# ---- design 1 ----
design_1/congestion.png
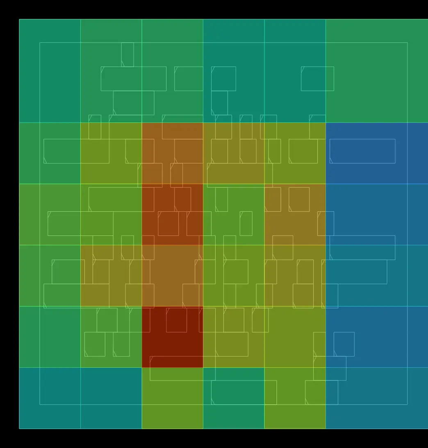

## src/rtl/de4_qsys_timeout_cnt.sv

```systemverilog
// -----------------------------------------------------------------------------
// de4_qsys_timeout_cnt
// Per-phase watchdog. Counts cycles while enabled; o_expired is high during the
// TIMEOUT_CYC-th enabled cycle since the last clear, so a phase lasts at most
// TIMEOUT_CYC cycles.
// Ports:
//   i_clock    system clock
//   i_reset    synchronous active-high reset
//   i_clear    restart the count (phase entry)
//   i_enable   count this cycle
//   o_expired  last allowed cycle of the phase
// -----------------------------------------------------------------------------
module de4_qsys_timeout_cnt #(
   parameter int TIMEOUT_CYC = 1024
) (
   input  logic i_clock,
   input  logic i_reset,
   input  logic i_clear,
   input  logic i_enable,
   output logic o_expired
);

   localparam int               CNT_W = $clog2(TIMEOUT_CYC + 1);
   localparam logic [CNT_W-1:0] LAST  = CNT_W'(TIMEOUT_CYC - 1);

   logic [CNT_W-1:0] r_count;

   always_ff @(posedge i_clock) begin
      if (i_reset) begin
         r_count <= '0;
      end else if (i_clear) begin
         r_count <= '0;
      end else if (i_enable && !o_expired) begin
         r_count <= r_count + CNT_W'(1);
      end
   end

   assign o_expired = i_enable && (r_count == LAST);

endmodule

```

## config.mk

```make
export PLATFORM = sky130hd
export DESIGN_NAME = de4_qsys_timeout_cnt
export DESIGN_NICKNAME = d
export VERILOG_FILES = /design/src/rtl/de4_qsys_timeout_cnt.sv
export SDC_FILE = /design/constraint.sdc
export NUM_CORES = 1
export LEC_CHECK = 0
export CAP_MARGIN = 10
export CELL_PAD_IN_SITES_DETAIL_PLACEMENT = 1
export CELL_PAD_IN_SITES_GLOBAL_PLACEMENT = 1
export CORE_MARGIN = 2
export CORE_UTILIZATION = 30
export CTS_CLUSTER_DIAMETER = 100
export DETAILED_ROUTE_END_ITERATION = 10
export GPL_TIMING_DRIVEN = 0
export MAX_ROUTING_LAYER = met4
export PLACE_DENSITY = 0.62
export SLEW_MARGIN = 20
export SYNTH_ARGS = -nofsm -noshare
export SYNTH_HDL_FRONTEND = slang
export SYNTH_SLANG_ARGS = --single-unit
export TNS_END_PERCENT = 10
```

## constraint.sdc

```tcl
create_clock -name i_clock -period 4.2 [get_ports i_clock]
set_clock_uncertainty 0.1 [all_clocks]
set_input_delay 0.84 -clock i_clock [delete_from_list [all_inputs] [get_ports i_clock]]
set_output_delay 0.84 -clock i_clock [all_outputs]
set_load 0.02 [all_outputs]
```

# ---- design 2 ----
--- src/rtl/phase_deg_calc.sv ---
// -----------------------------------------------------------------------------
// phase_deg_calc
//   Converts an edge-to-edge delay and the reference period (both in ns) into
//   phase in 1/SCALE-cycle units: phase = floor(delay * SCALE / period).
//   The quotient comes from a one-bit-per-clock restoring divider. Samples
//   with delay >= period saturate to SCALE-1. 2**AVG_LOG2 results are
//   averaged (floor) before being presented.
//
// Ports
//   clk          system clock
//   rst_n        asynchronous active-low reset
//   meas_vld_i   1-cycle strobe, delay_ns_i/period_ns_i valid
//   delay_ns_i   measured delay between reference and test edges (ns)
//   period_ns_i  measured reference period (ns)
//   phase_o      averaged phase 0..SCALE-1, held until the next update
//   phase_vld_o  1-cycle pulse when phase_o updates
//   busy_o       high whenever the FSM is not idle
//   div_err_o    1-cycle pulse: an accepted sample had period_ns_i == 0
//   overrun_o    1-cycle pulse: strobe arrived while busy, sample dropped
// -----------------------------------------------------------------------------
module phase_deg_calc #(
    parameter int SCALE    = 3600,
    parameter int SCALE_W  = 12,
    parameter int AVG_LOG2 = 2
) (
    input  logic               clk,
    input  logic               rst_n,
    input  logic               meas_vld_i,
    input  logic [31:0]        delay_ns_i,
    input  logic [31:0]        period_ns_i,
    output logic [SCALE_W-1:0] phase_o,
    output logic               phase_vld_o,
    output logic               busy_o,
    output logic               div_err_o,
    output logic               overrun_o
);

    localparam int NW = 32 + SCALE_W;          // numerator width
    localparam int IW = $clog2(NW);            // divider iteration counter
    localparam int AW = SCALE_W + AVG_LOG2;    // accumulator width
    localparam int CW = AVG_LOG2 + 1;          // sample counter holds 2**AVG_LOG2

    localparam logic [NW-1:0]      SCALE_NW  = NW'(SCALE);
    localparam logic [SCALE_W-1:0] SAT_Q     = SCALE_W'(SCALE - 1);
    localparam logic [CW-1:0]      CNT_FULL  = CW'(2 ** AVG_LOG2);
    localparam logic [IW-1:0]      ITER_LAST = IW'(NW - 1);

    typedef enum logic [2:0] {
        S_IDLE = 3'd0,
        S_CHK  = 3'd1,
        S_MUL  = 3'd2,
        S_DIV  = 3'd3,
        S_ACC  = 3'd4,
        S_OUT  = 3'd5
    } state_t;

    state_t             state_q, state_d;
    logic [31:0]        delay_q;
    logic [31:0]        period_q;
    logic [NW-1:0]      num_q;
    logic [31:0]        rem_q;
    logic [SCALE_W-1:0] quo_q;
    logic [IW-1:0]      iter_q;
    logic [AW-1:0]      acc_q;
    logic [CW-1:0]      cnt_q;
    logic [SCALE_W-1:0] phase_q;
    logic               phase_vld_q;
    logic               busy_q;
    logic               div_err_q;
    logic               overrun_q;

    logic [32:0]        shift_s;
    logic [32:0]        trial_s;
    logic [31:0]        rem_d;
    logic               quo_bit_s;
    logic [AW-1:0]      acc_sum_s;
    logic [CW-1:0]      cnt_inc_s;

    // Restoring divider step, accumulator sum and sample count increment.
    always_comb begin
        // Remainder stays below period, so the shifted value needs one extra bit.
        shift_s   = {rem_q, num_q[NW-1]};
        trial_s   = shift_s - {1'b0, period_q};
        quo_bit_s = ~trial_s[32];
        if (trial_s[32]) begin
            rem_d = shift_s[31:0];
        end else begin
            rem_d = trial_s[31:0];
        end
        // Quotient never exceeds SCALE-1, so only its low SCALE_W bits are kept.
        acc_sum_s = acc_q + AW'(quo_q);
        cnt_inc_s = cnt_q + CW'(1);
    end

    // Next-state decode of the control FSM.
    always_comb begin
        state_d = state_q;
        case (state_q)
            S_IDLE: begin
                if (meas_vld_i) begin
                    state_d = S_CHK;
                end else begin
                    state_d = S_IDLE;
                end
            end
            S_CHK: begin
                if (period_q == 32'd0) begin
                    state_d = S_IDLE;
                end else if (delay_q >= period_q) begin
                    state_d = S_ACC;
                end else begin
                    state_d = S_MUL;
                end
            end
            S_MUL: state_d = S_DIV;
            S_DIV: begin
                if (iter_q == ITER_LAST) begin
                    state_d = S_ACC;
                end else begin
                    state_d = S_DIV;
                end
            end
            S_ACC: begin
                if (cnt_inc_s == CNT_FULL) begin
                    state_d = S_OUT;
                end else begin
                    state_d = S_IDLE;
                end
            end
            S_OUT:   state_d = S_IDLE;
            default: state_d = S_IDLE;
        endcase
    end

    // FSM state, datapath registers and registered status outputs.
    always_ff @(posedge clk or negedge rst_n) begin
        if (!rst_n) begin
            state_q     <= S_IDLE;
            delay_q     <= 32'd0;
            period_q    <= 32'd0;
            num_q       <= '0;
            rem_q       <= 32'd0;
            quo_q       <= '0;
            iter_q      <= '0;
            acc_q       <= '0;
            cnt_q       <= '0;
            phase_q     <= '0;
            phase_vld_q <= 1'b0;
            busy_q      <= 1'b0;
            div_err_q   <= 1'b0;
            overrun_q   <= 1'b0;
        end else begin
            state_q     <= state_d;
            busy_q      <= (state_d != S_IDLE);
            phase_vld_q <= 1'b0;
            div_err_q   <= 1'b0;
            // A strobe outside IDLE is dropped; the running operation continues.
            overrun_q   <= meas_vld_i && (state_q != S_IDLE);
            case (state_q)
                S_IDLE: begin
                    if (meas_vld_i) begin
                        delay_q  <= delay_ns_i;
                        period_q <= period_ns_i;
                    end
                end
                S_CHK: begin
                    if (period_q == 32'd0) begin
                        div_err_q <= 1'b1;
                    end else if (delay_q >= period_q) begin
                        quo_q <= SAT_Q;
                    end
                end
                S_MUL: begin
                    // delay * SCALE fits exactly in 32+SCALE_W bits.
                    num_q  <= NW'(delay_q) * SCALE_NW;
                    rem_q  <= 32'd0;
                    quo_q  <= '0;
                    iter_q <= '0;
                end
                S_DIV: begin
                    num_q  <= num_q << 1;
                    rem_q  <= rem_d;
                    quo_q  <= {quo_q[SCALE_W-2:0], quo_bit_s};
                    iter_q <= iter_q + IW'(1);
                end
                S_ACC: begin
                    acc_q <= acc_sum_s;
                    cnt_q <= cnt_inc_s;
                end
                S_OUT: begin
                    phase_q     <= SCALE_W'(acc_q >> AVG_LOG2);
                    phase_vld_q <= 1'b1;
                    acc_q       <= '0;
                    cnt_q       <= '0;
                end
                default: begin
                    acc_q <= '0;
                    cnt_q <= '0;
                end
            endcase
        end
    end

    assign phase_o     = phase_q;
    assign phase_vld_o = phase_vld_q;
    assign busy_o      = busy_q;
    assign div_err_o   = div_err_q;
    assign overrun_o   = overrun_q;

endmodule
--- config.mk ---
export PLATFORM = sky130hd
export DESIGN_NAME = phase_deg_calc
export DESIGN_NICKNAME = d
export VERILOG_FILES = /design/src/rtl/phase_deg_calc.sv
export SDC_FILE = /design/constraint.sdc
export NUM_CORES = 1
export LEC_CHECK = 0
export CORE_MARGIN = 4
export CORE_UTILIZATION = 49
export DETAILED_ROUTE_END_ITERATION = 10
export PLACE_DENSITY = 0.67
export SLEW_MARGIN = 5
export SYNTH_ARGS = -nofsm -noshare
export SYNTH_HDL_FRONTEND = slang
export SYNTH_SLANG_ARGS = --single-unit
--- constraint.sdc ---
create_clock -name clk -period 9.3 [get_ports clk]
set_input_delay 1.395 -clock clk [delete_from_list [all_inputs] [get_ports clk]]
set_output_delay 1.395 -clock clk [all_outputs]
set_load 0.02 [all_outputs]
# ---- design 3 ----
<file path="config.mk">
export PLATFORM = sky130hd
export DESIGN_NAME = qsort_range_scheduler
export DESIGN_NICKNAME = d
export VERILOG_FILES = /design/src/rtl/qsort_pkg.sv /design/src/rtl/qsort_range_stack.sv /design/src/rtl/qsort_range_scheduler.sv
export SDC_FILE = /design/constraint.sdc
export NUM_CORES = 1
export LEC_CHECK = 0
export ABC_AREA = 1
export CAP_MARGIN = 20
export CORE_ASPECT_RATIO = 2
export CORE_UTILIZATION = 45
export DETAILED_ROUTE_END_ITERATION = 10
export PLACE_DENSITY_LB_ADDON = 0.05
export REMOVE_ABC_BUFFERS = 1
export SYNTH_ARGS = -nofsm -noshare
export SYNTH_HDL_FRONTEND = slang
export SYNTH_HIERARCHICAL = 1
export SYNTH_SLANG_ARGS = --single-unit
</file>
<file path="constraint.sdc">
create_clock -name clock -period 10.35 [get_ports clock]
set_input_delay 2.07 -clock clock [delete_from_list [all_inputs] [get_ports clock]]
set_output_delay 2.07 -clock clock [all_outputs]
set_load 0.1 [all_outputs]
</file>
<file path="src/rtl/qsort_pkg.sv">
// Shared types for the quicksort scheduler and partition engine: FSM states,
// the (lo, hi) range record and the default array size.
package qsort_pkg;

    localparam int QS_N_ELEM = 8;
    localparam int QS_IDX_W  = $clog2(QS_N_ELEM);

    typedef enum logic [2:0] {
        IDLE,
        POP,
        ISSUE,
        PUSH,
        DONE
    } qs_state_t;

    typedef struct packed {
        logic [QS_IDX_W-1:0] lo;
        logic [QS_IDX_W-1:0] hi;
    } qs_range_t;

endpackage

</file>
<file path="src/rtl/qsort_range_stack.sv">
// LIFO of pending (lo, hi) ranges. Pushes 0, 1 or 2 entries per cycle
// (push_a lands deeper, push_b on top) or pops one; clr restarts from empty.
module qsort_range_stack
    import qsort_pkg::*;
#(
    parameter int DEPTH = QS_N_ELEM
) (
    input  logic       clock,
    input  logic       reset,
    input  logic       clr,
    input  logic       pop,
    input  logic [1:0] push_cnt,
    input  qs_range_t  push_a,
    input  qs_range_t  push_b,
    output logic       empty,
    output qs_range_t  top,
    output logic       would_overflow
);

    localparam int SP_W = $clog2(DEPTH + 1);
    localparam int AW   = $clog2(DEPTH);

    qs_range_t       mem [DEPTH];
    logic [SP_W-1:0] sp;
    logic [SP_W-1:0] base;
    logic [AW-1:0]   top_idx;
    logic [AW-1:0]   wr_idx0;
    logic [AW-1:0]   wr_idx1;

    assign base           = clr ? '0 : sp;
    assign empty          = (sp == '0);
    assign top_idx        = AW'(sp - SP_W'(1));
    assign top            = empty ? '0 : mem[top_idx];
    assign wr_idx0        = AW'(base);
    assign wr_idx1        = AW'(base + SP_W'(1));
    assign would_overflow = (int'(base) + int'(push_cnt)) > DEPTH;

    always_ff @(posedge clock or posedge reset) begin
        if (reset) begin
            sp <= '0;
        end else if (pop && !empty) begin
            sp <= sp - SP_W'(1);
        end else if (!would_overflow && (clr || push_cnt != 2'd0)) begin
            sp <= base + SP_W'(push_cnt);
        end
    end

    // NOTE: storage is deliberately not reset; sp alone defines which entries are valid.
    always_ff @(posedge clock) begin
        if (!would_overflow) begin
            if (push_cnt != 2'd0) mem[wr_idx0] <= push_a;
            if (push_cnt == 2'd2) mem[wr_idx1] <= push_b;
        end
    end

endmodule

</file>
<file path="src/rtl/qsort_range_scheduler.sv">
// Work-stack scheduler that drives the partition engine one range at a time.
// Stack entries use qsort_pkg::qs_range_t, so N_ELEM tracks QS_N_ELEM.
module qsort_range_scheduler
    import qsort_pkg::*;
#(
    parameter int N_ELEM      = QS_N_ELEM,
    parameter int IDX_W       = $clog2(N_ELEM),
    parameter int STACK_DEPTH = N_ELEM
) (
    input  logic             clock,
    input  logic             reset,
    input  logic             start,
    output logic             busy,
    output logic             done,
    output logic             err,
    output logic             part_req,
    output logic [IDX_W-1:0] part_lo,
    output logic [IDX_W-1:0] part_hi,
    input  logic             part_ack,
    input  logic [IDX_W-1:0] part_pivot,
    output logic [IDX_W+3:0] partitions
);

    qs_state_t        state, state_nx;
    logic [IDX_W-1:0] lo_r, hi_r, p_r;
    logic             stk_clr, stk_pop, stk_empty, stk_overflow;
    logic [1:0]       push_cnt;
    qs_range_t        push_a, push_b, stk_top;
    logic             clr_run, cap_top, cap_pivot, part_inc, err_set;
    logic             right_ok, left_ok;
    logic [IDX_W-1:0] right_lo, left_hi;

    qsort_range_stack #(.DEPTH(STACK_DEPTH)) u_stack (
        .clock          (clock),
        .reset          (reset),
        .clr            (stk_clr),
        .pop            (stk_pop),
        .push_cnt       (push_cnt),
        .push_a         (push_a),
        .push_b         (push_b),
        .empty          (stk_empty),
        .top            (stk_top),
        .would_overflow (stk_overflow)
    );

    // Sub-range bounds are only stepped under their guards, so nothing wraps.
    assign right_ok = (p_r < hi_r);
    assign left_ok  = (p_r > lo_r);
    assign right_lo = right_ok ? p_r + IDX_W'(1) : p_r;
    assign left_hi  = left_ok  ? p_r - IDX_W'(1) : p_r;

    always_comb begin
        // NOTE: every signal driven here gets a default first, so no path can infer a latch.
        state_nx  = state;
        stk_clr   = 1'b0;
        stk_pop   = 1'b0;
        push_cnt  = 2'd0;
        push_a    = '0;
        push_b    = '0;
        clr_run   = 1'b0;
        cap_top   = 1'b0;
        cap_pivot = 1'b0;
        part_inc  = 1'b0;
        err_set   = 1'b0;
        unique case (state)
            IDLE: begin
                if (start) begin
                    stk_clr   = 1'b1;
                    push_cnt  = 2'd1;
                    push_a.hi = IDX_W'(N_ELEM - 1);
                    clr_run   = 1'b1;
                    state_nx  = POP;
                end
            end
            POP: begin
                if (stk_empty) begin
                    state_nx = DONE;
                end else begin
                    stk_pop = 1'b1;
                    cap_top = 1'b1;
                    if (stk_top.lo < stk_top.hi) begin
                        part_inc = 1'b1;
                        state_nx = ISSUE;
                    end
                end
            end
            ISSUE: begin
                if (part_ack) begin
                    if (part_pivot < lo_r || part_pivot > hi_r) begin
                        err_set  = 1'b1;
                        state_nx = DONE;
                    end else begin
                        cap_pivot = 1'b1;
                        state_nx  = PUSH;
                    end
                end
            end
            PUSH: begin
                // Right range goes deeper so the left range is popped first.
                push_cnt  = {1'b0, right_ok} + {1'b0, left_ok};
                push_b.lo = lo_r;
                push_b.hi = left_hi;
                if (right_ok) begin
                    push_a.lo = right_lo;
                    push_a.hi = hi_r;
                end else begin
                    push_a = push_b;
                end
                err_set  = stk_overflow;
                state_nx = stk_overflow ? DONE : POP;
            end
            DONE:    state_nx = IDLE;
            default: state_nx = IDLE;
        endcase
    end

    always_ff @(posedge clock or posedge reset) begin
        if (reset) begin
            state      <= IDLE;
            lo_r       <= '0;
            hi_r       <= '0;
            p_r        <= '0;
            err        <= 1'b0;
            partitions <= '0;
        end else begin
            state <= state_nx;
            if (cap_top) begin
                lo_r <= stk_top.lo;
                hi_r <= stk_top.hi;
            end
            if (cap_pivot) p_r <= part_pivot;
            if (clr_run)      err <= 1'b0;
            else if (err_set) err <= 1'b1;
            if (clr_run) begin
                partitions <= '0;
            end else if (part_inc && partitions != '1) begin
                partitions <= partitions + (IDX_W+4)'(1);
            end
        end
    end

    // Decoded from state so an asynchronous reset drops them at once.
    assign busy     = (state == POP) || (state == ISSUE) || (state == PUSH);
    assign done     = (state == DONE);
    assign part_req = (state == ISSUE);
    assign part_lo  = lo_r;
    assign part_hi  = hi_r;

endmodule

</file>

==> screenshots <==
Wire density map.
picture 1
Scale bar: 10 um. 9 x 9 tiles, from dark blue (low) to red (high), scaled to the fullest tile. Values are wire area over tile area, all layers added.
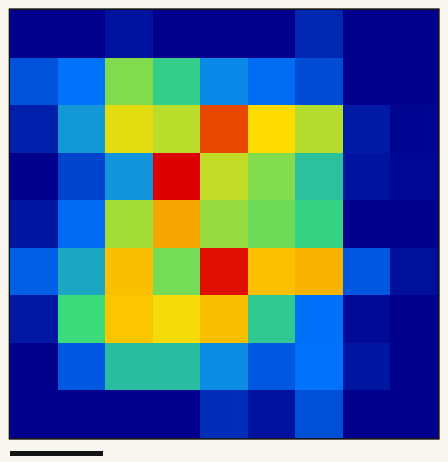
picture 2
Scale bar: 20 um. 15 x 30 tiles, from dark blue (low) to red (high), scaled to the fullest tile. Values are wire area over tile area, all layers added.
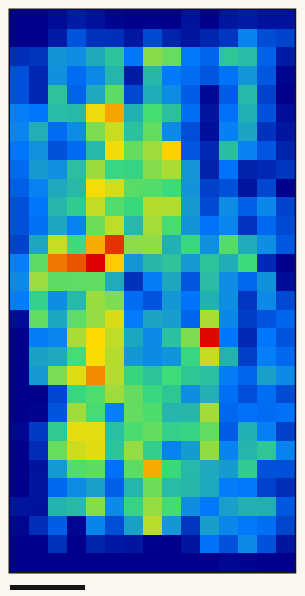
picture 3
Scale bar: 50 um. 36 x 36 tiles, from dark blue (low) to red (high), scaled to the fullest tile. Values are wire area over tile area, all layers added.
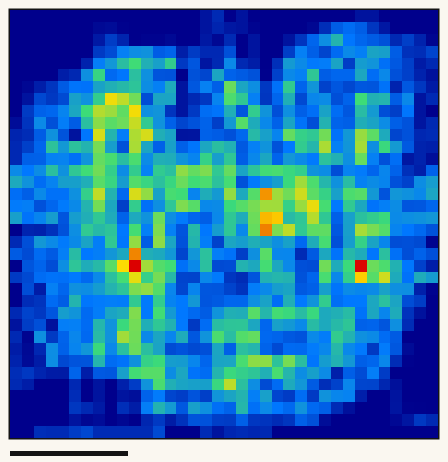
Picture 2 comes from design 3.
Picture 3 comes from design 2.
Picture 1 comes from design 1.
Of these, largest die: picture 3
Of these, smallest die: picture 1

Key to picture 1:
The densest ninth of the die: centre. The emptiest ninth of the die: lower right. 26% of the tiles are over half the peak. 30% of the tiles are nearly empty. The mean over all tiles is 0.093.

design_2/placement_by_type.png
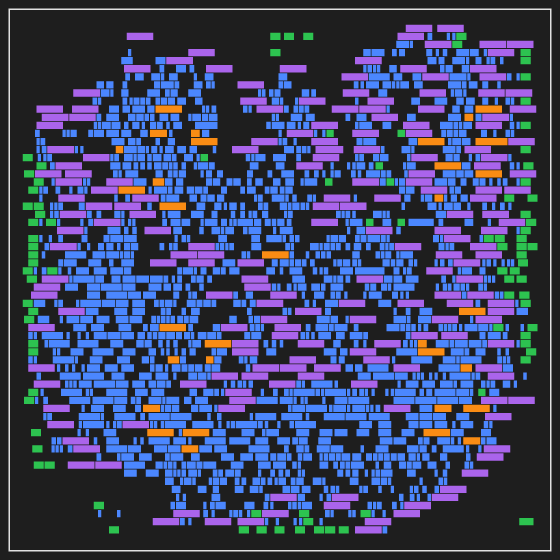
flops: drawn in purple, cells 190. other buffers and delay cells: drawn in green, cells 91. combinational and other logic: drawn in blue, cells 1363. clock drivers and dummy loads: drawn in orange, cells 32.

==> results.py, design 2 <==
# Metrics from the implementation run
metrics = {
    "timing": {
        "fin_hold_ws_ns": 0.4800,
        "setup_slack_ns": 4.437,
        "max_freq_mhz": 205.6,
        "min_period_ns": 4.863,
    },
    "run": {
        "warnings": 33,
        "maxCapViolCount": 0,
    },
    "finish": {
        "seq_area_um2": 4756,
        "layout_top_cell": "dfrtp_1",
        "sh_seq_area_pct": 28.81,
        "fin_cells": 2066,
        "final_cell_mix": "dfrtp_1, ha_1, nand2_1",
        "diodes": 0,
        "fillCellCount": 2681,
        "signal_buffer_area_fraction_pct": 5.405,
        "nClkBuffers": 17,
        "comb_cells": 1206,
    },
    "critical_path": {
        "worstReg2RegStart": "delay_q[11]$_DFFE_PN0P_",
        "path_class": "reg -> reg",
        "endpoint_kind": "flop",
        "cp_max_fo": 6,
        "path_cells": "inv_1 > fa_1 > inv_1 > ha_1 > fa_1 > ha_1 > ha_1 > a211o_1 > nor4_1 > nor3_1 > a21oi_1 > a31oi_1 > a31oi_1 > mux2i_1 > nand3_1",
        "crit_family": "adder cells",
    },
    "clock_network": {
        "clock_latency_ns": 0.46,
        "max-clock-path-buffers": 2,
        "cts-root-buf": "clkbuf_16",
    },
    "floorplan": {
        "n_tap_cell": 390,
        "fp_util_pct": 49.69,
        "die_h_um": 181.6,
        "die-area_um2": 32980,
        "die_w_um": 181.6,
    },
    "global_routing": {
        "grt_pass1_wl_um": 59010,
        "gr-max-usage-layer": "met2",
    },
    "yosys": {
        "syn_area_um2": 14770,
        "ys_sh_xor_pct": 3.440,
        "synth_area_leader_cell": "dfrtp_1",
        "ys_seq_elements": 190,
        "ys_cells": 1619,
        "yosys.area.top_type_share_pct": 32.20,
        "synth-main-ff-cell": "dfrtp_1",
        "yosys_area_um2": 14770,
        "most_common_cell": "dfrtp_1",
        "area_leaders": "dfrtp_1, ha_1, fa_1",
        "edf_count": 0,
        "yosysSeqAreaShare_pct": 32.20,
        "topCombFamilyByArea": "adder cells",
    },
    "drt": {
        "vias_per_cell": 5.668,
        "route.met3.wl_um": 1461,
        "drt-met1-wl_um": 16730,
        "postRouteAntennaNets": 0,
    },
    "placed_design": {
        "portBuffers": 82,
    },
    "run_status": {
        "status": "finished, final reports clean",
    },
}
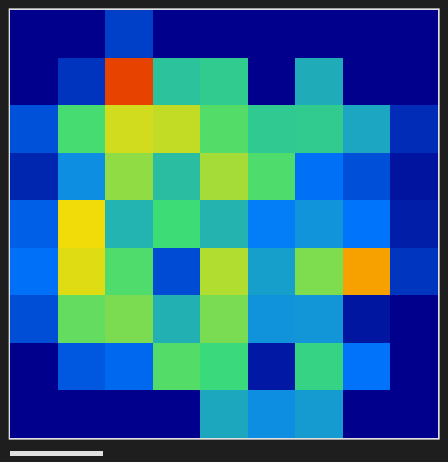
design_1/cell_density.png
Scale bar: 10 um. 9 x 9 tiles, from dark blue (low) to red (high), 0 to 100% covered.
26% of the tiles are nearly empty. The mean over all tiles is 28%. 2.5% of the tiles are over 75% full. The fullest tile reaches 92%.

## Picture notes: design_1/congestion.png
gr busiest metal: met1
GRT Total Usage: 15.16%
M2 GR Usage: 20.00%
Util after Layout: 36.74%

==> results.py, design 1 <==
# Metrics from the implementation run
metrics = {
    "run_status": {
        "status": "finished, final reports clean",
    },
    "drt": {
        "drt-met1-wl_um": 654,
        "dr_total_vias": 505,
        "vias_per_cell": 5.674,
    },
    "yosys": {
        "common_cells": "dfxtp_1, nor3_1, nor2_1",
        "synth_nets": 69,
        "synth_area_leader_cell": "dfxtp_1",
        "yosys.area.top_type_share_pct": 41.31,
    },
    "critical_path": {
        "crit_required_ns": 3.26,
        "cp_max_fo": 5,
        "cp-start-kind": "primary input",
        "crit_start": "i_enable",
    },
    "clock_network": {
        "tritoncts": "done",
    },
    "finish": {
        "dominant_cells": "multi-input combinational cells",
        "n_all_inverters": 0,
        "seq_area_um2": 220.2,
        "ff_count": 11,
        "layout-drive-gt1-share_pct": 11.11,
        "final_cell_mix": "dfxtp_1, nor3_1, nor2_1",
    },
    "timing": {
        "max_freq_mhz": 295.7,
    },
    "floorplan": {
        "die_w_um": 46.15,
    },
    "worst_hold_path": {
        "whs_path_depth": 2,
    },
}
design_3/sizes.png
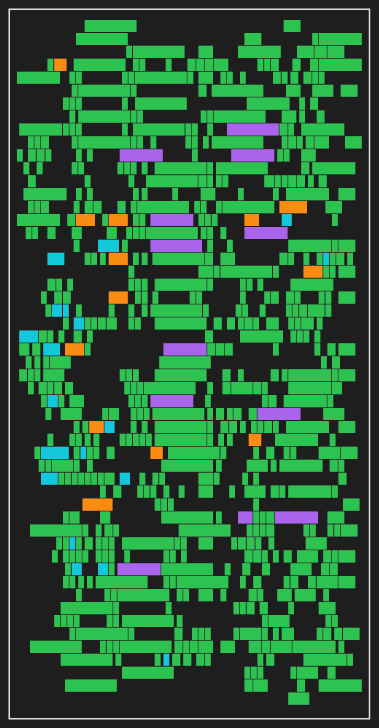
_3 and _4 cells: drawn in orange, cells 13, share 1.9%. _6 and larger: drawn in purple, cells 12, share 1.8%. _0 and _1 cells: drawn in green, cells 626, share 93%. _2 cells: drawn in cyan, cells 19, share 2.8%.

design_3/cell_density.png
Scale bar: 20 um. 8 x 15 tiles, from dark blue (low) to red (high), 0 to 100% covered.
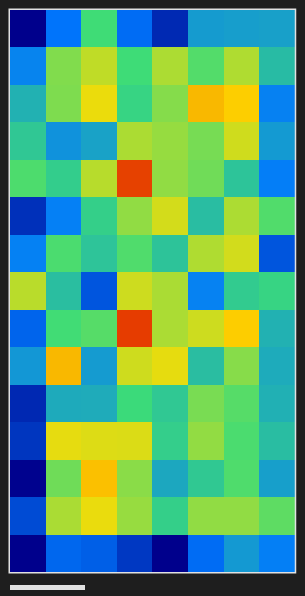
The densest ninth of the die: centre. 5.8% of the tiles are over 75% full. The fullest tile reaches 93%. The emptiest ninth of the die: lower left. 3.3% of the tiles are nearly empty. The mean over all tiles is 47%.

==> results.py, design 3 <==
# Metrics from the implementation run
metrics = {
    "clock_network": {
        "cts_setup_buffers": 0,
        "htreeDepth": 3,
        "path_clk_slew_ns": 0.06,
        "tritoncts": "done",
        "cts_resized": 0,
        "hold_buffers": 0,
        "cts-root-buf": "clkbuf_16",
    },
    "global_routing": {
        "antenna_found_initial": 0,
        "gr-max-usage-layer": "met2",
        "grt_max_degree": 28,
        "grt_use_met1_pct": 27.45,
        "met2_usage_pct": 52.05,
        "grt.met3_usage_pct": 4.662,
    },
    "finish": {
        "layout-drive-gt1-share_pct": 6.567,
        "area_growth_pct": 12.42,
        "seq_area_um2": 2042,
        "diodes": 0,
        "sh_seq_area_pct": 37.41,
        "logic_area_um2": 2434,
        "comb_share_pct": 44.59,
        "buffers": 24,
        "ff_count": 72,
        "largest_reg_flops": 48,
        "final_cell_mix": "nand2_1, nor2_1, inv_1",
        "largest_register": "u_stack/mem",
        "fin_area_um2": 5458,
        "n_all_inverters": 67,
        "dominant_cells": "multi-input combinational cells",
    },
    "floorplan": {
        "ios": 24,
        "n_tap_cell": 137,
        "die_w_um": 75.45,
        "die-area_um2": 11230,
        "rows": 53,
    },
    "placed_design": {
        "place_inst": 791,
        "post-place-ws_ns": 4.787,
        "dp_hpwl_um": 11380,
        "dpl_cell_area_um2": 5136,
        "portBuffers": 23,
    },
    "yosys": {
        "synthArstFlopShare_pct": 33.33,
        "ys_sh_aoi_pct": 8.093,
        "yosysSeqAreaShare_pct": 42.06,
        "yosys_warnings": 6,
        "common_cells": "nand2_1, nor2_1, inv_1",
        "ys_types": 32,
        "most_common_cell": "nand2_1",
        "simple_gate_area_share_pct": 35.05,
    },
    "drt": {
        "drc_errors": 0,
        "drtPass1Iterations": 4,
    },
    "critical_path": {
        "worstReg2RegStart": "part_lo[2]$_DFFE_PP0P_",
        "cp-start-kind": "primary input",
        "reg2reg_slack_ns": 6.38,
        "path_cells": "clkdlybuf4s50_1 > nand2_1 > inv_1 > nor2_2 > ha_1 > ha_1 > inv_1 > nand2_2 > nand3_1 > nand4_1 > nand2_1",
        "worst-path-buf-inv": 3,
        "crit_start": "start",
        "cp_num_cells": 11,
    },
    "timing": {
        "hold_viol_final": 0,
        "min_period_ns": 5.301,
        "max_freq_mhz": 188.6,
        "setup_slack_ns": 5.049,
        "period_used_pct": 51.22,
    },
    "run": {
        "warnings": 26,
    },
    "worst_hold_path": {
        "hold_path_startpoint": "partitions[6]$_DFFE_PP0P_",
        "min_path_type": "reg -> reg",
    },
    "run_status": {
        "status": "finished, final reports clean",
    },
}

# ---- design 4 ----
design_4/placement_by_type.png
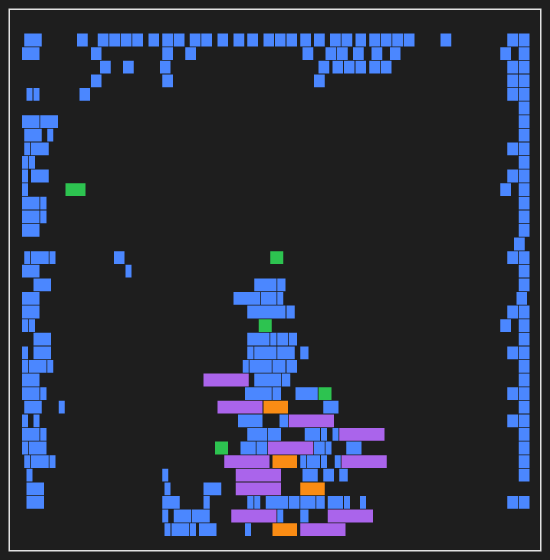

==> src/rtl/arb_pkg.sv <==
//------------------------------------------------------------------------------
// Module  : arb_pkg
// Brief   : Shared types, constants and arbitration rule for mem_arbiter.
// Revision: 1.0 - initial release
//------------------------------------------------------------------------------
`default_nettype none

package arb_pkg;

   typedef enum logic [1:0] {
      IDLE  = 2'd0,
      I_ACC = 2'd1,
      D_ACC = 2'd2
   } arb_state_t;

   typedef enum logic {
      GNT_I = 1'b0,
      GNT_D = 1'b1
   } grant_t;

   // Width of the per-access wait counter; bounds MAX_WAIT to 1..255.
   localparam int MAX_WAIT_W = 8;

   // Grant rule used both from IDLE and when re-arbitrating on completion:
   // data wins unless it just completed and instruction fetch is waiting.
   function automatic arb_state_t arbitrate(input logic i_req,
                                            input logic d_req,
                                            input logic last_d);
      if (d_req && !(last_d && i_req))
         return D_ACC;
      else if (i_req)
         return I_ACC;
      else
         return IDLE;
   endfunction

endpackage

`default_nettype wire

==> src/rtl/mem_arbiter_if.sv <==
//------------------------------------------------------------------------------
// Module  : mem_arbiter_if
// Brief   : Datapath-side request ports and RAM-side bus of the arbiter.
//           slave  = arbiter view, master = datapath/RAM environment view.
// Revision: 1.0 - initial release
//------------------------------------------------------------------------------
`default_nettype none

interface mem_arbiter_if #(
   parameter int ADDR_W = 32,
   parameter int DATA_W = 32
);
   // instruction fetch port
   logic              i_ren;
   logic [ADDR_W-1:0] i_addr;
   logic [DATA_W-1:0] i_load;
   logic              i_wait;
   // data load/store port
   logic              d_ren;
   logic              d_wen;
   logic [ADDR_W-1:0] d_addr;
   logic [DATA_W-1:0] d_store;
   logic [DATA_W-1:0] d_load;
   logic              d_wait;
   // single-ported RAM
   logic              ram_ren;
   logic              ram_wen;
   logic [ADDR_W-1:0] ram_addr;
   logic [DATA_W-1:0] ram_store;
   logic [DATA_W-1:0] ram_load;
   logic              ram_ready;

   modport slave (
      input  i_ren, i_addr, d_ren, d_wen, d_addr, d_store, ram_load, ram_ready,
      output i_load, i_wait, d_load, d_wait, ram_ren, ram_wen, ram_addr, ram_store
   );

   modport master (
      output i_ren, i_addr, d_ren, d_wen, d_addr, d_store, ram_load, ram_ready,
      input  i_load, i_wait, d_load, d_wait, ram_ren, ram_wen, ram_addr, ram_store
   );
endinterface

`default_nettype wire

==> src/rtl/arb_timeout_ctr.sv <==
//------------------------------------------------------------------------------
// Module  : arb_timeout_ctr
// Brief   : Per-access RAM wait counter with expiry compare against MAX_WAIT.
// Revision: 1.0 - initial release
//------------------------------------------------------------------------------
`default_nettype none

module arb_timeout_ctr
   import arb_pkg::*;
#(
   parameter int MAX_WAIT = 15
) (
   input  wire logic clk,
   input  wire logic rst,
   input  wire logic clr,
   input  wire logic inc,
   output logic      expired
);

   logic [MAX_WAIT_W-1:0] wait_cnt;

   // Clear has priority so a finished or abandoned access never leaks counts.
   always_ff @(posedge clk or posedge rst) begin
      if (rst)
         wait_cnt <= '0;
      else if (clr)
         wait_cnt <= '0;
      else if (inc)
         wait_cnt <= wait_cnt + MAX_WAIT_W'(1);
   end

   assign expired = (wait_cnt == MAX_WAIT_W'(MAX_WAIT));

endmodule

`default_nettype wire

==> src/rtl/mem_arbiter.sv <==
//------------------------------------------------------------------------------
// Module  : mem_arbiter
// Brief   : Shares one single-ported RAM between instruction fetch and data
//           load/store ports with alternating fairness and access timeout.
//           Optional macro ARB_STATS_EN adds grant and stall counters.
// Revision: 1.0 - initial release
//------------------------------------------------------------------------------
`default_nettype none

module mem_arbiter
   import arb_pkg::*;
#(
   parameter int ADDR_W   = 32,
   parameter int DATA_W   = 32,
   parameter int MAX_WAIT = 15
) (
   input  wire logic    clk,
   input  wire logic    rst,
   mem_arbiter_if.slave bus,
   output logic         err
`ifdef ARB_STATS_EN
   ,
   output logic [31:0]  stat_i_grants,
   output logic [31:0]  stat_d_grants,
   output logic [31:0]  stat_stall
`endif
);

   localparam logic [ADDR_W-1:0] ZERO_ADDR = '0;
   localparam logic [DATA_W-1:0] ZERO_DATA = '0;

   arb_state_t state;
   arb_state_t state_nxt;
   grant_t     granted;
   logic       last_d;
   logic       last_d_nxt;
   logic       err_nxt;

   logic       d_req;
   logic       in_acc;
   logic       live;
   logic       done;
   logic       i_done;
   logic       d_done;
   logic       abort;
   logic       expired;
   logic       timeout;
   logic       keep_counting;

   assign d_req   = bus.d_ren | bus.d_wen;
   assign in_acc  = (state == I_ACC) || (state == D_ACC);
   assign granted = (state == D_ACC) ? GNT_D : GNT_I;

   // The granted request must still be asserted for the access to exist.
   assign live    = ((state == I_ACC) && bus.i_ren) || ((state == D_ACC) && d_req);
   assign done    = live & bus.ram_ready;
   assign i_done  = done & (granted == GNT_I);
   assign d_done  = done & (granted == GNT_D);
   assign abort   = in_acc & ~live;
   assign timeout = live & ~bus.ram_ready & expired;

   assign keep_counting = live & ~bus.ram_ready & ~expired;

   arb_timeout_ctr #(
      .MAX_WAIT (MAX_WAIT)
   ) u_timeout (
      .clk     (clk),
      .rst     (rst),
      .clr     (~keep_counting),
      .inc     (keep_counting),
      .expired (expired)
   );

   // State register together with fairness history and sticky error.
   always_ff @(posedge clk or posedge rst) begin
      if (rst) begin
         state  <= IDLE;
         last_d <= 1'b0;
         err    <= 1'b0;
      end else begin
         state  <= state_nxt;
         last_d <= last_d_nxt;
         err    <= err_nxt;
      end
   end

   // Next state: completion re-arbitrates straight into the next access,
   // withdrawal and timeout fall back to IDLE.
   always_comb begin
      state_nxt  = state;
      last_d_nxt = last_d;
      err_nxt    = err;
      case (state)
         IDLE: begin
            state_nxt = arbitrate(bus.i_ren, d_req, last_d);
         end
         I_ACC, D_ACC: begin
            if (done) begin
               last_d_nxt = (granted == GNT_D);
               state_nxt  = arbitrate(bus.i_ren, d_req, last_d_nxt);
            end else if (abort) begin
               state_nxt = IDLE;
            end else if (timeout) begin
               state_nxt = IDLE;
               err_nxt   = 1'b1;
            end
         end
         default: begin
            state_nxt = IDLE;
         end
      endcase
   end

   // Outputs: RAM driven from the granted port's live inputs; load data
   // and completion only in the ram_ready cycle.
   always_comb begin
      bus.ram_ren   = 1'b0;
      bus.ram_wen   = 1'b0;
      bus.ram_addr  = ZERO_ADDR;
      bus.ram_store = ZERO_DATA;
      if (live) begin
         if (granted == GNT_I) begin
            bus.ram_ren  = 1'b1;
            bus.ram_addr = bus.i_addr;
         end else begin
            bus.ram_addr = bus.d_addr;
            if (bus.d_wen) begin
               bus.ram_wen   = 1'b1;
               bus.ram_store = bus.d_store;
            end else begin
               bus.ram_ren = 1'b1;
            end
         end
      end
      bus.i_load = i_done ? bus.ram_load : ZERO_DATA;
      bus.d_load = (d_done && !bus.d_wen) ? bus.ram_load : ZERO_DATA;
      bus.i_wait = bus.i_ren & ~i_done;
      bus.d_wait = d_req & ~d_done;
   end

`ifdef ARB_STATS_EN
   // Free-running statistics, wrapping naturally at 2^32.
   always_ff @(posedge clk or posedge rst) begin
      if (rst) begin
         stat_i_grants <= '0;
         stat_d_grants <= '0;
         stat_stall    <= '0;
      end else begin
         if (i_done)
            stat_i_grants <= stat_i_grants + 32'd1;
         if (d_done)
            stat_d_grants <= stat_d_grants + 32'd1;
         if (bus.i_wait || bus.d_wait)
            stat_stall <= stat_stall + 32'd1;
      end
   end
`endif

endmodule

`default_nettype wire
==> src/flat_wrapper.sv <==
// flat-port wrapper written by rule: the top's interface ports become plain ports
module mem_arbiter_flat import arb_pkg::*;
#(
   parameter int ADDR_W   = 32,
   parameter int DATA_W   = 32,
   parameter int MAX_WAIT = 15
)
  (clk, rst, err, bus_i_ren, bus_i_addr, bus_d_ren, bus_d_wen, bus_d_addr, bus_d_store, bus_ram_load, bus_ram_ready, bus_i_load, bus_i_wait, bus_d_load, bus_d_wait, bus_ram_ren, bus_ram_wen, bus_ram_addr, bus_ram_store);
  mem_arbiter_if #(.ADDR_W(ADDR_W), .DATA_W(DATA_W)) bus_i ();
  input  wire logic clk;
  input  wire logic rst;
  output logic err;
  input wire logic [$bits(bus_i.i_ren)-1:0] bus_i_ren;
  input wire logic [$bits(bus_i.i_addr)-1:0] bus_i_addr;
  input wire logic [$bits(bus_i.d_ren)-1:0] bus_d_ren;
  input wire logic [$bits(bus_i.d_wen)-1:0] bus_d_wen;
  input wire logic [$bits(bus_i.d_addr)-1:0] bus_d_addr;
  input wire logic [$bits(bus_i.d_store)-1:0] bus_d_store;
  input wire logic [$bits(bus_i.ram_load)-1:0] bus_ram_load;
  input wire logic [$bits(bus_i.ram_ready)-1:0] bus_ram_ready;
  output wire logic [$bits(bus_i.i_load)-1:0] bus_i_load;
  output wire logic [$bits(bus_i.i_wait)-1:0] bus_i_wait;
  output wire logic [$bits(bus_i.d_load)-1:0] bus_d_load;
  output wire logic [$bits(bus_i.d_wait)-1:0] bus_d_wait;
  output wire logic [$bits(bus_i.ram_ren)-1:0] bus_ram_ren;
  output wire logic [$bits(bus_i.ram_wen)-1:0] bus_ram_wen;
  output wire logic [$bits(bus_i.ram_addr)-1:0] bus_ram_addr;
  output wire logic [$bits(bus_i.ram_store)-1:0] bus_ram_store;
  assign bus_i.i_ren = bus_i_ren;
  assign bus_i.i_addr = bus_i_addr;
  assign bus_i.d_ren = bus_d_ren;
  assign bus_i.d_wen = bus_d_wen;
  assign bus_i.d_addr = bus_d_addr;
  assign bus_i.d_store = bus_d_store;
  assign bus_i.ram_load = bus_ram_load;
  assign bus_i.ram_ready = bus_ram_ready;
  assign bus_i_load = bus_i.i_load;
  assign bus_i_wait = bus_i.i_wait;
  assign bus_d_load = bus_i.d_load;
  assign bus_d_wait = bus_i.d_wait;
  assign bus_ram_ren = bus_i.ram_ren;
  assign bus_ram_wen = bus_i.ram_wen;
  assign bus_ram_addr = bus_i.ram_addr;
  assign bus_ram_store = bus_i.ram_store;
  mem_arbiter #(.ADDR_W(ADDR_W), .DATA_W(DATA_W), .MAX_WAIT(MAX_WAIT)) u_core (.clk(clk), .rst(rst), .bus(bus_i), .err(err));
endmodule
==> config.mk <==
export PLATFORM = sky130hd
export DESIGN_NAME = mem_arbiter_flat
export DESIGN_NICKNAME = d
export VERILOG_FILES = /design/src/rtl/arb_pkg.sv /design/src/rtl/mem_arbiter_if.sv /design/src/rtl/arb_timeout_ctr.sv /design/src/rtl/mem_arbiter.sv /design/src/flat_wrapper.sv
export SDC_FILE = /design/constraint.sdc
export NUM_CORES = 1
export LEC_CHECK = 0
export CAP_MARGIN = 20
export CORE_AREA = 2 2 104 106
export CTS_CLUSTER_DIAMETER = 50
export DETAILED_ROUTE_END_ITERATION = 8
export DIE_AREA = 0 0 106 108
export DONT_BUFFER_PORTS = 1
export SLEW_MARGIN = 20
export SYNTH_ARGS = -nofsm -noshare
export SYNTH_HDL_FRONTEND = slang
export SYNTH_SLANG_ARGS = --single-unit
==> constraint.sdc <==
create_clock -name clk -period 5.6 [get_ports clk]
set_clock_uncertainty 0.1 [all_clocks]
set_input_delay 0.56 -clock clk [delete_from_list [all_inputs] [get_ports clk]]
set_output_delay 0.56 -clock clk [all_outputs]
set_load 0.05 [all_outputs]
# ---- design 5 ----
===== config.mk =====
export PLATFORM = sky130hd
export DESIGN_NAME = ones_frame_acc
export DESIGN_NICKNAME = d
export VERILOG_FILES = /design/src/rtl/popcnt_pkg.sv /design/src/rtl/ones_clamp.sv /design/src/rtl/ones_frame_acc.sv
export SDC_FILE = /design/constraint.sdc
export NUM_CORES = 1
export LEC_CHECK = 0
export ABC_CLOCK_PERIOD_IN_PS = 2500
export CELL_PAD_IN_SITES_DETAIL_PLACEMENT = 0
export CELL_PAD_IN_SITES_GLOBAL_PLACEMENT = 1
export CORE_MARGIN = 2
export CORE_UTILIZATION = 35
export DETAILED_ROUTE_END_ITERATION = 16
export PLACE_DENSITY_LB_ADDON = 0.1
export SETUP_SLACK_MARGIN = 0.2
export SYNTH_ARGS = -nofsm -noshare
export SYNTH_HDL_FRONTEND = slang
export SYNTH_HIERARCHICAL = 1
export SYNTH_SLANG_ARGS = --single-unit

===== constraint.sdc =====
create_clock -name clk -period 2.5 [get_ports clk]
set_input_delay 0.25 -clock clk [delete_from_list [all_inputs] [get_ports clk]]
set_output_delay 0.25 -clock clk [all_outputs]
set_load 0.01 [all_outputs]

===== src/rtl/popcnt_pkg.sv =====
// Shared definitions for consumers of the 16-bit combinational ones-counter.
// Holds the per-word count range and the frame accumulator state encoding.
package popcnt_pkg;

    // Largest legal ones count for a 16-bit word, and the width that carries it.
    localparam int unsigned MAX_ONES = 16;
    localparam int unsigned ONES_W   = 5;

    typedef enum logic {
        StAcc  = 1'b0,
        StHold = 1'b1
    } acc_state_e;

endpackage


===== src/rtl/ones_clamp.sv =====
// Saturates a per-word ones count to the legal range and flags counts that had to be clamped.
// Purely combinational so that any consumer of the ones-counter can reuse it.
module ones_clamp
    import popcnt_pkg::*;
(
    input  logic [ONES_W-1:0] in_ones,
    output logic [ONES_W-1:0] v,
    output logic              err_bit
);

    always_comb begin
        err_bit = (in_ones > ONES_W'(MAX_ONES));
        v       = err_bit ? ONES_W'(MAX_ONES) : in_ones;
    end

endmodule


===== src/rtl/ones_frame_acc.sv =====
// Accumulates clamped per-word ones counts over a frame and presents one registered result
// per frame behind a valid/ready handshake.
module ones_frame_acc
    import popcnt_pkg::*;
#(
    parameter int unsigned FRAME_LEN = 8,
    parameter int unsigned SUM_W     = 8,
    parameter int unsigned WCNT_W    = 4
) (
    input  logic              clk,
    input  logic              rst,
    input  logic              in_valid,
    output logic              in_ready,
    input  logic [ONES_W-1:0] in_ones,
    input  logic              in_last,
    input  logic [SUM_W-1:0]  thresh,
    output logic              out_valid,
    input  logic              out_ready,
    output logic [SUM_W-1:0]  out_sum,
    output logic [WCNT_W-1:0] out_words,
    output logic [ONES_W-1:0] out_max,
    output logic              out_over,
    output logic              out_err
);

    acc_state_e        state_q, state_d;
    logic [SUM_W-1:0]  acc_sum_q, acc_sum_d;
    logic [WCNT_W-1:0] acc_words_q, acc_words_d;
    logic [ONES_W-1:0] acc_max_q, acc_max_d;
    logic              acc_err_q, acc_err_d;

    logic [SUM_W-1:0]  out_sum_q, out_sum_d;
    logic [WCNT_W-1:0] out_words_q, out_words_d;
    logic [ONES_W-1:0] out_max_q, out_max_d;
    logic              out_over_q, out_over_d;
    logic              out_err_q, out_err_d;

    logic [ONES_W-1:0] v;
    logic              clamp_err;
    logic              accept;
    logic              close;
    logic [SUM_W-1:0]  sum_upd;
    logic [WCNT_W-1:0] words_upd;
    logic [ONES_W-1:0] max_upd;
    logic              err_upd;

    ones_clamp u_clamp (
        .in_ones (in_ones),
        .v       (v),
        .err_bit (clamp_err)
    );

    // Handshake flags come straight from the state register; no path from out_ready.
    assign in_ready  = (state_q == StAcc);
    assign out_valid = (state_q == StHold);

    assign out_sum   = out_sum_q;
    assign out_words = out_words_q;
    assign out_max   = out_max_q;
    assign out_over  = out_over_q;
    assign out_err   = out_err_q;

    // Running values including the word on the inputs; the SUM_W sizing rule keeps the sum from
    // wrapping, so a plain add is enough.
    always_comb begin
        accept    = in_valid && (state_q == StAcc);
        sum_upd   = acc_sum_q + SUM_W'(v);
        words_upd = acc_words_q + WCNT_W'(1);
        max_upd   = (v > acc_max_q) ? v : acc_max_q;
        err_upd   = acc_err_q | clamp_err;
        close     = accept && ((words_upd == WCNT_W'(FRAME_LEN)) || in_last);
    end

    always_comb begin
        state_d     = state_q;
        acc_sum_d   = acc_sum_q;
        acc_words_d = acc_words_q;
        acc_max_d   = acc_max_q;
        acc_err_d   = acc_err_q;
        out_sum_d   = out_sum_q;
        out_words_d = out_words_q;
        out_max_d   = out_max_q;
        out_over_d  = out_over_q;
        out_err_d   = out_err_q;

        case (state_q)
            StAcc: begin
                if (close) begin
                    // The closing word is part of the result; accumulators restart empty.
                    out_sum_d   = sum_upd;
                    out_words_d = words_upd;
                    out_max_d   = max_upd;
                    out_over_d  = (sum_upd >= thresh);
                    out_err_d   = err_upd;
                    acc_sum_d   = '0;
                    acc_words_d = '0;
                    acc_max_d   = '0;
                    acc_err_d   = 1'b0;
                    state_d     = StHold;
                end else if (accept) begin
                    acc_sum_d   = sum_upd;
                    acc_words_d = words_upd;
                    acc_max_d   = max_upd;
                    acc_err_d   = err_upd;
                end
            end
            StHold: begin
                if (out_ready) begin
                    state_d = StAcc;
                end
            end
            default: state_d = StAcc;
        endcase
    end

    always_ff @(posedge clk or posedge rst) begin
        if (rst) begin
            state_q     <= StAcc;
            acc_sum_q   <= '0;
            acc_words_q <= '0;
            acc_max_q   <= '0;
            acc_err_q   <= 1'b0;
            out_sum_q   <= '0;
            out_words_q <= '0;
            out_max_q   <= '0;
            out_over_q  <= 1'b0;
            out_err_q   <= 1'b0;
        end else begin
            state_q     <= state_d;
            acc_sum_q   <= acc_sum_d;
            acc_words_q <= acc_words_d;
            acc_max_q   <= acc_max_d;
            acc_err_q   <= acc_err_d;
            out_sum_q   <= out_sum_d;
            out_words_q <= out_words_d;
            out_max_q   <= out_max_d;
            out_over_q  <= out_over_d;
            out_err_q   <= out_err_d;
        end
    end

endmodule


# ---- design 6 ----
--- src/rtl/conv_engine.sv ---
// Sliding-window 2-D convolution over an R x C tile held in external X/W memories.
// Emits one biased dot product per window position over an AXI-Stream-style output.
module conv_engine #(
    parameter int INW  = 24,
    parameter int R    = 9,
    parameter int C    = 8,
    parameter int MAXK = 4,
    parameter int OUTW = 48,
    localparam int K_BITS      = $clog2(MAXK + 1),
    localparam int X_ADDR_BITS = $clog2(R * C),
    localparam int W_ADDR_BITS = $clog2(MAXK * MAXK),
    localparam int ACCW        = 2 * INW + $clog2(MAXK * MAXK)
) (
    input  logic                          clk,
    input  logic                          reset,
    input  logic                          inputs_loaded,
    output logic                          compute_finished,
    input  logic [K_BITS-1:0]             K,
    input  logic signed [INW-1:0]         B,
    output logic [X_ADDR_BITS-1:0]        X_read_addr,
    input  logic signed [INW-1:0]         X_data,
    output logic [W_ADDR_BITS-1:0]        W_read_addr,
    input  logic signed [INW-1:0]         W_data,
    output logic signed [OUTW-1:0]        AXIS_OUT_TDATA,
    output logic                          AXIS_OUT_TVALID,
    input  logic                          AXIS_OUT_TREADY,
    output logic                          AXIS_OUT_TLAST
);
    localparam int RW = $clog2(R);
    localparam int CW = $clog2(C);
    localparam int SW = (ACCW > OUTW) ? ACCW : OUTW;
    localparam logic [X_ADDR_BITS-1:0] C_X = X_ADDR_BITS'(C);

    typedef enum logic [2:0] {IDLE, MAC, FLUSH, OUT, DONE} state_t;
    state_t state, state_nx;

    logic [K_BITS-1:0]        kq, i, j, k_end;
    logic signed [INW-1:0]    bq;
    logic [RW-1:0]            r, r_end;
    logic [CW-1:0]            c, c_end;
    logic signed [ACCW-1:0]   acc, acc_nx;
    logic signed [2*INW-1:0]  prod;
    logic                     mac_vld;
    logic                     last_pair, last_win;

    assign k_end     = kq - K_BITS'(1);
    assign r_end     = RW'(R) - RW'(kq);
    assign c_end     = CW'(C) - CW'(kq);
    assign last_pair = (i == k_end) && (j == k_end);
    assign last_win  = (r == r_end) && (c == c_end);

    // Memory data trails the address by a cycle, so a product is only
    // accumulated in the cycle after a MAC-state read.
    assign prod   = X_data * W_data;
    assign acc_nx = mac_vld ? acc + ACCW'(prod) : acc;

    always_ff @(posedge clk or negedge reset) begin
        if (!reset) state <= IDLE;
        else        state <= state_nx;
    end

    always_comb begin
        state_nx = state;
        case (state)
            IDLE:    if (inputs_loaded) state_nx = MAC;
            MAC:     if (last_pair) state_nx = FLUSH;
            FLUSH:   state_nx = OUT;
            OUT:     if (AXIS_OUT_TREADY) state_nx = last_win ? DONE : MAC;
            DONE:    state_nx = IDLE;
            default: state_nx = IDLE;
        endcase
    end

    always_comb begin
        X_read_addr      = '0;
        W_read_addr      = '0;
        AXIS_OUT_TVALID  = 1'b0;
        AXIS_OUT_TLAST   = 1'b0;
        compute_finished = 1'b0;
        case (state)
            MAC: begin
                X_read_addr = (X_ADDR_BITS'(r) + X_ADDR_BITS'(i)) * C_X
                            + X_ADDR_BITS'(c) + X_ADDR_BITS'(j);
                W_read_addr = W_ADDR_BITS'(i) * W_ADDR_BITS'(kq) + W_ADDR_BITS'(j);
            end
            OUT: begin
                AXIS_OUT_TVALID = 1'b1;
                AXIS_OUT_TLAST  = last_win;
            end
            DONE:    compute_finished = 1'b1;
            default: ;
        endcase
    end

    always_ff @(posedge clk or negedge reset) begin
        if (!reset) begin
            kq             <= '0;
            bq             <= '0;
            r              <= '0;
            c              <= '0;
            i              <= '0;
            j              <= '0;
            acc            <= '0;
            mac_vld        <= 1'b0;
            AXIS_OUT_TDATA <= '0;
        end else begin
            mac_vld <= (state == MAC);
            case (state)
                IDLE: if (inputs_loaded) begin
                    kq  <= K;
                    bq  <= B;
                    r   <= '0;
                    c   <= '0;
                    i   <= '0;
                    j   <= '0;
                    acc <= '0;
                end
                MAC: begin
                    acc <= acc_nx;
                    if (j == k_end) begin
                        j <= '0;
                        i <= i + 1'b1;
                    end else begin
                        j <= j + 1'b1;
                    end
                end
                FLUSH: begin
                    acc            <= acc_nx;
                    // Two's-complement wrap into OUTW, no saturation.
                    AXIS_OUT_TDATA <= OUTW'(SW'(acc_nx) + SW'(bq));
                end
                OUT: if (AXIS_OUT_TREADY && !last_win) begin
                    acc <= '0;
                    i   <= '0;
                    j   <= '0;
                    if (c == c_end) begin
                        c <= '0;
                        r <= r + 1'b1;
                    end else begin
                        c <= c + 1'b1;
                    end
                end
                default: ;
            endcase
        end
    end
endmodule

--- config.mk ---
export PLATFORM = sky130hd
export DESIGN_NAME = conv_engine
export DESIGN_NICKNAME = d
export VERILOG_FILES = /design/src/rtl/conv_engine.sv
export SDC_FILE = /design/constraint.sdc
export NUM_CORES = 2
export LEC_CHECK = 0
export CORE_MARGIN = 1.5
export CORE_UTILIZATION = 69
export CTS_CLUSTER_DIAMETER = 150
export DETAILED_ROUTE_END_ITERATION = 10
export PLACE_DENSITY_LB_ADDON = 0.05
export SYNTH_ARGS = -nofsm -noshare
export SYNTH_HDL_FRONTEND = slang
export SYNTH_SLANG_ARGS = --single-unit
--- constraint.sdc ---
create_clock -name clk -period 17.6 [get_ports clk]
set_input_delay 3.52 -clock clk [delete_from_list [all_inputs] [get_ports clk]]
set_output_delay 3.52 -clock clk [all_outputs]
set_load 0.05 [all_outputs]
# ---- design 7 ----
`src/rtl/uart_pkg.sv`:
```
// Shared UART definitions: receiver state encoding and frame-format defaults.
// Latency: n/a (declarations only).
// Backpressure: n/a; used by uart_rx and uart_tx alike.
package uart_pkg;

    // bclk cycles per bit period and payload bits per frame
    localparam int OVERSAMPLE_DEF = 16;
    localparam int DATA_BITS_DEF  = 8;

    typedef enum logic [2:0] {
        IDLE  = 3'd0,
        START = 3'd1,
        DATA  = 3'd2,
        STOP  = 3'd3,
        BREAK = 3'd4
    } uart_state_t;

endpackage

```
`src/rtl/sync_2ff.sv`:
```
// Two-flop synchronizer for a single asynchronous input.
// Latency: 2 clk cycles from d to q.
// Backpressure: none; free-running.
// Ports: clk (sampling clock), rst (sync active-high, forces both flops to
//        RESET_VAL), d (async input), q (synchronized output).
module sync_2ff #(
    parameter logic RESET_VAL = 1'b1
) (
    input  logic clk,
    input  logic rst,
    input  logic d,
    output logic q
);

    logic meta;

    always_ff @(posedge clk) begin
        if (rst) begin
            meta <= RESET_VAL;
            q    <= RESET_VAL;
        end else begin
            meta <= d;
            q    <= meta;
        end
    end

endmodule

```
`src/rtl/uart_rx.sv`:
```
// Oversampling UART receiver: start/data/stop framing, LSB first, break hold-off.
// Latency: rx_ready rises OVERSAMPLE/2 + (DATA_BITS+1)*OVERSAMPLE bclk edges after IDLE sees the start edge.
// Backpressure: none; each good frame overwrites rx_dout with no consumer handshake.
// Ports: bclk (OVERSAMPLE x baud clock), rst (sync active-high), rxd (async line, idle high),
//        rx_dout (last good byte), rx_ready (1-cycle good-frame pulse),
//        rx_frame_err (1-cycle stop-low pulse), rx_busy (state != IDLE).
module uart_rx
    import uart_pkg::*;
#(
    parameter int OVERSAMPLE = OVERSAMPLE_DEF,
    parameter int DATA_BITS  = DATA_BITS_DEF
) (
    input  logic                 bclk,
    input  logic                 rst,
    input  logic                 rxd,
    output logic [DATA_BITS-1:0] rx_dout,
    output logic                 rx_ready,
    output logic                 rx_frame_err,
    output logic                 rx_busy
);

    localparam int CNT_W = (OVERSAMPLE > 2) ? $clog2(OVERSAMPLE) : 1;
    localparam int IDX_W = (DATA_BITS  > 2) ? $clog2(DATA_BITS)  : 1;

    localparam logic [CNT_W-1:0] HALF_LAST = CNT_W'(OVERSAMPLE/2 - 1);
    localparam logic [CNT_W-1:0] FULL_LAST = CNT_W'(OVERSAMPLE - 1);
    localparam logic [IDX_W-1:0] IDX_LAST  = IDX_W'(DATA_BITS - 1);

    logic                 rxd_s;

    uart_state_t          state_q, state_d;
    logic [CNT_W-1:0]     cnt_q,   cnt_d;
    logic [IDX_W-1:0]     idx_q,   idx_d;
    logic [DATA_BITS-1:0] shift_q, shift_d;

    logic                 stop_done;
    logic                 ready_d;
    logic                 err_d;

    sync_2ff #(
        .RESET_VAL (1'b1)
    ) u_sync (
        .clk (bclk),
        .rst (rst),
        .d   (rxd),
        .q   (rxd_s)
    );

    // State register plus the registered output pulses and data latch.
    always_ff @(posedge bclk) begin
        if (rst) begin
            state_q      <= IDLE;
            cnt_q        <= '0;
            idx_q        <= '0;
            shift_q      <= '0;
            rx_dout      <= '0;
            rx_ready     <= 1'b0;
            rx_frame_err <= 1'b0;
        end else begin
            state_q      <= state_d;
            cnt_q        <= cnt_d;
            idx_q        <= idx_d;
            shift_q      <= shift_d;
            rx_ready     <= ready_d;
            rx_frame_err <= err_d;
            if (ready_d) begin
                rx_dout <= shift_q;
            end
        end
    end

    // Next-state logic. The start bit is checked half a bit in, so every later
    // sample taken one full bit period apart lands on a bit centre.
    always_comb begin
        state_d = state_q;
        cnt_d   = cnt_q + 1'b1;
        idx_d   = idx_q;
        shift_d = shift_q;
        case (state_q)
            IDLE: begin
                cnt_d = '0;
                if (!rxd_s) begin
                    state_d = START;
                end
            end
            START: begin
                if (cnt_q == HALF_LAST) begin
                    cnt_d   = '0;
                    idx_d   = '0;
                    // a line already back high at mid-start was a glitch
                    state_d = rxd_s ? IDLE : DATA;
                end
            end
            DATA: begin
                if (cnt_q == FULL_LAST) begin
                    cnt_d   = '0;
                    // LSB arrives first, so shift in from the top
                    shift_d = {rxd_s, shift_q[DATA_BITS-1:1]};
                    idx_d   = idx_q + 1'b1;
                    if (idx_q == IDX_LAST) begin
                        state_d = STOP;
                    end
                end
            end
            STOP: begin
                if (cnt_q == FULL_LAST) begin
                    cnt_d   = '0;
                    state_d = rxd_s ? IDLE : BREAK;
                end
            end
            BREAK: begin
                // hold here while the line stays low so a break gives one error
                cnt_d = '0;
                if (rxd_s) begin
                    state_d = IDLE;
                end
            end
            default: begin
                cnt_d   = '0;
                state_d = IDLE;
            end
        endcase
    end

    // Output decode; ready and error are mutually exclusive on rxd_s.
    always_comb begin
        stop_done = (state_q == STOP) && (cnt_q == FULL_LAST);
        ready_d   = stop_done &&  rxd_s;
        err_d     = stop_done && !rxd_s;
        rx_busy   = (state_q != IDLE);
    end

endmodule

```
`config.mk`:
```
export PLATFORM = sky130hd
export DESIGN_NAME = uart_rx
export DESIGN_NICKNAME = d
export VERILOG_FILES = /design/src/rtl/uart_pkg.sv /design/src/rtl/sync_2ff.sv /design/src/rtl/uart_rx.sv
export SDC_FILE = /design/constraint.sdc
export NUM_CORES = 1
export LEC_CHECK = 0
export CELL_PAD_IN_SITES_DETAIL_PLACEMENT = 0
export CELL_PAD_IN_SITES_GLOBAL_PLACEMENT = 1
export CORE_UTILIZATION = 35
export CTS_CLUSTER_SIZE = 14
export DETAILED_ROUTE_END_ITERATION = 7
export GPL_ROUTABILITY_DRIVEN = 0
export PLACE_DENSITY_LB_ADDON = 0.05
export SETUP_SLACK_MARGIN = 0.4
export SYNTH_ARGS = -nofsm -noshare
export SYNTH_HDL_FRONTEND = slang
export SYNTH_HIERARCHICAL = 1
export SYNTH_SLANG_ARGS = --single-unit
export TNS_END_PERCENT = 10
```
`constraint.sdc`:
```
create_clock -name bclk -period 1.58 [get_ports bclk]
set_clock_uncertainty 0.1 [all_clocks]
set_input_delay 0.316 -clock bclk [delete_from_list [all_inputs] [get_ports bclk]]
set_output_delay 0.316 -clock bclk [all_outputs]
set_load 0.05 [all_outputs]
```
design_5/metal_density.png
Scale bar: 20 um. 16 x 16 tiles, from dark blue (low) to red (high), scaled to the fullest tile. Values are wire area over tile area, all layers added.
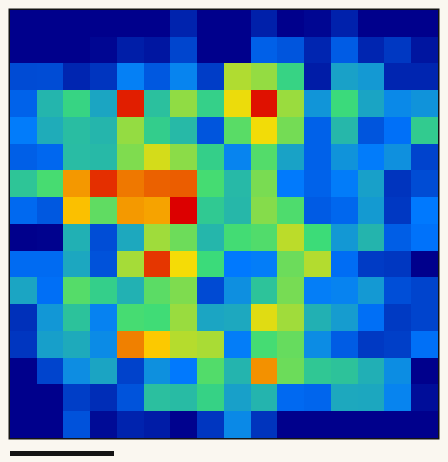
14% of the tiles are nearly empty. The densest ninth of the die: centre. 23% of the tiles are over half the peak. The mean over all tiles is 0.11.

==> results.py, design 5 <==
# Metrics from the implementation run
metrics = {
    "run_status": {
        "status": "finished, final reports clean",
    },
    "timing": {
        "setup_slack_ns": 0.04241,
        "finClkSkew_ns": 0.003685,
        "worst_slew_pin_slew_ns": 0.4921,
        "hold_viol_final": 0,
        "max_freq_mhz": 406.9,
        "min_period_ns": 2.458,
    },
    "drt": {
        "top_layer_used": "met4",
        "vias_per_cell": 4.808,
        "routedWlPerCell_um": 13.79,
        "route.met3.wl_um": 192,
        "drc_errors": 0,
    },
    "floorplan": {
        "die-area_um2": 6773,
        "core_area_um2": 5921,
    },
    "yosys": {
        "synth_nets": 246,
        "syn_area_um2": 2146,
        "ys_types": 37,
        "area_leaders": "dfrtp_1, ha_1, o21ai_0",
        "yosys_warnings": 6,
        "ys_sh_mux_pct": 6.064,
        "synth_area_leader_cell": "dfrtp_1",
        "common_cells": "dfrtp_1, nand2_1, ha_1, o21ai_0, inv_1",
    },
    "critical_path": {
        "worstReg2RegStart": "acc_sum_q[0]$_DFFE_PP0P_",
        "cp-start-kind": "flop",
        "path_cells": "ha_4 > fa_2 > a21o_1 > buf_4 > a21oi_2 > xnor2_1 > ha_1 > a21o_1 > a21o_1 > a211oi_2 > a2bb2oi_2",
        "crit_start": "acc_sum_q[0]$_DFFE_PP0P_",
        "worstRegToRegCells": 11,
    },
    "finish": {
        "signal_buffer_area_fraction_pct": 20.37,
        "nClkBuffers": 7,
        "fin_area_um2": 3040,
    },
    "placed_design": {
        "post-place-ws_ns": -0.5565,
    },
    "clock_network": {
        "hold_buffers": 0,
        "cts-root-buf": "clkbuf_8",
        "path_clk_slew_ns": 0.08,
        "cts_setup_buffers": 1,
    },
    "global_routing": {
        "track_usage_pct": 16.61,
        "grt_use_met1_pct": 21.71,
    },
}
design_6/placement_by_type.png
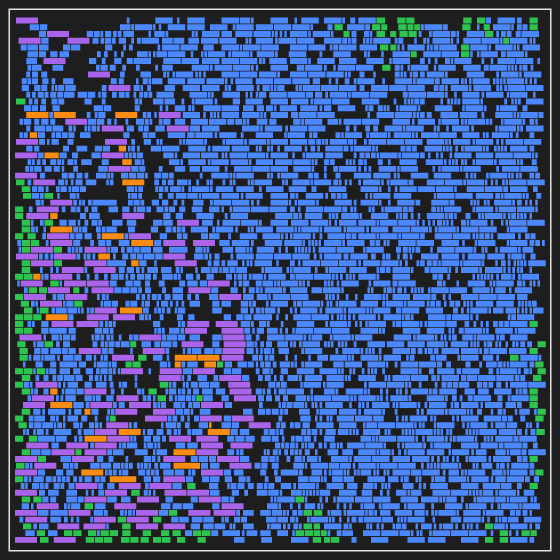
clock drivers and dummy loads: drawn in orange, cells 32. other buffers and delay cells: drawn in green, cells 161. combinational and other logic: drawn in blue, cells 3147. flops: drawn in purple, cells 140.

design_6/cell_density.png
Scale bar: 50 um. 22 x 22 tiles, from dark blue (low) to red (high), 0 to 100% covered.
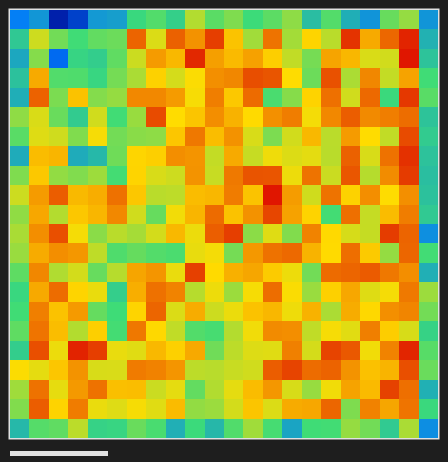
The mean over all tiles is 71%. 46% of the tiles are over 75% full. The fullest tile reaches 98%. The emptiest ninth of the die: upper left.

==> results.py, design 6 <==
# Metrics from the implementation run
metrics = {
    "run_status": {
        "status": "finished, final reports clean",
    },
    "yosys": {
        "ys_cells": 3433,
        "common_cells": "inv_1, fa_1, nand2_1",
        "syn_area_um2": 31820,
        "ys_types": 69,
        "simple_gate_area_share_pct": 13.67,
    },
    "drt": {
        "drtIter0Drc": 1982,
        "top_layer_used": "met5",
        "drc_errors": 0,
        "routed_wl_um": 80630,
        "dr_total_vias": 23652,
    },
    "critical_path": {
        "cp_slowest_cell": "clkdlybuf4s50_1",
        "cp.arrival_ns": 14.21,
        "reg2reg_slack_ns": 9.13,
        "cp-start-kind": "primary input",
    },
    "finish": {
        "layout_top_cell": "inv_1",
        "nNetsFinal": 4429,
    },
    "clock_network": {
        "max-clock-path-buffers": 2,
    },
    "worst_hold_path": {
        "min_path_type": "reg -> reg",
        "hold_path_startpoint": "AXIS_OUT_TDATA[20]$_DFFE_PN0P_",
    },
    "global_routing": {
        "track_usage_pct": 36.69,
    },
    "timing": {
        "rsz0062_at_grt": "no",
        "hold_viol_final": 0,
    },
    "floorplan": {
        "ios": 141,
    },
    "run": {
        "warnings": 29,
    },
}
design_7/congestion.png
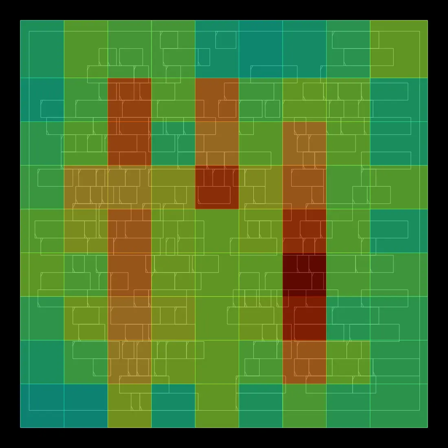
met3 Usage GRT: 5.000%
M2 GR Usage: 28.29%
Util after Layout: 53.09%
gr busiest metal: met2
GRT met1 Usage: 17.18%

design_7/cell_density.png
Scale bar: 20 um. 6 x 6 tiles, from dark blue (low) to red (high), 0 to 100% covered.
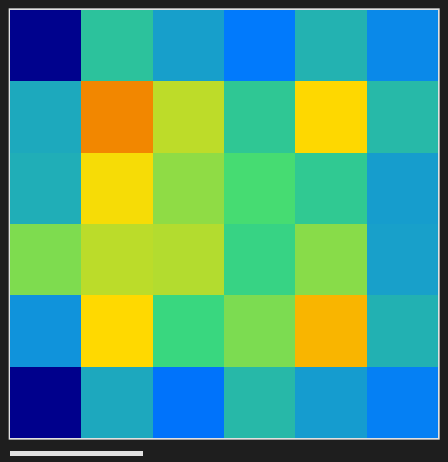
11% of the tiles are over 75% full. The mean over all tiles is 46%. The fullest tile reaches 85%. The emptiest ninth of the die: lower left.

==> results.py, design 7 <==
# Metrics from the implementation run
metrics = {
    "run_status": {
        "status": "finished, violations left",
        "violations": "negative setup slack",
    },
    "finish": {
        "final_cell_mix": "nand2b_1, dfxtp_1, dfxtp_2",
        "sh_seq_area_pct": 31.76,
        "fin_area_um2": 1958,
        "dominant_cells": "multi-input combinational cells",
        "layout_top_cell": "nand2b_1",
        "comb_share_pct": 39.68,
        "logic_area_um2": 777.0,
        "buffers": 31,
    },
    "clock_network": {
        "numCtsBuffers": 5,
        "clock_latency_ns": 0.28,
        "path_clk_slew_ns": 0.06,
        "tritoncts": "done",
        "max-clock-path-buffers": 2,
    },
    "critical_path": {
        "max_stage_delay_ns": 0.37,
        "endpoint_kind": "output port",
        "cp-start-kind": "flop",
        "reg2reg_slack_ns": -0.03,
        "crit_family": "simple AND/OR/NAND/NOR gates",
        "cp.arrival_ns": 1.24,
        "worst-path-buf-inv": 2,
    },
    "placed_design": {
        "dpl_cell_area_um2": 1697,
        "dp_hpwl_um": 1868,
        "place_inst": 206,
    },
    "yosys": {
        "synth_nets": 150,
        "syn_inst": 144,
        "ys_cells": 144,
        "ys_sh_aoi_pct": 10.51,
        "avgSynthCellArea_um2": 9.427,
    },
    "drt": {
        "top_layer_used": "met4",
        "drtIter0Drc": 46,
        "routedWlPerCell_um": 12.87,
        "route.met3.wl_um": 114,
    },
    "worst_hold_path": {
        "whs_path_depth": 1,
        "hold_path_startpoint": "u_sync/meta$_SDFF_PP1_",
    },
    "timing": {
        "fin_tns_setup_ns": -0.1026,
        "setup_slack_ns": -0.07642,
        "setup_violations": 2,
        "rsz0062_at_grt": "yes",
        "min_period_ns": 1.656,
    },
    "floorplan": {
        "n_tap_cell": 48,
        "fp_util_pct": 36.80,
        "core_area_um2": 3689,
        "rows": 22,
    },
}
design_4/metal_density.png
Scale bar: 20 um. 21 x 22 tiles, from dark blue (low) to red (high), scaled to the fullest tile. Values are wire area over tile area, all layers added.
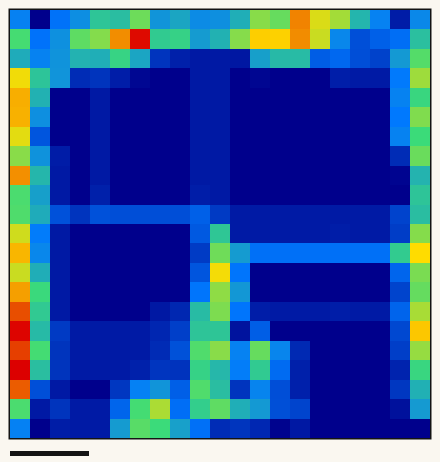
The fullest tile reaches 0.52. 13% of the tiles are over half the peak. The mean over all tiles is 0.097. 36% of the tiles are nearly empty.

Notes on design_4/placement_by_type.png above:
combinational and other logic: drawn in blue, cells 219. flops: drawn in purple, cells 12. clock drivers and dummy loads: drawn in orange, cells 4. other buffers and delay cells: drawn in green, cells 5.

==> results.py, design 4 <==
# Metrics from the implementation run
metrics = {
    "run_status": {
        "status": "finished, final reports clean",
    },
    "critical_path": {
        "r2r-end": "u_core.last_d$_DFFE_PP0P_",
        "crit_end": "bus_i_wait",
        "worstRegToRegCells": 6,
        "cp_num_cells": 7,
        "crit_required_ns": 4.94,
        "cp-start-kind": "flop",
        "crit_start": "u_core.state[1]$_DFFE_PP0P_",
    },
    "run": {
        "maxCapViolCount": 0,
        "warnings": 29,
    },
    "timing": {
        "period_used_pct": 63.96,
        "fin_tns_setup_ns": 0,
        "drv_slew": 0,
        "rsz0062_at_grt": "no",
        "hold_viol_final": 0,
    },
    "finish": {
        "seq_area_um2": 300.3,
        "n_all_inverters": 4,
        "largest_reg_flops": 8,
        "final_cell_mix": "and2_1, nor2_1, and3_1",
        "signal_buffer_area_fraction_pct": 2.023,
        "nNetsFinal": 380,
        "fillCellCount": 1123,
        "comb_share_pct": 71.49,
        "reg_top3": "u_core.u_timeout.wait_cnt: 8 flops, u_core.state: 2 flops",
        "logic_area_um2": 1459,
        "sh_seq_area_pct": 14.71,
    },
    "global_routing": {
        "gr-max-usage-layer": "met2",
        "grt-ovfl-total": 0,
        "grt_pass1_wl_um": 8666,
        "antenna_found_initial": 0,
    },
    "yosys": {
        "synthAdderAreaFrac_pct": 3.367,
        "syn_area_um2": 1858,
        "synthArstFlopShare_pct": 100.0,
        "yosysSeqAreaShare_pct": 16.16,
        "simple_gate_area_share_pct": 49.09,
        "ys_sh_mux_pct": 19.46,
        "most_common_cell": "and2_1",
        "synth_nets": 393,
        "avgSynthCellArea_um2": 7.315,
        "synth-main-ff-cell": "dfrtp_1",
        "ys_sh_aoi_pct": 3.367,
        "syn_inst": 254,
        "yosys_warnings": 0,
        "ys_cells": 254,
    },
    "floorplan": {
        "n_tap_cell": 136,
        "fp_util_pct": 18.16,
        "die_w_um": 106,
        "ios": 267,
        "die_h_um": 108,
    },
    "clock_network": {
        "max-clock-path-buffers": 2,
        "htreeDepth": 1,
        "cts-root-buf": "clkbuf_8",
    },
    "drt": {
        "postRouteAntennaNets": 0,
    },
    "placed_design": {
        "place_inst": 372,
        "post-place-ws_ns": 2.161,
    },
}

==> layout pictures side by side <==
Drive-strength map.
Plate I
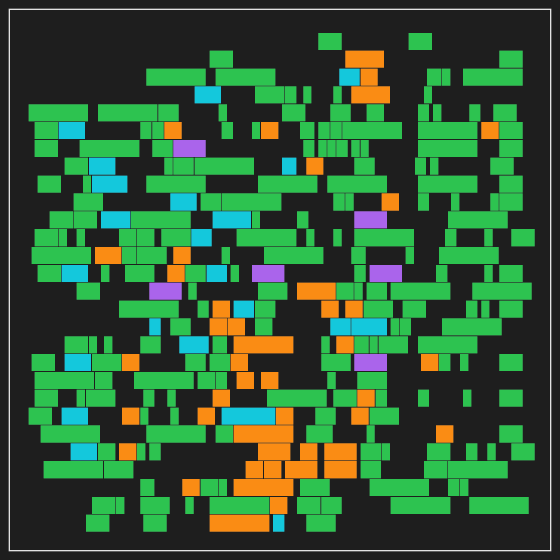
Plate II
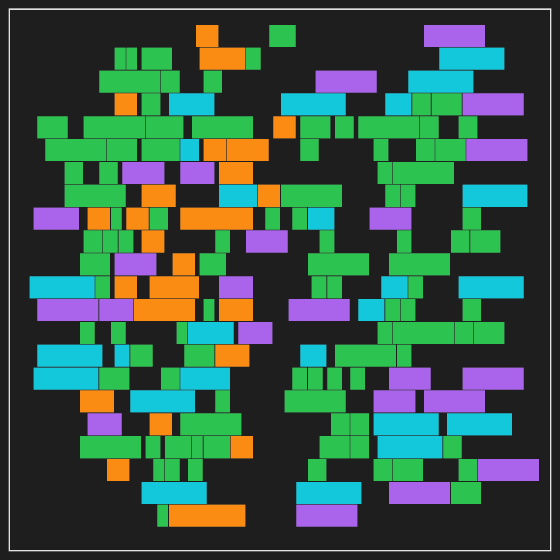
Plate III
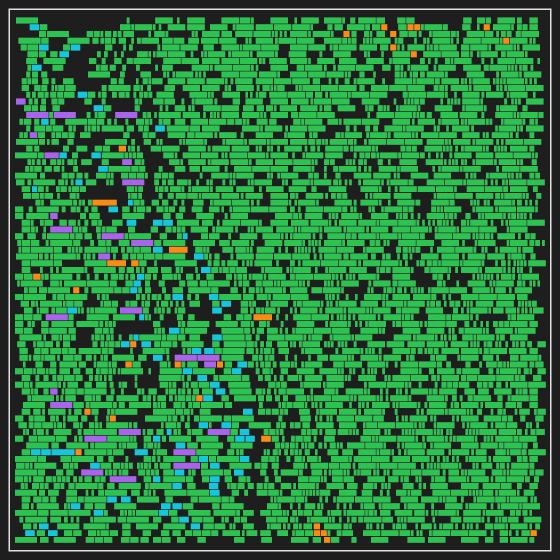
Plate IV
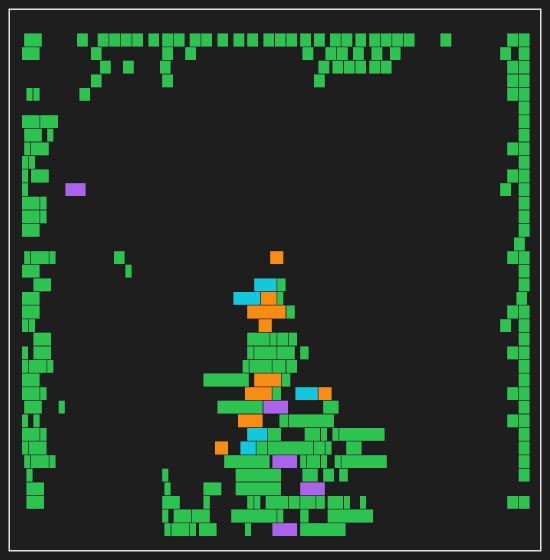
| picture | from |
|---|---|
| Plate IV | design 4 |
| Plate II | design 7 |
| Plate III | design 6 |
| Plate I | design 5 |
Of these, most cells: Plate III
Of these, fewest cells: Plate II

Key to Plate III:
_2 cells: drawn in cyan, cells 83, share 2.4%. _0 and _1 cells: drawn in green, cells 3339, share 96%. _3 and _4 cells: drawn in orange, cells 31, share 0.89%. _6 and larger: drawn in purple, cells 27, share 0.78%.


# ---- design 8 ----
design_8/cell_density.png
Scale bar: 20 um. 9 x 9 tiles, from dark blue (low) to red (high), 0 to 100% covered.
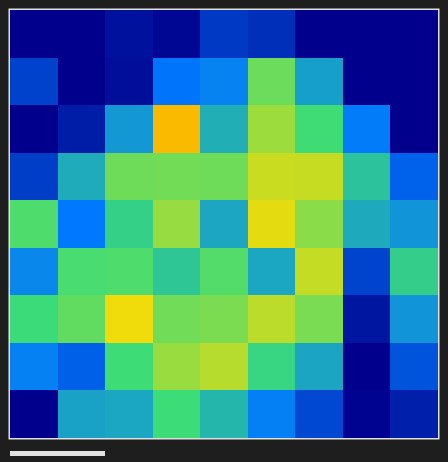

## config.mk

```make
export PLATFORM = sky130hd
export DESIGN_NAME = vptl_gate_ic_tester
export DESIGN_NICKNAME = d
export VERILOG_FILES = /design/src/rtl/vptl_gate_ic_tester.sv
export SDC_FILE = /design/constraint.sdc
export NUM_CORES = 1
export LEC_CHECK = 0
export CAP_MARGIN = 25
export CORE_UTILIZATION = 30
export DETAILED_ROUTE_END_ITERATION = 12
export SYNTH_ARGS = -nofsm -noshare
export SYNTH_HDL_FRONTEND = slang
export SYNTH_SLANG_ARGS = --single-unit
```

## constraint.sdc

```tcl
create_clock -name i_clk -period 3.8 [get_ports i_clk]
set_input_delay 0.76 -clock i_clk [delete_from_list [all_inputs] [get_ports i_clk]]
set_output_delay 0.76 -clock i_clk [all_outputs]
set_load 0.02 [all_outputs]
```

## src/rtl/vptl_gate_ic_tester.sv

```systemverilog
// vptl_gate_ic_tester: drives a 14-pin 74xx gate IC through its truth table and flags failing gates
module vptl_gate_ic_tester #(
  parameter int SETTLE_CYCLES = 4
) (
  input  logic        i_clk,
  input  logic        i_rst,
  input  logic        i_start,
  input  logic [2:0]  i_chip_sel,
  output logic [13:0] o_pin_drv,
  output logic [13:0] o_pin_oe,
  input  logic [13:0] i_pin_sense,
  output logic        o_busy,
  output logic        o_done,
  output logic        o_pass,
  output logic [5:0]  o_gate_fail,
  output logic        o_err_sel
);
  typedef enum logic [2:0] {S_IDLE, S_APPLY, S_SETTLE, S_SAMPLE, S_DONE} state_t;
  state_t      r_state, w_next;
  logic [2:0]  r_sel, w_sel;
  logic [1:0]  r_vec, w_vec;
  logic [7:0]  r_cnt;
  logic [13:0] r_s1, r_s2, r_drv, r_oe, w_drv, w_oe;
  logic [5:0]  r_fail, w_mis;
  logic        r_pass, r_err, w_not, w_valid, w_last, w_a, w_b, w_ra, w_rb, w_y;
  logic        w_unused_sense;
  // Drive values look ahead to the vector being entered; compare uses the vector held now.
  always_comb begin
    w_sel = (r_state == S_IDLE) ? i_chip_sel : r_sel;
    w_valid = i_chip_sel <= 3'd4;
    w_vec = (r_state == S_SAMPLE) ? r_vec + 2'd1 : 2'd0;
    w_not = w_sel == 3'd0;
    w_a = w_not ? w_vec[0] : w_vec[1];
    w_b = w_vec[0];
    w_ra = w_not ? r_vec[0] : r_vec[1];
    w_rb = r_vec[0];
    w_drv = w_not ? (({14{w_a}} & 14'h1515) | 14'h2000)
                  : (({14{w_a}} & 14'h0909) | ({14{w_b}} & 14'h1212) | 14'h2000);
    w_oe = w_not ? 14'h3555 : 14'h3B5B;
    w_y = (r_sel == 3'd1) ? (w_ra & w_rb) :
          (r_sel == 3'd2) ? ~(w_ra & w_rb) :
          (r_sel == 3'd3) ? (w_ra | w_rb) : (w_ra ^ w_rb);
    w_mis = w_not ? ({r_s2[11], r_s2[9], r_s2[7], r_s2[5], r_s2[3], r_s2[1]} ^ {6{~w_ra}})
                  : {2'b00, {r_s2[10], r_s2[7], r_s2[5], r_s2[2]} ^ {4{w_y}}};
    w_last = r_vec == (w_not ? 2'd1 : 2'd3);
    w_unused_sense = ^{r_s2[13:12], r_s2[8], r_s2[6], r_s2[4], r_s2[0]};
    w_next = r_state;
    case (r_state)
      S_IDLE:   w_next = i_start ? (w_valid ? S_APPLY : S_DONE) : S_IDLE;
      S_APPLY:  w_next = S_SETTLE;
      S_SETTLE: w_next = (r_cnt == 8'd0) ? S_SAMPLE : S_SETTLE;
      S_SAMPLE: w_next = w_last ? S_DONE : S_APPLY;
      default:  w_next = S_IDLE;
    endcase
  end
  always_ff @(posedge i_clk or posedge i_rst) begin
    if (i_rst) begin
      r_state <= S_IDLE;
      r_sel <= '0;
      r_vec <= '0;
      r_cnt <= '0;
      r_s1 <= '0;
      r_s2 <= '0;
      r_drv <= '0;
      r_oe <= '0;
      r_fail <= '0;
      r_pass <= 1'b0;
      r_err <= 1'b0;
    end else begin
      r_state <= w_next;
      r_s1 <= i_pin_sense;
      r_s2 <= r_s1;
      if (w_next == S_APPLY) begin
        r_vec <= w_vec;
        r_drv <= w_drv;
        r_oe <= w_oe;
      end
      if (w_next == S_DONE) begin
        r_drv <= '0;
        r_oe <= '0;
      end
      if (r_state == S_IDLE && i_start) begin
        r_sel <= i_chip_sel;
        r_fail <= '0;
        r_pass <= 1'b0;
        r_err <= ~w_valid;
      end
      if (r_state == S_APPLY) r_cnt <= 8'(SETTLE_CYCLES - 1);
      else if (r_state == S_SETTLE) r_cnt <= r_cnt - 8'd1;
      if (r_state == S_SAMPLE) begin
        r_fail <= r_fail | w_mis;
        if (w_last) r_pass <= ~|(r_fail | w_mis);
      end
    end
  end
  assign o_pin_drv = r_drv;
  assign o_pin_oe = r_oe;
  assign o_busy = r_state != S_IDLE;
  assign o_done = r_state == S_DONE;
  assign o_pass = r_pass;
  assign o_gate_fail = r_fail;
  assign o_err_sel = r_err;
endmodule

```

# ---- design 9 ----
File: config.mk
export PLATFORM = sky130hd
export DESIGN_NAME = csi2_frame_ctrl_flat
export DESIGN_NICKNAME = d
export VERILOG_FILES = /design/src/rtl/csi2_frame_ctrl_if.sv /design/src/rtl/csi2_frame_ctrl.sv /design/src/flat_wrapper.sv
export SDC_FILE = /design/constraint.sdc
export NUM_CORES = 1
export LEC_CHECK = 0
export CELL_PAD_IN_SITES_DETAIL_PLACEMENT = 2
export CELL_PAD_IN_SITES_GLOBAL_PLACEMENT = 2
export CORE_ASPECT_RATIO = 0.9
export CORE_MARGIN = 4
export CORE_UTILIZATION = 29
export CTS_CLUSTER_SIZE = 24
export DETAILED_ROUTE_END_ITERATION = 8
export PLACE_DENSITY = 0.85
export SETUP_SLACK_MARGIN = 0.05
export SLEW_MARGIN = 20
export SYNTH_ARGS = -nofsm -noshare
export SYNTH_HDL_FRONTEND = slang
export SYNTH_SLANG_ARGS = --single-unit
File: constraint.sdc
create_clock -name clk_i -period 4.35 [get_ports clk_i]
set_clock_uncertainty 0.15 [all_clocks]
set_input_delay 0.87 -clock clk_i [delete_from_list [all_inputs] [get_ports clk_i]]
set_output_delay 0.87 -clock clk_i [all_outputs]
set_load 0.05 [all_outputs]
File: src/rtl/csi2_frame_ctrl_if.sv
// AXI4-Stream bundle shared by the CSI-2 packet input and the pixel-line output.
// There is no tready: the sink always accepts.
interface axi4_stream_if #(
    parameter int DW = 32,
    parameter int UW = 1
);
    logic              tvalid;
    logic [DW-1:0]     tdata;
    logic [DW/8-1:0]   tstrb;
    logic [DW/8-1:0]   tkeep;
    logic              tlast;
    logic [UW-1:0]     tuser;

    modport master (output tvalid, tdata, tstrb, tkeep, tlast, tuser);
    modport slave  (input  tvalid, tdata, tstrb, tkeep, tlast, tuser);
endinterface

File: src/rtl/csi2_frame_ctrl.sv
// CSI-2 frame sequencer: decodes packet headers, tracks FS/FE, forwards one pixel line per packet.
// Optional build macro CSI2_VC_FILTER_EN restricts decoding to virtual channel VC.
module csi2_frame_ctrl #(
    parameter logic [5:0] DATA_TYPE = 6'h2B,
    parameter logic [1:0] VC        = 2'd0
) (
    input  logic          clk_i,
    input  logic          rst_i,
    axi4_stream_if.slave  pkt_i,
    input  logic          enable_i,
    axi4_stream_if.master video_o,
    output logic [15:0]   frame_cnt_o,
    output logic [15:0]   line_cnt_o,
    output logic [15:0]   lines_per_frame_o,
    output logic          in_frame_o,
    output logic [2:0]    err_o,
    output logic [1:0]    state_o
);

    // Handshake: a beat transfers on every cycle with tvalid=1; neither side can stall.
    typedef enum logic [1:0] {
        ST_HDR     = 2'd0,
        ST_PAYLOAD = 2'd1,
        ST_DISCARD = 2'd2
    } state_t;

    state_t      state_q, state_d;
    logic [15:0] rem_q;
    logic        sof_q;

    logic [5:0]  hdr_dt;
    logic [1:0]  hdr_vc;
    logic [15:0] hdr_wc;
    logic        vc_ok;
    logic        is_short;
    logic        hdr_beat;
    logic        pay_beat;
    logic        rem_small;
    logic        long_match;
    logic        fs_hit;
    logic        fe_hit;

    logic        emit_d;
    logic [3:0]  strb_d;
    logic        last_d;
    logic [2:0]  err_d;
    logic        line_done;
    logic        fs_start;
    logic        fs_restart;
    logic        fe_done;

    assign hdr_dt = pkt_i.tdata[5:0];
    assign hdr_vc = pkt_i.tdata[7:6];
    assign hdr_wc = pkt_i.tdata[23:8];

`ifdef CSI2_VC_FILTER_EN
    assign vc_ok = (hdr_vc == VC);
`else
    // VC field is decoded but every channel is accepted.
    assign vc_ok = 1'b1 | (hdr_vc == VC);
`endif

    assign is_short   = (hdr_dt < 6'h10);
    assign hdr_beat   = pkt_i.tvalid && (state_q == ST_HDR);
    assign pay_beat   = pkt_i.tvalid && (state_q == ST_PAYLOAD);
    assign rem_small  = (rem_q <= 16'd4);
    assign long_match = !is_short && (hdr_dt == DATA_TYPE) && in_frame_o
                        && (hdr_wc != 16'd0) && vc_ok;
    assign fs_hit     = hdr_beat && is_short && vc_ok && (hdr_dt == 6'h00);
    assign fe_hit     = hdr_beat && is_short && vc_ok && (hdr_dt == 6'h01);
    assign state_o    = state_q;

    always_ff @(posedge clk_i or posedge rst_i) begin
        if (rst_i) begin
            state_q <= ST_HDR;
        end else begin
            state_q <= state_d;
        end
    end

    always_comb begin
        state_d = state_q;
        if (pkt_i.tvalid) begin
            case (state_q)
                ST_HDR: begin
                    if (is_short) begin
                        state_d = ST_HDR;
                    end else if (long_match) begin
                        state_d = ST_PAYLOAD;
                    end else if (!pkt_i.tlast) begin
                        state_d = ST_DISCARD;
                    end
                end
                ST_PAYLOAD: begin
                    if (rem_small) begin
                        // Pixels done; a beat without tlast still has the CRC to drop.
                        state_d = pkt_i.tlast ? ST_HDR : ST_DISCARD;
                    end else if (pkt_i.tlast) begin
                        state_d = ST_HDR;
                    end
                end
                ST_DISCARD: begin
                    if (pkt_i.tlast) begin
                        state_d = ST_HDR;
                    end
                end
                default: state_d = ST_HDR;
            endcase
        end
    end

    always_comb begin
        emit_d     = 1'b0;
        strb_d     = 4'h0;
        last_d     = 1'b0;
        err_d      = 3'b000;
        line_done  = 1'b0;
        fs_start   = 1'b0;
        fs_restart = 1'b0;
        fe_done    = 1'b0;

        if (fs_hit) begin
            if (in_frame_o) begin
                fs_restart = 1'b1;
                err_d[0]   = 1'b1;
            end else if (enable_i) begin
                fs_start = 1'b1;
            end
        end

        if (fe_hit) begin
            if (in_frame_o) begin
                fe_done = 1'b1;
            end else begin
                err_d[1] = 1'b1;
            end
        end

        if (pay_beat) begin
            emit_d = 1'b1;
            if (rem_small) begin
                for (int i = 0; i < 4; i++) begin
                    strb_d[i] = (16'(i) < rem_q);
                end
                last_d    = 1'b1;
                line_done = 1'b1;
            end else if (pkt_i.tlast) begin
                strb_d   = pkt_i.tstrb;
                last_d   = 1'b1;
                err_d[2] = 1'b1;
            end else begin
                strb_d = 4'hF;
            end
        end
    end

    always_ff @(posedge clk_i or posedge rst_i) begin
        if (rst_i) begin
            rem_q             <= 16'd0;
            sof_q             <= 1'b0;
            in_frame_o        <= 1'b0;
            line_cnt_o        <= 16'd0;
            frame_cnt_o       <= 16'd0;
            lines_per_frame_o <= 16'd0;
            err_o             <= 3'b000;
            video_o.tvalid    <= 1'b0;
            video_o.tdata     <= 32'd0;
            video_o.tstrb     <= 4'h0;
            video_o.tkeep     <= 4'h0;
            video_o.tlast     <= 1'b0;
            video_o.tuser     <= 1'b0;
        end else begin
            if (hdr_beat && long_match) begin
                rem_q <= hdr_wc;
            end else if (pay_beat && !rem_small) begin
                rem_q <= rem_q - 16'd4;
            end

            if (fs_start) begin
                in_frame_o <= 1'b1;
            end else if (fe_done) begin
                in_frame_o <= 1'b0;
            end

            if (fs_start || fs_restart) begin
                line_cnt_o <= 16'd0;
            end else if (line_done) begin
                line_cnt_o <= line_cnt_o + 16'd1;
            end

            if (fe_done) begin
                frame_cnt_o       <= frame_cnt_o + 16'd1;
                lines_per_frame_o <= line_cnt_o;
            end

            // SOF rides on the first emitted beat after it is armed.
            if (fs_start || fs_restart) begin
                sof_q <= 1'b1;
            end else if (emit_d) begin
                sof_q <= 1'b0;
            end

            err_o          <= err_d;
            video_o.tvalid <= emit_d;
            video_o.tlast  <= last_d;
            video_o.tuser  <= emit_d & sof_q;
            if (emit_d) begin
                video_o.tdata <= pkt_i.tdata;
                video_o.tstrb <= strb_d;
                video_o.tkeep <= strb_d;
            end
        end
    end

endmodule

File: src/flat_wrapper.sv
// flat-port wrapper written by rule: the top's interface ports become plain ports
module csi2_frame_ctrl_flat 
#(
    parameter logic [5:0] DATA_TYPE = 6'h2B,
    parameter logic [1:0] VC        = 2'd0
)
  (clk_i, rst_i, enable_i, frame_cnt_o, line_cnt_o, lines_per_frame_o, in_frame_o, err_o, state_o, pkt_i_tvalid, pkt_i_tdata, pkt_i_tstrb, pkt_i_tkeep, pkt_i_tlast, pkt_i_tuser, video_o_tvalid, video_o_tdata, video_o_tstrb, video_o_tkeep, video_o_tlast, video_o_tuser);
  axi4_stream_if #(.DW(32), .UW(1)) pkt_i_i ();
  axi4_stream_if #(.DW(32), .UW(1)) video_o_i ();
  input  logic clk_i;
  input  logic rst_i;
  input  logic enable_i;
  output logic [15:0] frame_cnt_o;
  output logic [15:0] line_cnt_o;
  output logic [15:0] lines_per_frame_o;
  output logic in_frame_o;
  output logic [2:0] err_o;
  output logic [1:0] state_o;
  input wire logic [$bits(pkt_i_i.tvalid)-1:0] pkt_i_tvalid;
  input wire logic [$bits(pkt_i_i.tdata)-1:0] pkt_i_tdata;
  input wire logic [$bits(pkt_i_i.tstrb)-1:0] pkt_i_tstrb;
  input wire logic [$bits(pkt_i_i.tkeep)-1:0] pkt_i_tkeep;
  input wire logic [$bits(pkt_i_i.tlast)-1:0] pkt_i_tlast;
  input wire logic [$bits(pkt_i_i.tuser)-1:0] pkt_i_tuser;
  output wire logic [$bits(video_o_i.tvalid)-1:0] video_o_tvalid;
  output wire logic [$bits(video_o_i.tdata)-1:0] video_o_tdata;
  output wire logic [$bits(video_o_i.tstrb)-1:0] video_o_tstrb;
  output wire logic [$bits(video_o_i.tkeep)-1:0] video_o_tkeep;
  output wire logic [$bits(video_o_i.tlast)-1:0] video_o_tlast;
  output wire logic [$bits(video_o_i.tuser)-1:0] video_o_tuser;
  assign pkt_i_i.tvalid = pkt_i_tvalid;
  assign pkt_i_i.tdata = pkt_i_tdata;
  assign pkt_i_i.tstrb = pkt_i_tstrb;
  assign pkt_i_i.tkeep = pkt_i_tkeep;
  assign pkt_i_i.tlast = pkt_i_tlast;
  assign pkt_i_i.tuser = pkt_i_tuser;
  assign video_o_tvalid = video_o_i.tvalid;
  assign video_o_tdata = video_o_i.tdata;
  assign video_o_tstrb = video_o_i.tstrb;
  assign video_o_tkeep = video_o_i.tkeep;
  assign video_o_tlast = video_o_i.tlast;
  assign video_o_tuser = video_o_i.tuser;
  csi2_frame_ctrl #(.DATA_TYPE(DATA_TYPE), .VC(VC)) u_core (.clk_i(clk_i), .rst_i(rst_i), .pkt_i(pkt_i_i), .enable_i(enable_i), .video_o(video_o_i), .frame_cnt_o(frame_cnt_o), .line_cnt_o(line_cnt_o), .lines_per_frame_o(lines_per_frame_o), .in_frame_o(in_frame_o), .err_o(err_o), .state_o(state_o));
endmodule
# ---- design 10 ----
==> src/rtl/mux_scan.sv <==
// mux_scan: registered channel multiplexer with manual select and auto scan.
//
// Selects one WIDTH-bit slice of data_in and registers it on out. The channel
// register ch is set directly from sel (manual mode). In the auto modes it
// steps up or down once every dwell+1 cycles, or freezes (hold mode) while out
// keeps re-sampling the held channel.
//
// Ports
//   clk      rising-edge clock
//   rst      asynchronous, active-high reset
//   data_in  CHANNELS*WIDTH packed channels, channel i at [i*WIDTH +: WIDTH]
//   sel      manual channel select / auto-mode load value
//   mode     00 manual, 01 auto-up, 10 auto-down, 11 hold
//   dwell    extra cycles spent on each channel in the auto modes
//   load     auto modes only: load sel into ch
//   out      registered data of the channel ch moves to (1-cycle latency)
//   ch       current channel register
//   valid    out holds a post-reset sample
//   wrap     one-cycle pulse after an auto advance crosses the channel boundary
//   err      one-cycle pulse after an out-of-range select or load value
//
// 2**SEL_W must be >= CHANNELS. Unused select codes map to zero padding.
module mux_scan #(
  parameter int WIDTH    = 1,
  parameter int CHANNELS = 16,
  parameter int SEL_W    = 4
) (
  input  logic                      clk,
  input  logic                      rst,
  input  logic [CHANNELS*WIDTH-1:0] data_in,
  input  logic [SEL_W-1:0]          sel,
  input  logic [1:0]                mode,
  input  logic [7:0]                dwell,
  input  logic                      load,
  output logic [WIDTH-1:0]          out,
  output logic [SEL_W-1:0]          ch,
  output logic                      valid,
  output logic                      wrap,
  output logic                      err
);

  localparam logic [1:0] MODE_MAN  = 2'b00;
  localparam logic [1:0] MODE_UP   = 2'b01;
  localparam logic [1:0] MODE_DN   = 2'b10;
  localparam logic [1:0] MODE_HOLD = 2'b11;

  localparam int              NSLOT   = 2 ** SEL_W;
  localparam logic [SEL_W-1:0] CH_LAST = SEL_W'(CHANNELS - 1);

  logic [NSLOT-1:0][WIDTH-1:0] chan;
  logic [7:0]       dcnt, dcnt_eff, dcnt_nxt;
  logic [1:0]       prev_mode;
  logic [SEL_W-1:0] ch_nxt;
  logic             sel_ok, mode_chg, hold_out, wrap_nxt, err_nxt;

  // Unpack the channels into a select-sized table; codes past CHANNELS read 0.
  for (genvar i = 0; i < NSLOT; i++) begin : g_chan
    if (i < CHANNELS) begin : g_live
      assign chan[i] = data_in[i*WIDTH +: WIDTH];
    end else begin : g_pad
      assign chan[i] = '0;
    end
  end

  assign sel_ok   = (32'(sel) < CHANNELS);
  assign mode_chg = (mode != prev_mode);
  // A mode change restarts the dwell count on this very edge: the new mode's
  // rule is evaluated as if the count were already 0.
  assign dcnt_eff = mode_chg ? 8'd0 : dcnt;

  always_comb begin
    ch_nxt   = ch;
    dcnt_nxt = dcnt_eff;
    wrap_nxt = 1'b0;
    err_nxt  = 1'b0;
    hold_out = 1'b0;
    case (mode)
      MODE_MAN: begin
        if (sel_ok) begin
          ch_nxt   = sel;
          dcnt_nxt = 8'd0;
        end else begin
          // Bad manual select: keep channel and last sample, flag it.
          err_nxt  = 1'b1;
          hold_out = 1'b1;
        end
      end
      MODE_UP, MODE_DN: begin
        if (load && sel_ok) begin
          // Load wins over advance and never reports a wrap.
          ch_nxt   = sel;
          dcnt_nxt = 8'd0;
        end else begin
          err_nxt = load;
          if (dcnt_eff == dwell) begin
            dcnt_nxt = 8'd0;
            if (mode == MODE_UP) begin
              if (ch == CH_LAST) begin
                ch_nxt   = '0;
                wrap_nxt = 1'b1;
              end else begin
                ch_nxt = ch + SEL_W'(1);
              end
            end else begin
              if (ch == '0) begin
                ch_nxt   = CH_LAST;
                wrap_nxt = 1'b1;
              end else begin
                ch_nxt = ch - SEL_W'(1);
              end
            end
          end else begin
            // Free-running 8-bit count: if dwell dropped below the count it
            // rolls through 255 back to 0 before it can match again.
            dcnt_nxt = dcnt_eff + 8'd1;
          end
        end
      end
      default: ; // hold: ch and count frozen, out still re-samples ch
    endcase
  end

  always_ff @(posedge clk or posedge rst) begin
    if (rst) begin
      ch        <= '0;
      dcnt      <= '0;
      prev_mode <= MODE_MAN;
      out       <= '0;
      valid     <= 1'b0;
      wrap      <= 1'b0;
      err       <= 1'b0;
    end else begin
      ch        <= ch_nxt;
      dcnt      <= dcnt_nxt;
      prev_mode <= mode;
      valid     <= 1'b1;
      wrap      <= wrap_nxt;
      err       <= err_nxt;
      if (!hold_out) out <= chan[ch_nxt];
    end
  end

endmodule

==> config.mk <==
export PLATFORM = sky130hd
export DESIGN_NAME = mux_scan
export DESIGN_NICKNAME = d
export VERILOG_FILES = /design/src/rtl/mux_scan.sv
export SDC_FILE = /design/constraint.sdc
export NUM_CORES = 1
export LEC_CHECK = 0
export CORE_MARGIN = 2
export CORE_UTILIZATION = 51
export DETAILED_ROUTE_END_ITERATION = 10
export PLACE_DENSITY = 0.81
export SLEW_MARGIN = 20
export SYNTH_ARGS = -nofsm -noshare
export SYNTH_HDL_FRONTEND = slang
export SYNTH_SLANG_ARGS = --single-unit
==> constraint.sdc <==
create_clock -name clk -period 2.9 [get_ports clk]
set_input_delay 0.58 -clock clk [delete_from_list [all_inputs] [get_ports clk]]
set_output_delay 0.58 -clock clk [all_outputs]
set_load 0.01 [all_outputs]
# ---- design 11 ----
**config.mk**
```make
export PLATFORM = sky130hd
export DESIGN_NAME = mod_down_timer
export DESIGN_NICKNAME = d
export VERILOG_FILES = /design/src/rtl/mod_counter_pkg.sv /design/src/rtl/mod_down_timer.sv
export SDC_FILE = /design/constraint.sdc
export NUM_CORES = 1
export LEC_CHECK = 0
export CAP_MARGIN = 10
export CORE_UTILIZATION = 47
export DETAILED_ROUTE_END_ITERATION = 8
export PLACE_DENSITY_LB_ADDON = 0.1
export REMOVE_ABC_BUFFERS = 1
export SYNTH_ARGS = -nofsm -noshare
export SYNTH_HDL_FRONTEND = slang
export SYNTH_SLANG_ARGS = --single-unit
export TNS_END_PERCENT = 5
```
**constraint.sdc**
```tcl
create_clock -name clk -period 2.3 [get_ports clk]
set_input_delay 0.69 -clock clk [delete_from_list [all_inputs] [get_ports clk]]
set_output_delay 0.69 -clock clk [all_outputs]
set_load 0.005 [all_outputs]
```
**src/rtl/mod_counter_pkg.sv**
```systemverilog
// mod_counter_pkg: shared state encoding and defaults for the modulus counter family
package mod_counter_pkg;
  typedef enum logic [1:0] {IDLE, RUN, DONE} state_t;
  localparam int DEFAULT_WIDTH = 4;
  localparam int DEFAULT_MOD   = 8;
endpackage

```
**src/rtl/mod_down_timer.sv**
```systemverilog
// mod_down_timer: programmable modulus down-counter with terminal-count pulse and borrow
module mod_down_timer
  import mod_counter_pkg::*;
#(
  parameter int WIDTH       = mod_counter_pkg::DEFAULT_WIDTH,
  parameter int DEFAULT_MOD = mod_counter_pkg::DEFAULT_MOD
) (
  input  logic             clk,
  input  logic             rstn,
  input  logic             en,
  input  logic             load,
  input  logic [WIDTH-1:0] load_val,
  input  logic             start,
  input  logic             stop,
  input  logic             periodic,
  output logic [WIDTH-1:0] count,
  output logic             busy,
  output logic             tc,
  output logic             borrow
);
  state_t           state_d, state_q;
  logic [WIDTH-1:0] count_d, count_q, mod_d, mod_q, lv;
  logic             tc_d, tc_q, go;
  assign lv = (load_val == '0) ? WIDTH'(1) : load_val;
  assign go = start && state_q != RUN;
  // next state: stop beats load/start, which beat counting; 0 is handled before any decrement
  always_comb begin
    state_d = state_q;
    count_d = count_q;
    mod_d   = mod_q;
    tc_d    = 1'b0;
    if (stop) state_d = IDLE;
    else if (load || go) begin
      if (load) begin
        mod_d   = lv;
        count_d = lv - 1'b1;
      end else count_d = mod_q - 1'b1;
      if (go) state_d = RUN;
    end else if (state_q == RUN && en) begin
      if (count_q != '0) count_d = count_q - 1'b1;
      else begin
        tc_d = 1'b1;
        if (periodic) count_d = mod_q - 1'b1;
        else state_d = DONE;
      end
    end
  end
  // state, modulus, count and tc registers
  always_ff @(posedge clk or negedge rstn) begin
    if (!rstn) begin
      state_q <= IDLE;
      mod_q   <= WIDTH'(DEFAULT_MOD);
      count_q <= WIDTH'(DEFAULT_MOD - 1);
      tc_q    <= 1'b0;
    end else begin
      state_q <= state_d;
      mod_q   <= mod_d;
      count_q <= count_d;
      tc_q    <= tc_d;
    end
  end
  assign count  = count_q;
  assign busy   = state_q == RUN;
  assign tc     = tc_q;
  assign borrow = count_q == '0 && busy && en;
endmodule
```
design_10/congestion.png
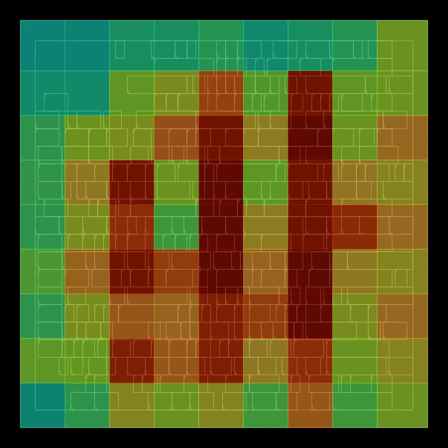
met3 Usage GRT: 2.703%
gr busiest metal: met2
Util after Layout: 79.30%
GRT Total Usage: 29.27%

==> results.py, design 10 <==
# Metrics from the implementation run
metrics = {
    "critical_path": {
        "crit_end": "out$_DFF_PP0_",
        "crit_start": "prev_mode[0]$_DFF_PP0_",
    },
    "timing": {
        "fin_hold_ws_ns": 0.5914,
        "finClkSkew_ns": 0.007562,
        "setup_violations": 1,
        "drv_slew": 0,
        "setup_slack_ns": -0.05646,
        "rsz0062_at_grt": "yes",
    },
    "power_and_ir_drop": {
        "p_sw_share_pct": 37.40,
        "power_sequential_mw": 0.276,
    },
    "clock_network": {
        "numCtsBuffers": 3,
        "max-clock-path-buffers": 2,
        "tritoncts": "done",
        "hold_buffers": 0,
        "cts_setup_buffers": 0,
    },
    "yosys": {
        "topCombFamilyByArea": "AND-OR/OR-AND gates",
        "ys_sh_xor_pct": 5.779,
        "simple_gate_area_share_pct": 25.37,
        "ys_types": 51,
        "yosys_warnings": 0,
        "ys_sh_mux_pct": 7.611,
        "avgSynthCellArea_um2": 7.753,
        "syn_inst": 229,
        "synthArstFlopShare_pct": 100.0,
    },
    "floorplan": {
        "die_h_um": 63,
        "n_tap_cell": 46,
        "ios": 41,
    },
    "run_status": {
        "status": "finished, violations left",
        "violations": "negative setup slack",
    },
    "finish": {
        "fillCellCount": 224,
        "comb_share_pct": 51.68,
        "nClkBuffers": 3,
        "largest_reg_flops": 8,
        "comb_cells": 188,
        "area_growth_pct": 49.05,
        "final_cell_mix": "buf_4, clkdlybuf4s50_1, nand2_1",
    },
    "global_routing": {
        "grt_max_degree": 18,
        "first_global_vias": 2125,
        "antenna_found_initial": 0,
        "grt_use_met1_pct": 33.90,
    },
    "worst_hold_path": {
        "hold_path_startpoint": "dcnt[7]$_DFF_PP0_",
    },
    "drt": {
        "routed_wl_um": 5770,
        "drtIter0Drc": 260,
    },
}
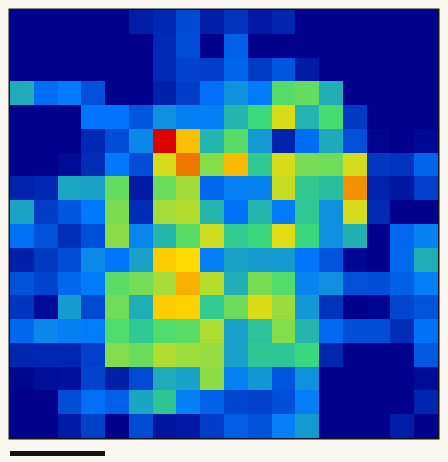
design_8/metal_density.png
Scale bar: 20 um. 18 x 18 tiles, from dark blue (low) to red (high), scaled to the fullest tile. Values are wire area over tile area, all layers added.
The fullest tile reaches 0.34. The mean over all tiles is 0.080. The densest ninth of the die: centre. The emptiest ninth of the die: upper left.

design_8/congestion.png
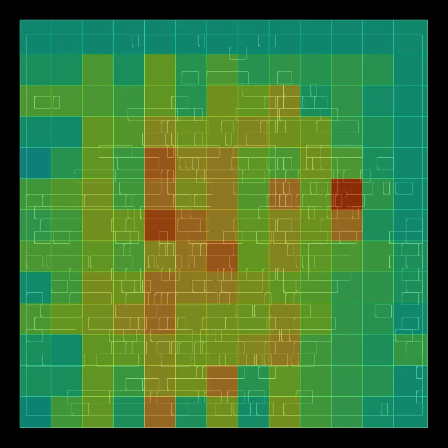
M2 GR Usage: 18.00%
GRT Total Usage: 10.99%
per-cell routed wire length: 11.89 um
met3 Usage GRT: 2.946%

Notes on design_8/cell_density.png above:
17% of the tiles are nearly empty. The mean over all tiles is 34%. The fullest tile reaches 79%. The emptiest ninth of the die: upper left. 1.2% of the tiles are over 75% full.

==> results.py, design 8 <==
# Metrics from the implementation run
metrics = {
    "finish": {
        "area_growth_pct": 22.02,
        "reg_top3": "r_cnt: 8 flops, r_s1: 8 flops, r_s2: 8 flops",
        "nNetsFinal": 278,
        "signal_buffer_area_fraction_pct": 17.08,
        "ff_count": 48,
        "fillCellCount": 722,
        "layout_top_cell": "dfrtp_1",
        "nClkBuffers": 5,
    },
    "power_and_ir_drop": {
        "switching_power_mw": 0.9407,
        "pwr-share-clk_pct": 15.0,
        "p_leak_nw": 1.248,
        "pg_comb_mw": 1.13,
    },
    "clock_network": {
        "cts.sinks": 48,
    },
    "drt": {
        "postRouteAntennaNets": 0,
        "vias_per_cell": 4.452,
    },
    "floorplan": {
        "die_w_um": 90.34,
    },
    "yosys": {
        "avgSynthCellArea_um2": 10.31,
        "ys_cells": 227,
        "synth-main-ff-cell": "dfrtp_1",
        "ys_types": 50,
        "synth_area_leader_cell": "dfrtp_1",
        "ys_sh_xor_pct": 5.184,
        "yosys_warnings": 0,
        "syn_inst": 227,
    },
    "run_status": {
        "status": "finished, final reports clean",
    },
    "critical_path": {
        "endpoint_kind": "flop",
        "cp-start-kind": "primary input",
        "worstReg2RegStart": "r_state[1]$_DFF_PP0_",
        "crit_family": "AND-OR/OR-AND gates",
        "cp_slowest_cell": "clkdlybuf4s50_1",
    },
    "run": {
        "warnings": 32,
    },
    "timing": {
        "rsz0062_at_grt": "no",
    },
}
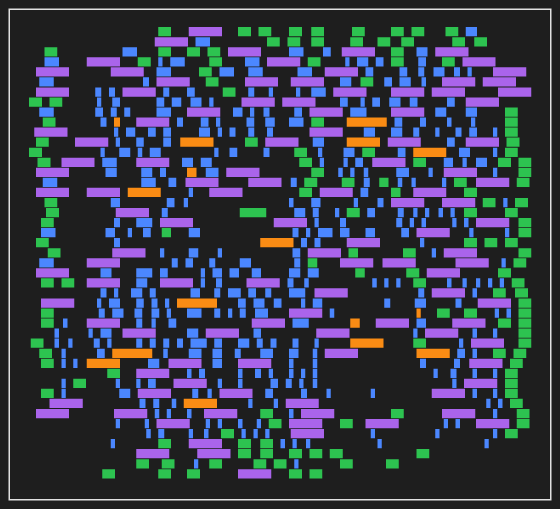
design_9/placement_by_type.png
flops: drawn in purple, cells 110. other buffers and delay cells: drawn in green, cells 144. clock drivers and dummy loads: drawn in orange, cells 16. combinational and other logic: drawn in blue, cells 371.

design_9/congestion.png
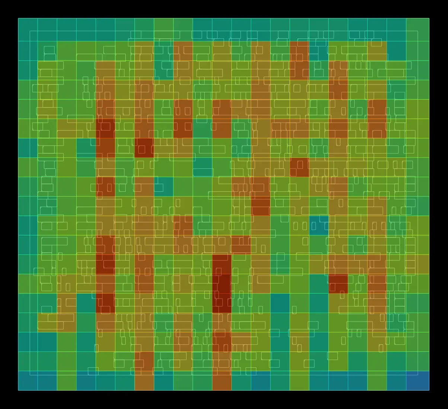
GRT met1 Usage: 21.08%
GRT Total Usage: 17.29%
met3 Usage GRT: 4.263%
per-cell routed wire length: 19.43 um

==> results.py, design 9 <==
# Metrics from the implementation run
metrics = {
    "run_status": {
        "status": "finished, final reports clean",
    },
    "yosys": {
        "edf_count": 0,
        "yosys.area.top_type_share_pct": 55.23,
        "avgSynthCellArea_um2": 9.947,
        "ys_sh_mux_pct": 4.268,
        "yosys_area_um2": 4984,
        "synthArstFlopShare_pct": 100.0,
        "synth_nets": 551,
        "ys_sh_aoi_pct": 8.963,
        "yosysSeqAreaShare_pct": 55.23,
        "topCombFamilyByArea": "simple AND/OR/NAND/NOR gates",
        "common_cells": "nand2_1, dfrtp_1, nand3_1",
        "syn_inst": 501,
        "most_common_cell": "nand2_1",
        "simple_gate_area_share_pct": 22.72,
        "area_leaders": "dfrtp_1, nand2_1, mux2_2",
        "syn_area_um2": 4984,
    },
    "clock_network": {
        "cts_resized": 0,
        "cts.sinks": 110,
        "clock_latency_ns": 0.36,
        "max-clock-path-buffers": 2,
        "cts_setup_buffers": 0,
        "hold_buffers": 0,
        "tritoncts": "done",
    },
    "critical_path": {
        "endpoint_kind": "flop",
        "path_cells": "clkdlybuf4s50_1 > nor3b_1 > nand3_1 > nor4_1 > nand3_1 > xnor2_1",
        "cp_slowest_cell": "nor4_1",
        "cp.arrival_ns": 3.20,
        "worstRegToRegCells": 7,
        "worstReg2RegStart": "u_core.rem_q[3]$_DFFE_PP0P_",
        "crit_family": "simple AND/OR/NAND/NOR gates",
        "path_class": "in -> reg",
    },
    "drt": {
        "vias_per_cell": 5.116,
        "drtIter0Drc": 115,
        "top_layer_used": "met4",
        "drt-met1-wl_um": 7146,
    },
    "finish": {
        "final_cell_mix": "clkdlybuf4s50_1, nand2_1, dfrtp_1",
        "nClkBuffers": 10,
        "layout-drive-gt1-share_pct": 8.580,
        "final_util_pct": 41.01,
        "largest_reg_flops": 32,
        "fillCellCount": 1812,
        "sh_seq_area_pct": 39.73,
    },
    "power_and_ir_drop": {
        "pg_clk_mw": 0.957,
        "pg_comb_mw": 1.70,
        "pwr-share-clk_pct": 23.2,
        "vdd_drop_max_mv": 0.2831,
        "powerDensity_nw_per_um2": 595.2,
        "power_frac_comb_pct": 41.3,
    },
    "timing": {
        "fin_tns_setup_ns": 0,
        "fin_hold_ws_ns": 0.3279,
        "max_slew_margin_pct": 48.18,
        "max_freq_mhz": 322.0,
        "setup_violations": 0,
    },
    "global_routing": {
        "first_global_vias": 4858,
        "met2_usage_pct": 30.55,
        "grt-ovfl-total": 0,
    },
    "floorplan": {
        "core_area_um2": 16890,
        "die-area_um2": 19350,
        "n_tap_cell": 211,
        "rows": 45,
        "fp_util_pct": 29.50,
        "ios": 143,
    },
    "placed_design": {
        "dpl_cell_area_um2": 6589,
    },
    "worst_hold_path": {
        "whs_path_depth": 1,
        "holdPathEnd": "u_core.sof_q$_DFFE_PP0P_",
    },
}
design_11/metal_density.png
Scale bar: 10 um. 8 x 8 tiles, from dark blue (low) to red (high), scaled to the fullest tile. Values are wire area over tile area, all layers added.
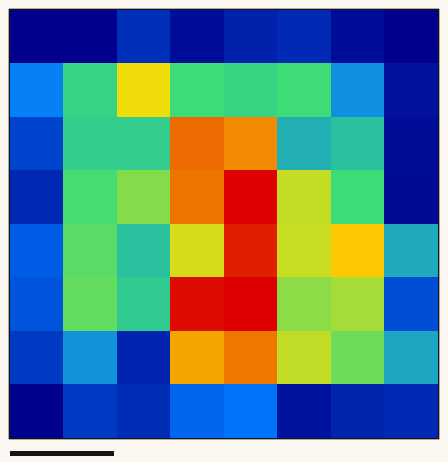
The mean over all tiles is 0.18. 7.8% of the tiles are nearly empty. The densest ninth of the die: centre. 38% of the tiles are over half the peak.

design_11/congestion.png
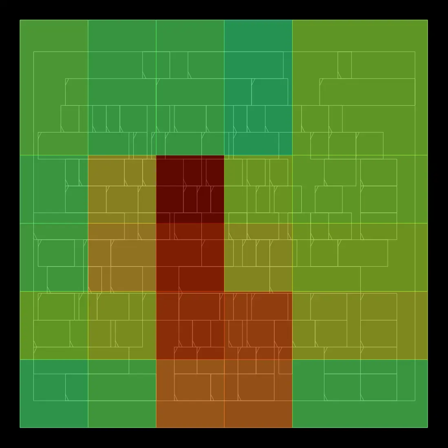
gr busiest metal: met2
GRT met1 Usage: 33.33%
Util after Layout: 72.80%
GRT Total Usage: 28.14%
M2 GR Usage: 47.66%

==> results.py, design 11 <==
# Metrics from the implementation run
metrics = {
    "clock_network": {
        "htreeDepth": 1,
        "cts_setup_buffers": 2,
    },
    "yosys": {
        "yosys_warnings": 0,
        "ys_sh_xor_pct": 3.621,
        "yosys_area_um2": 725.7,
        "ys_cells": 78,
        "synth-main-ff-cell": "dfrtp_1",
        "most_common_cell": "inv_1",
        "syn_inst": 78,
    },
    "placed_design": {
        "place_inst": 115,
    },
    "floorplan": {
        "ios": 18,
        "core_area_um2": 1366,
        "die_h_um": 41.30,
    },
    "run_status": {
        "status": "finished, final reports clean",
    },
    "global_routing": {
        "antenna_found_initial": 0,
    },
    "power_and_ir_drop": {
        "switching_power_mw": 0.2141,
        "p_total_mw": 0.6533,
    },
    "critical_path": {
        "cp.arrival_ns": 1.56,
        "crit_end": "borrow",
        "crit_start": "en",
        "crit_family": "buffers and inverters",
    },
    "finish": {
        "comb_cells": 55,
        "ff_count": 11,
        "clock_area_share_pct": 2.642,
    },
    "drt": {
        "drtPass1Iterations": 4,
    },
    "timing": {
        "hold_viol_final": 0,
    },
}

# ---- design 12 ----
$ cat src/rtl/kcpsm_port_bank.sv
// kcpsm_port_bank: byte-wide KCPSM3 (PicoBlaze) port bank.
// - NUM_CH output words of WORD_BYTES bytes. Low bytes collect in a shadow
//   register, and a write to the top byte commits the whole word in one edge.
// - IN_CH input words. A byte-0 read snapshots the whole word, so multi-byte
//   reads stay coherent.
// - Per-input change flags are readable at port 8'hFF.
// Optional feature: define PORT_BANK_READBACK_EN to read committed output words
// back at port_id[7]=1. Without it, the output registers are write-only.
module kcpsm_port_bank #(
  parameter int NUM_CH     = 2,
  parameter int WORD_BYTES = 2,
  parameter int IN_CH      = 1
) (
  input  logic                           CLK1,
  input  logic                           arst,
  input  logic [7:0]                     port_id,
  input  logic                           write_strobe,
  input  logic                           read_strobe,
  input  logic [7:0]                     out_port,
  output logic [7:0]                     in_port,
  input  logic [IN_CH*WORD_BYTES*8-1:0]  in_words,
  output logic [NUM_CH*WORD_BYTES*8-1:0] out_words,
  output logic [NUM_CH-1:0]              commit
);

  localparam int W     = 8 * WORD_BYTES;
  localparam int TOP   = WORD_BYTES - 1;
  localparam int RB_CH = (NUM_CH < 8) ? NUM_CH : 8;

  logic [3:0]        ch;
  logic [3:0]        b;
  logic              byte_ok;
  logic              top_hit;
  logic [NUM_CH-1:0] wr_sel;
  logic [IN_CH-1:0]  in_sel;
  logic [W-1:0]      shadow      [NUM_CH];
  logic [W-1:0]      commit_word [NUM_CH];
  logic [W-1:0]      snap        [IN_CH];
  logic [W-1:0]      prev        [IN_CH];
  logic [IN_CH-1:0]  flag;
  logic              armed;
  logic [7:0]        rd_data;

  assign ch = port_id[7:4];
  assign b  = port_id[3:0];

  // Address decode: the channel selects come from port_id[7:4], and the byte is checked against the word size.
  always_comb begin
    wr_sel  = '0;
    in_sel  = '0;
    byte_ok = ({1'b0, b} < 5'(WORD_BYTES));
    top_hit = (b == 4'(TOP));
    for (int i = 0; i < NUM_CH; i++) wr_sel[i] = (ch == 4'(i));
    for (int i = 0; i < IN_CH; i++)  in_sel[i] = (ch == 4'(i));
  end

  // Candidate word for a commit: the held low bytes with the incoming top byte on top.
  always_comb begin
    for (int i = 0; i < NUM_CH; i++) begin
      commit_word[i]                = shadow[i];
      commit_word[i][TOP*8 +: 8]    = out_port;
    end
  end

  // Output path: low-byte writes fill the shadow, and a top-byte write publishes the word and pulses commit.
  always_ff @(posedge CLK1) begin
    if (arst) begin
      for (int i = 0; i < NUM_CH; i++) shadow[i] <= '0;
      out_words <= '0;
      commit    <= '0;
    end else begin
      commit <= '0;
      if (write_strobe && byte_ok) begin
        for (int i = 0; i < NUM_CH; i++) begin
          if (wr_sel[i]) begin
            if (top_hit) begin
              out_words[i*W +: W] <= commit_word[i];
              commit[i]           <= 1'b1;
            end else begin
              for (int j = 0; j < TOP; j++) begin
                if (b == 4'(j)) shadow[i][j*8 +: 8] <= out_port;
              end
            end
          end
        end
      end
    end
  end

  // Input path: snapshot on a byte-0 read, and track changes against the previous cycle's sample (set beats clear).
  always_ff @(posedge CLK1) begin
    if (arst) begin
      for (int i = 0; i < IN_CH; i++) begin
        snap[i] <= '0;
        prev[i] <= '0;
      end
      flag  <= '0;
      armed <= 1'b0;
    end else begin
      armed <= 1'b1;
      for (int i = 0; i < IN_CH; i++) begin
        prev[i] <= in_words[i*W +: W];
        if (read_strobe && in_sel[i] && (b == 4'd0)) begin
          snap[i] <= in_words[i*W +: W];
          flag[i] <= armed && (in_words[i*W +: W] != prev[i]);
        end else begin
          flag[i] <= flag[i] || (armed && (in_words[i*W +: W] != prev[i]));
        end
      end
    end
  end

  // Read mux: status at 8'hFF, snapshot bytes for input channels, optional committed-word readback, else zero.
  always_comb begin
    rd_data = 8'h00;
    if (port_id == 8'hFF) begin
      rd_data = 8'(flag);
    end else if (byte_ok) begin
      for (int i = 0; i < IN_CH; i++) begin
        for (int j = 0; j < WORD_BYTES; j++) begin
          if (in_sel[i] && (b == 4'(j))) rd_data = snap[i][j*8 +: 8];
        end
      end
`ifdef PORT_BANK_READBACK_EN
      for (int i = 0; i < RB_CH; i++) begin
        for (int j = 0; j < WORD_BYTES; j++) begin
          if (port_id[7] && (port_id[6:4] == 3'(i)) && (b == 4'(j)))
            rd_data = out_words[i*W + j*8 +: 8];
        end
      end
`endif
    end
  end

  // Registered read port; KCPSM3 holds port_id for two cycles, so the data is ready at its sample point.
  always_ff @(posedge CLK1) begin
    if (arst) in_port <= 8'h00;
    else      in_port <= rd_data;
  end

endmodule

$ cat config.mk
export PLATFORM = sky130hd
export DESIGN_NAME = kcpsm_port_bank
export DESIGN_NICKNAME = d
export VERILOG_FILES = /design/src/rtl/kcpsm_port_bank.sv
export SDC_FILE = /design/constraint.sdc
export NUM_CORES = 1
export LEC_CHECK = 0
export CORE_MARGIN = 10
export CORE_UTILIZATION = 49
export CTS_CLUSTER_SIZE = 12
export DETAILED_ROUTE_END_ITERATION = 10
export PLACE_DENSITY = 0.75
export RECOVER_POWER = 25
export SLEW_MARGIN = 0
export SYNTH_ARGS = -nofsm -noshare
export SYNTH_HDL_FRONTEND = slang
export SYNTH_SLANG_ARGS = --single-unit
export TNS_END_PERCENT = 5
$ cat constraint.sdc
create_clock -name CLK1 -period 3.85 [get_ports CLK1]
set_input_delay 1.155 -clock CLK1 [delete_from_list [all_inputs] [get_ports CLK1]]
set_output_delay 1.155 -clock CLK1 [all_outputs]
set_load 0.02 [all_outputs]
design_12/congestion.png
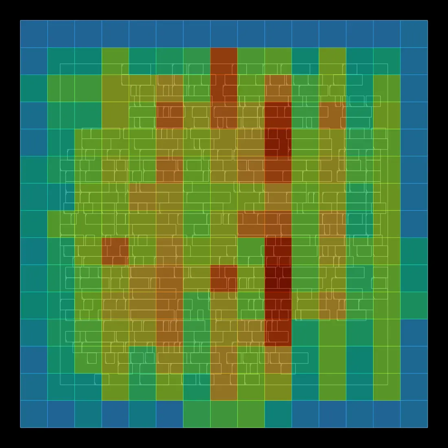
GRT met1 Usage: 14.38%
M2 GR Usage: 20.90%
per-cell routed wire length: 15.13 um
met3 Usage GRT: 3.965%

design_12/placement_by_type.png
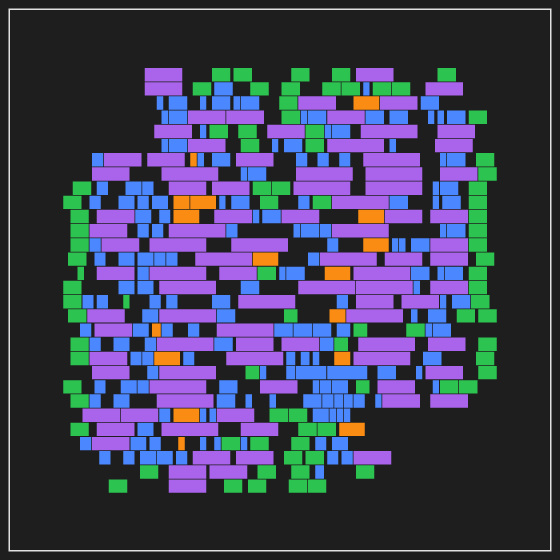
combinational and other logic: drawn in blue, cells 168. clock drivers and dummy loads: drawn in orange, cells 16. other buffers and delay cells: drawn in green, cells 83. flops: drawn in purple, cells 92.

==> results.py <==
# Metrics from the implementation run
metrics = {
    "critical_path": {
        "reg2reg_slack_ns": 2.41,
        "worstReg2RegStart": "prev[0][6]$_SDFF_PP0_",
        "endpoint_kind": "flop",
        "worst-path-buf-inv": 1,
        "path_cells": "clkdlybuf4s50_1 > nor3_1 > nand4_4 > mux2i_1 > nor2_1",
        "cp-start-kind": "primary input",
        "crit_required_ns": 4.03,
    },
    "power_and_ir_drop": {
        "vdd_drop_max_mv": 0.2583,
        "pwr-share-clk_pct": 33.4,
        "p_sw_share_pct": 22.41,
        "pg_clk_mw": 0.576,
        "p_seq_share_pct": 60.2,
        "power_frac_comb_pct": 6.4,
    },
    "yosys": {
        "synth_nets": 310,
        "edf_count": 32,
        "ys_types": 29,
        "synthArstFlopShare_pct": 0,
        "synth-main-ff-cell": "dfxtp_1",
        "ys_cells": 274,
    },
    "global_routing": {
        "first_global_vias": 2088,
        "gr-max-usage-layer": "met2",
    },
    "timing": {
        "setup_violations": 0,
        "drv_slew": 45,
    },
    "floorplan": {
        "core_area_um2": 6794,
    },
    "finish": {
        "largest_register": "out_words",
        "buffers": 83,
        "layout_top_cell": "clkdlybuf4s50_1",
        "fillCellCount": 548,
    },
    "clock_network": {
        "max-clock-path-buffers": 2,
        "cts-root-buf": "clkbuf_8",
    },
    "drt": {
        "postRouteAntennaNets": 0,
        "drc_errors": 0,
        "vias_per_cell": 4.714,
        "drt-met1-wl_um": 2979,
    },
    "placed_design": {
        "place_inst": 439,
    },
    "run_status": {
        "violations": "max-capacitance violations, max-slew violations",
        "status": "finished, violations left",
    },
    "run": {
        "maxCapViolCount": 1,
    },
}


==> notes/layouts.md <==
Pictures saved along the way, in no particular order.

Cell density map.
shot_01.png
Scale bar: 20 um. 10 x 10 tiles, from dark blue (low) to red (high), 0 to 100% covered.
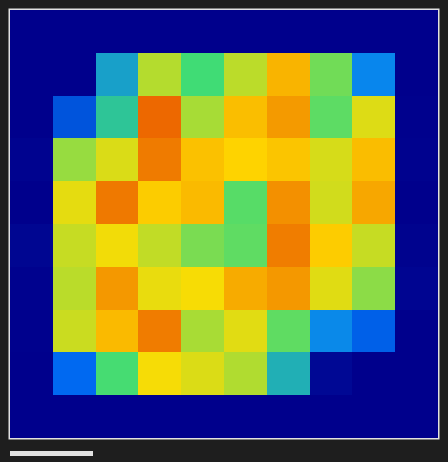
shot_02.png
Scale bar: 50 um. 18 x 18 tiles, from dark blue (low) to red (high), 0 to 100% covered.
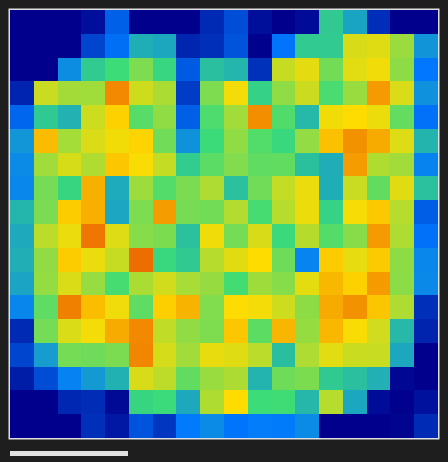
shot_03.png
Scale bar: 10 um. 8 x 8 tiles, from dark blue (low) to red (high), 0 to 100% covered.
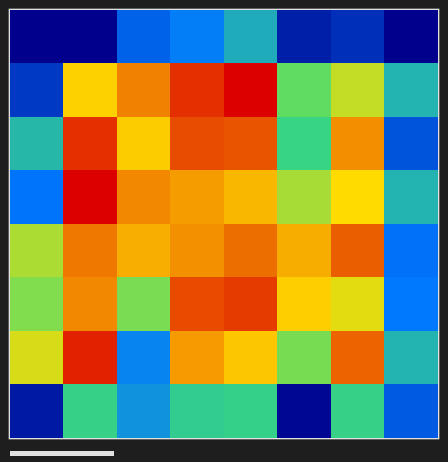
shot_04.png
Scale bar: 50 um. 15 x 13 tiles, from dark blue (low) to red (high), 0 to 100% covered.
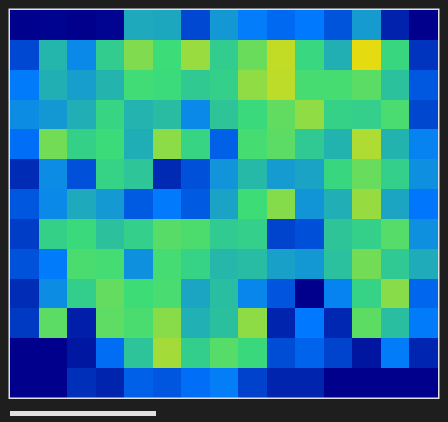
shot_05.png
Scale bar: 20 um. 8 x 8 tiles, from dark blue (low) to red (high), 0 to 100% covered.
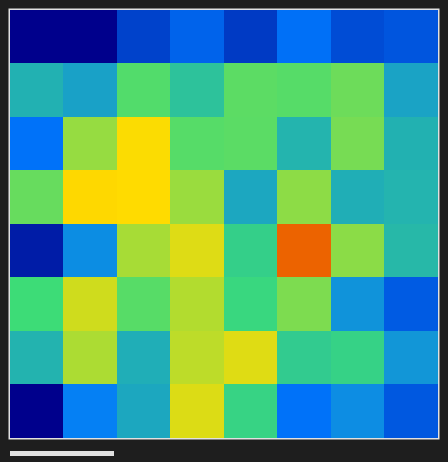
shot_06.png
Scale bar: 20 um. 6 x 6 tiles, from dark blue (low) to red (high), 0 to 100% covered.
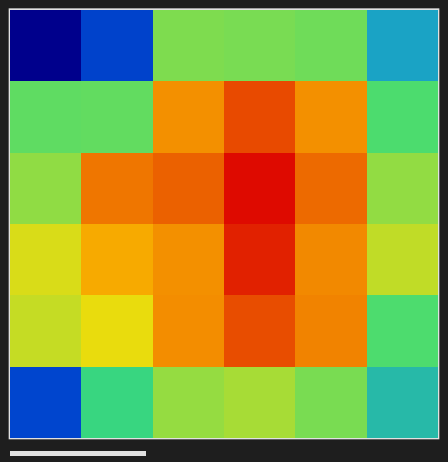
shot_02.png is design 2.
shot_03.png is design 11.
shot_01.png is design 12.
shot_06.png is design 10.
shot_05.png is design 5.
shot_04.png is design 9.
The one with the largest die is shot_02.png.
The one with the lowest utilization is shot_04.png.

Key to shot_06.png:
The densest ninth of the die: centre. The emptiest ninth of the die: upper left. The mean over all tiles is 65%.


==> gallery <==
Routing congestion map.
panel A
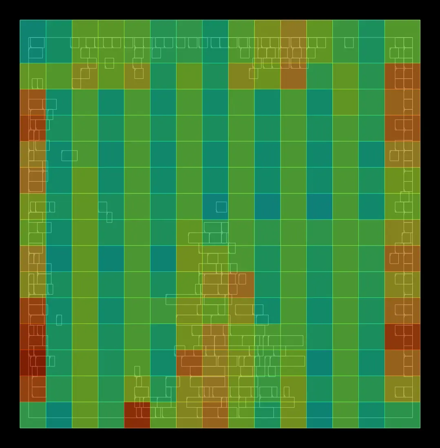
panel B
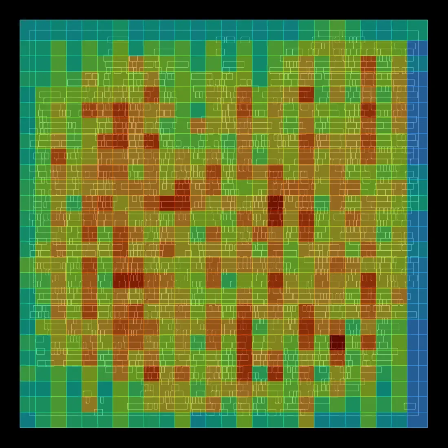
panel C
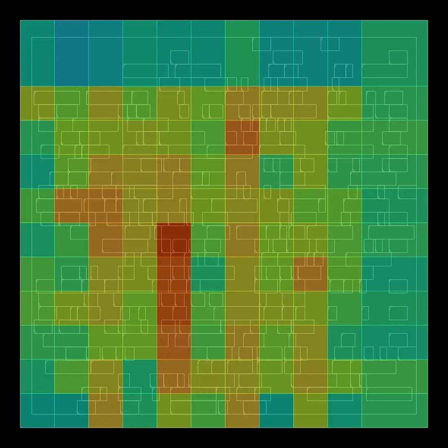
panel D
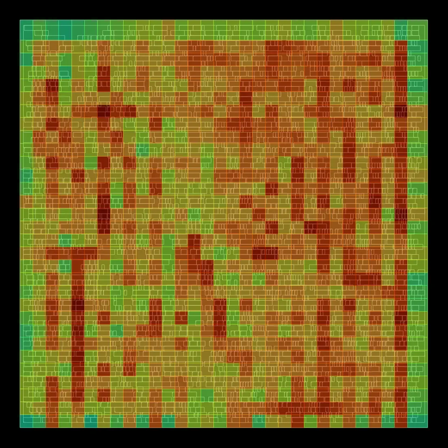
Panel B comes from design 2.
Panel C comes from design 5.
Panel A comes from design 4.
Panel D comes from design 6.
The one with the highest track usage is panel D.
The one with the least wire per cell is panel C.

No activity file was given, so power comes from the tool's default toggle rates.
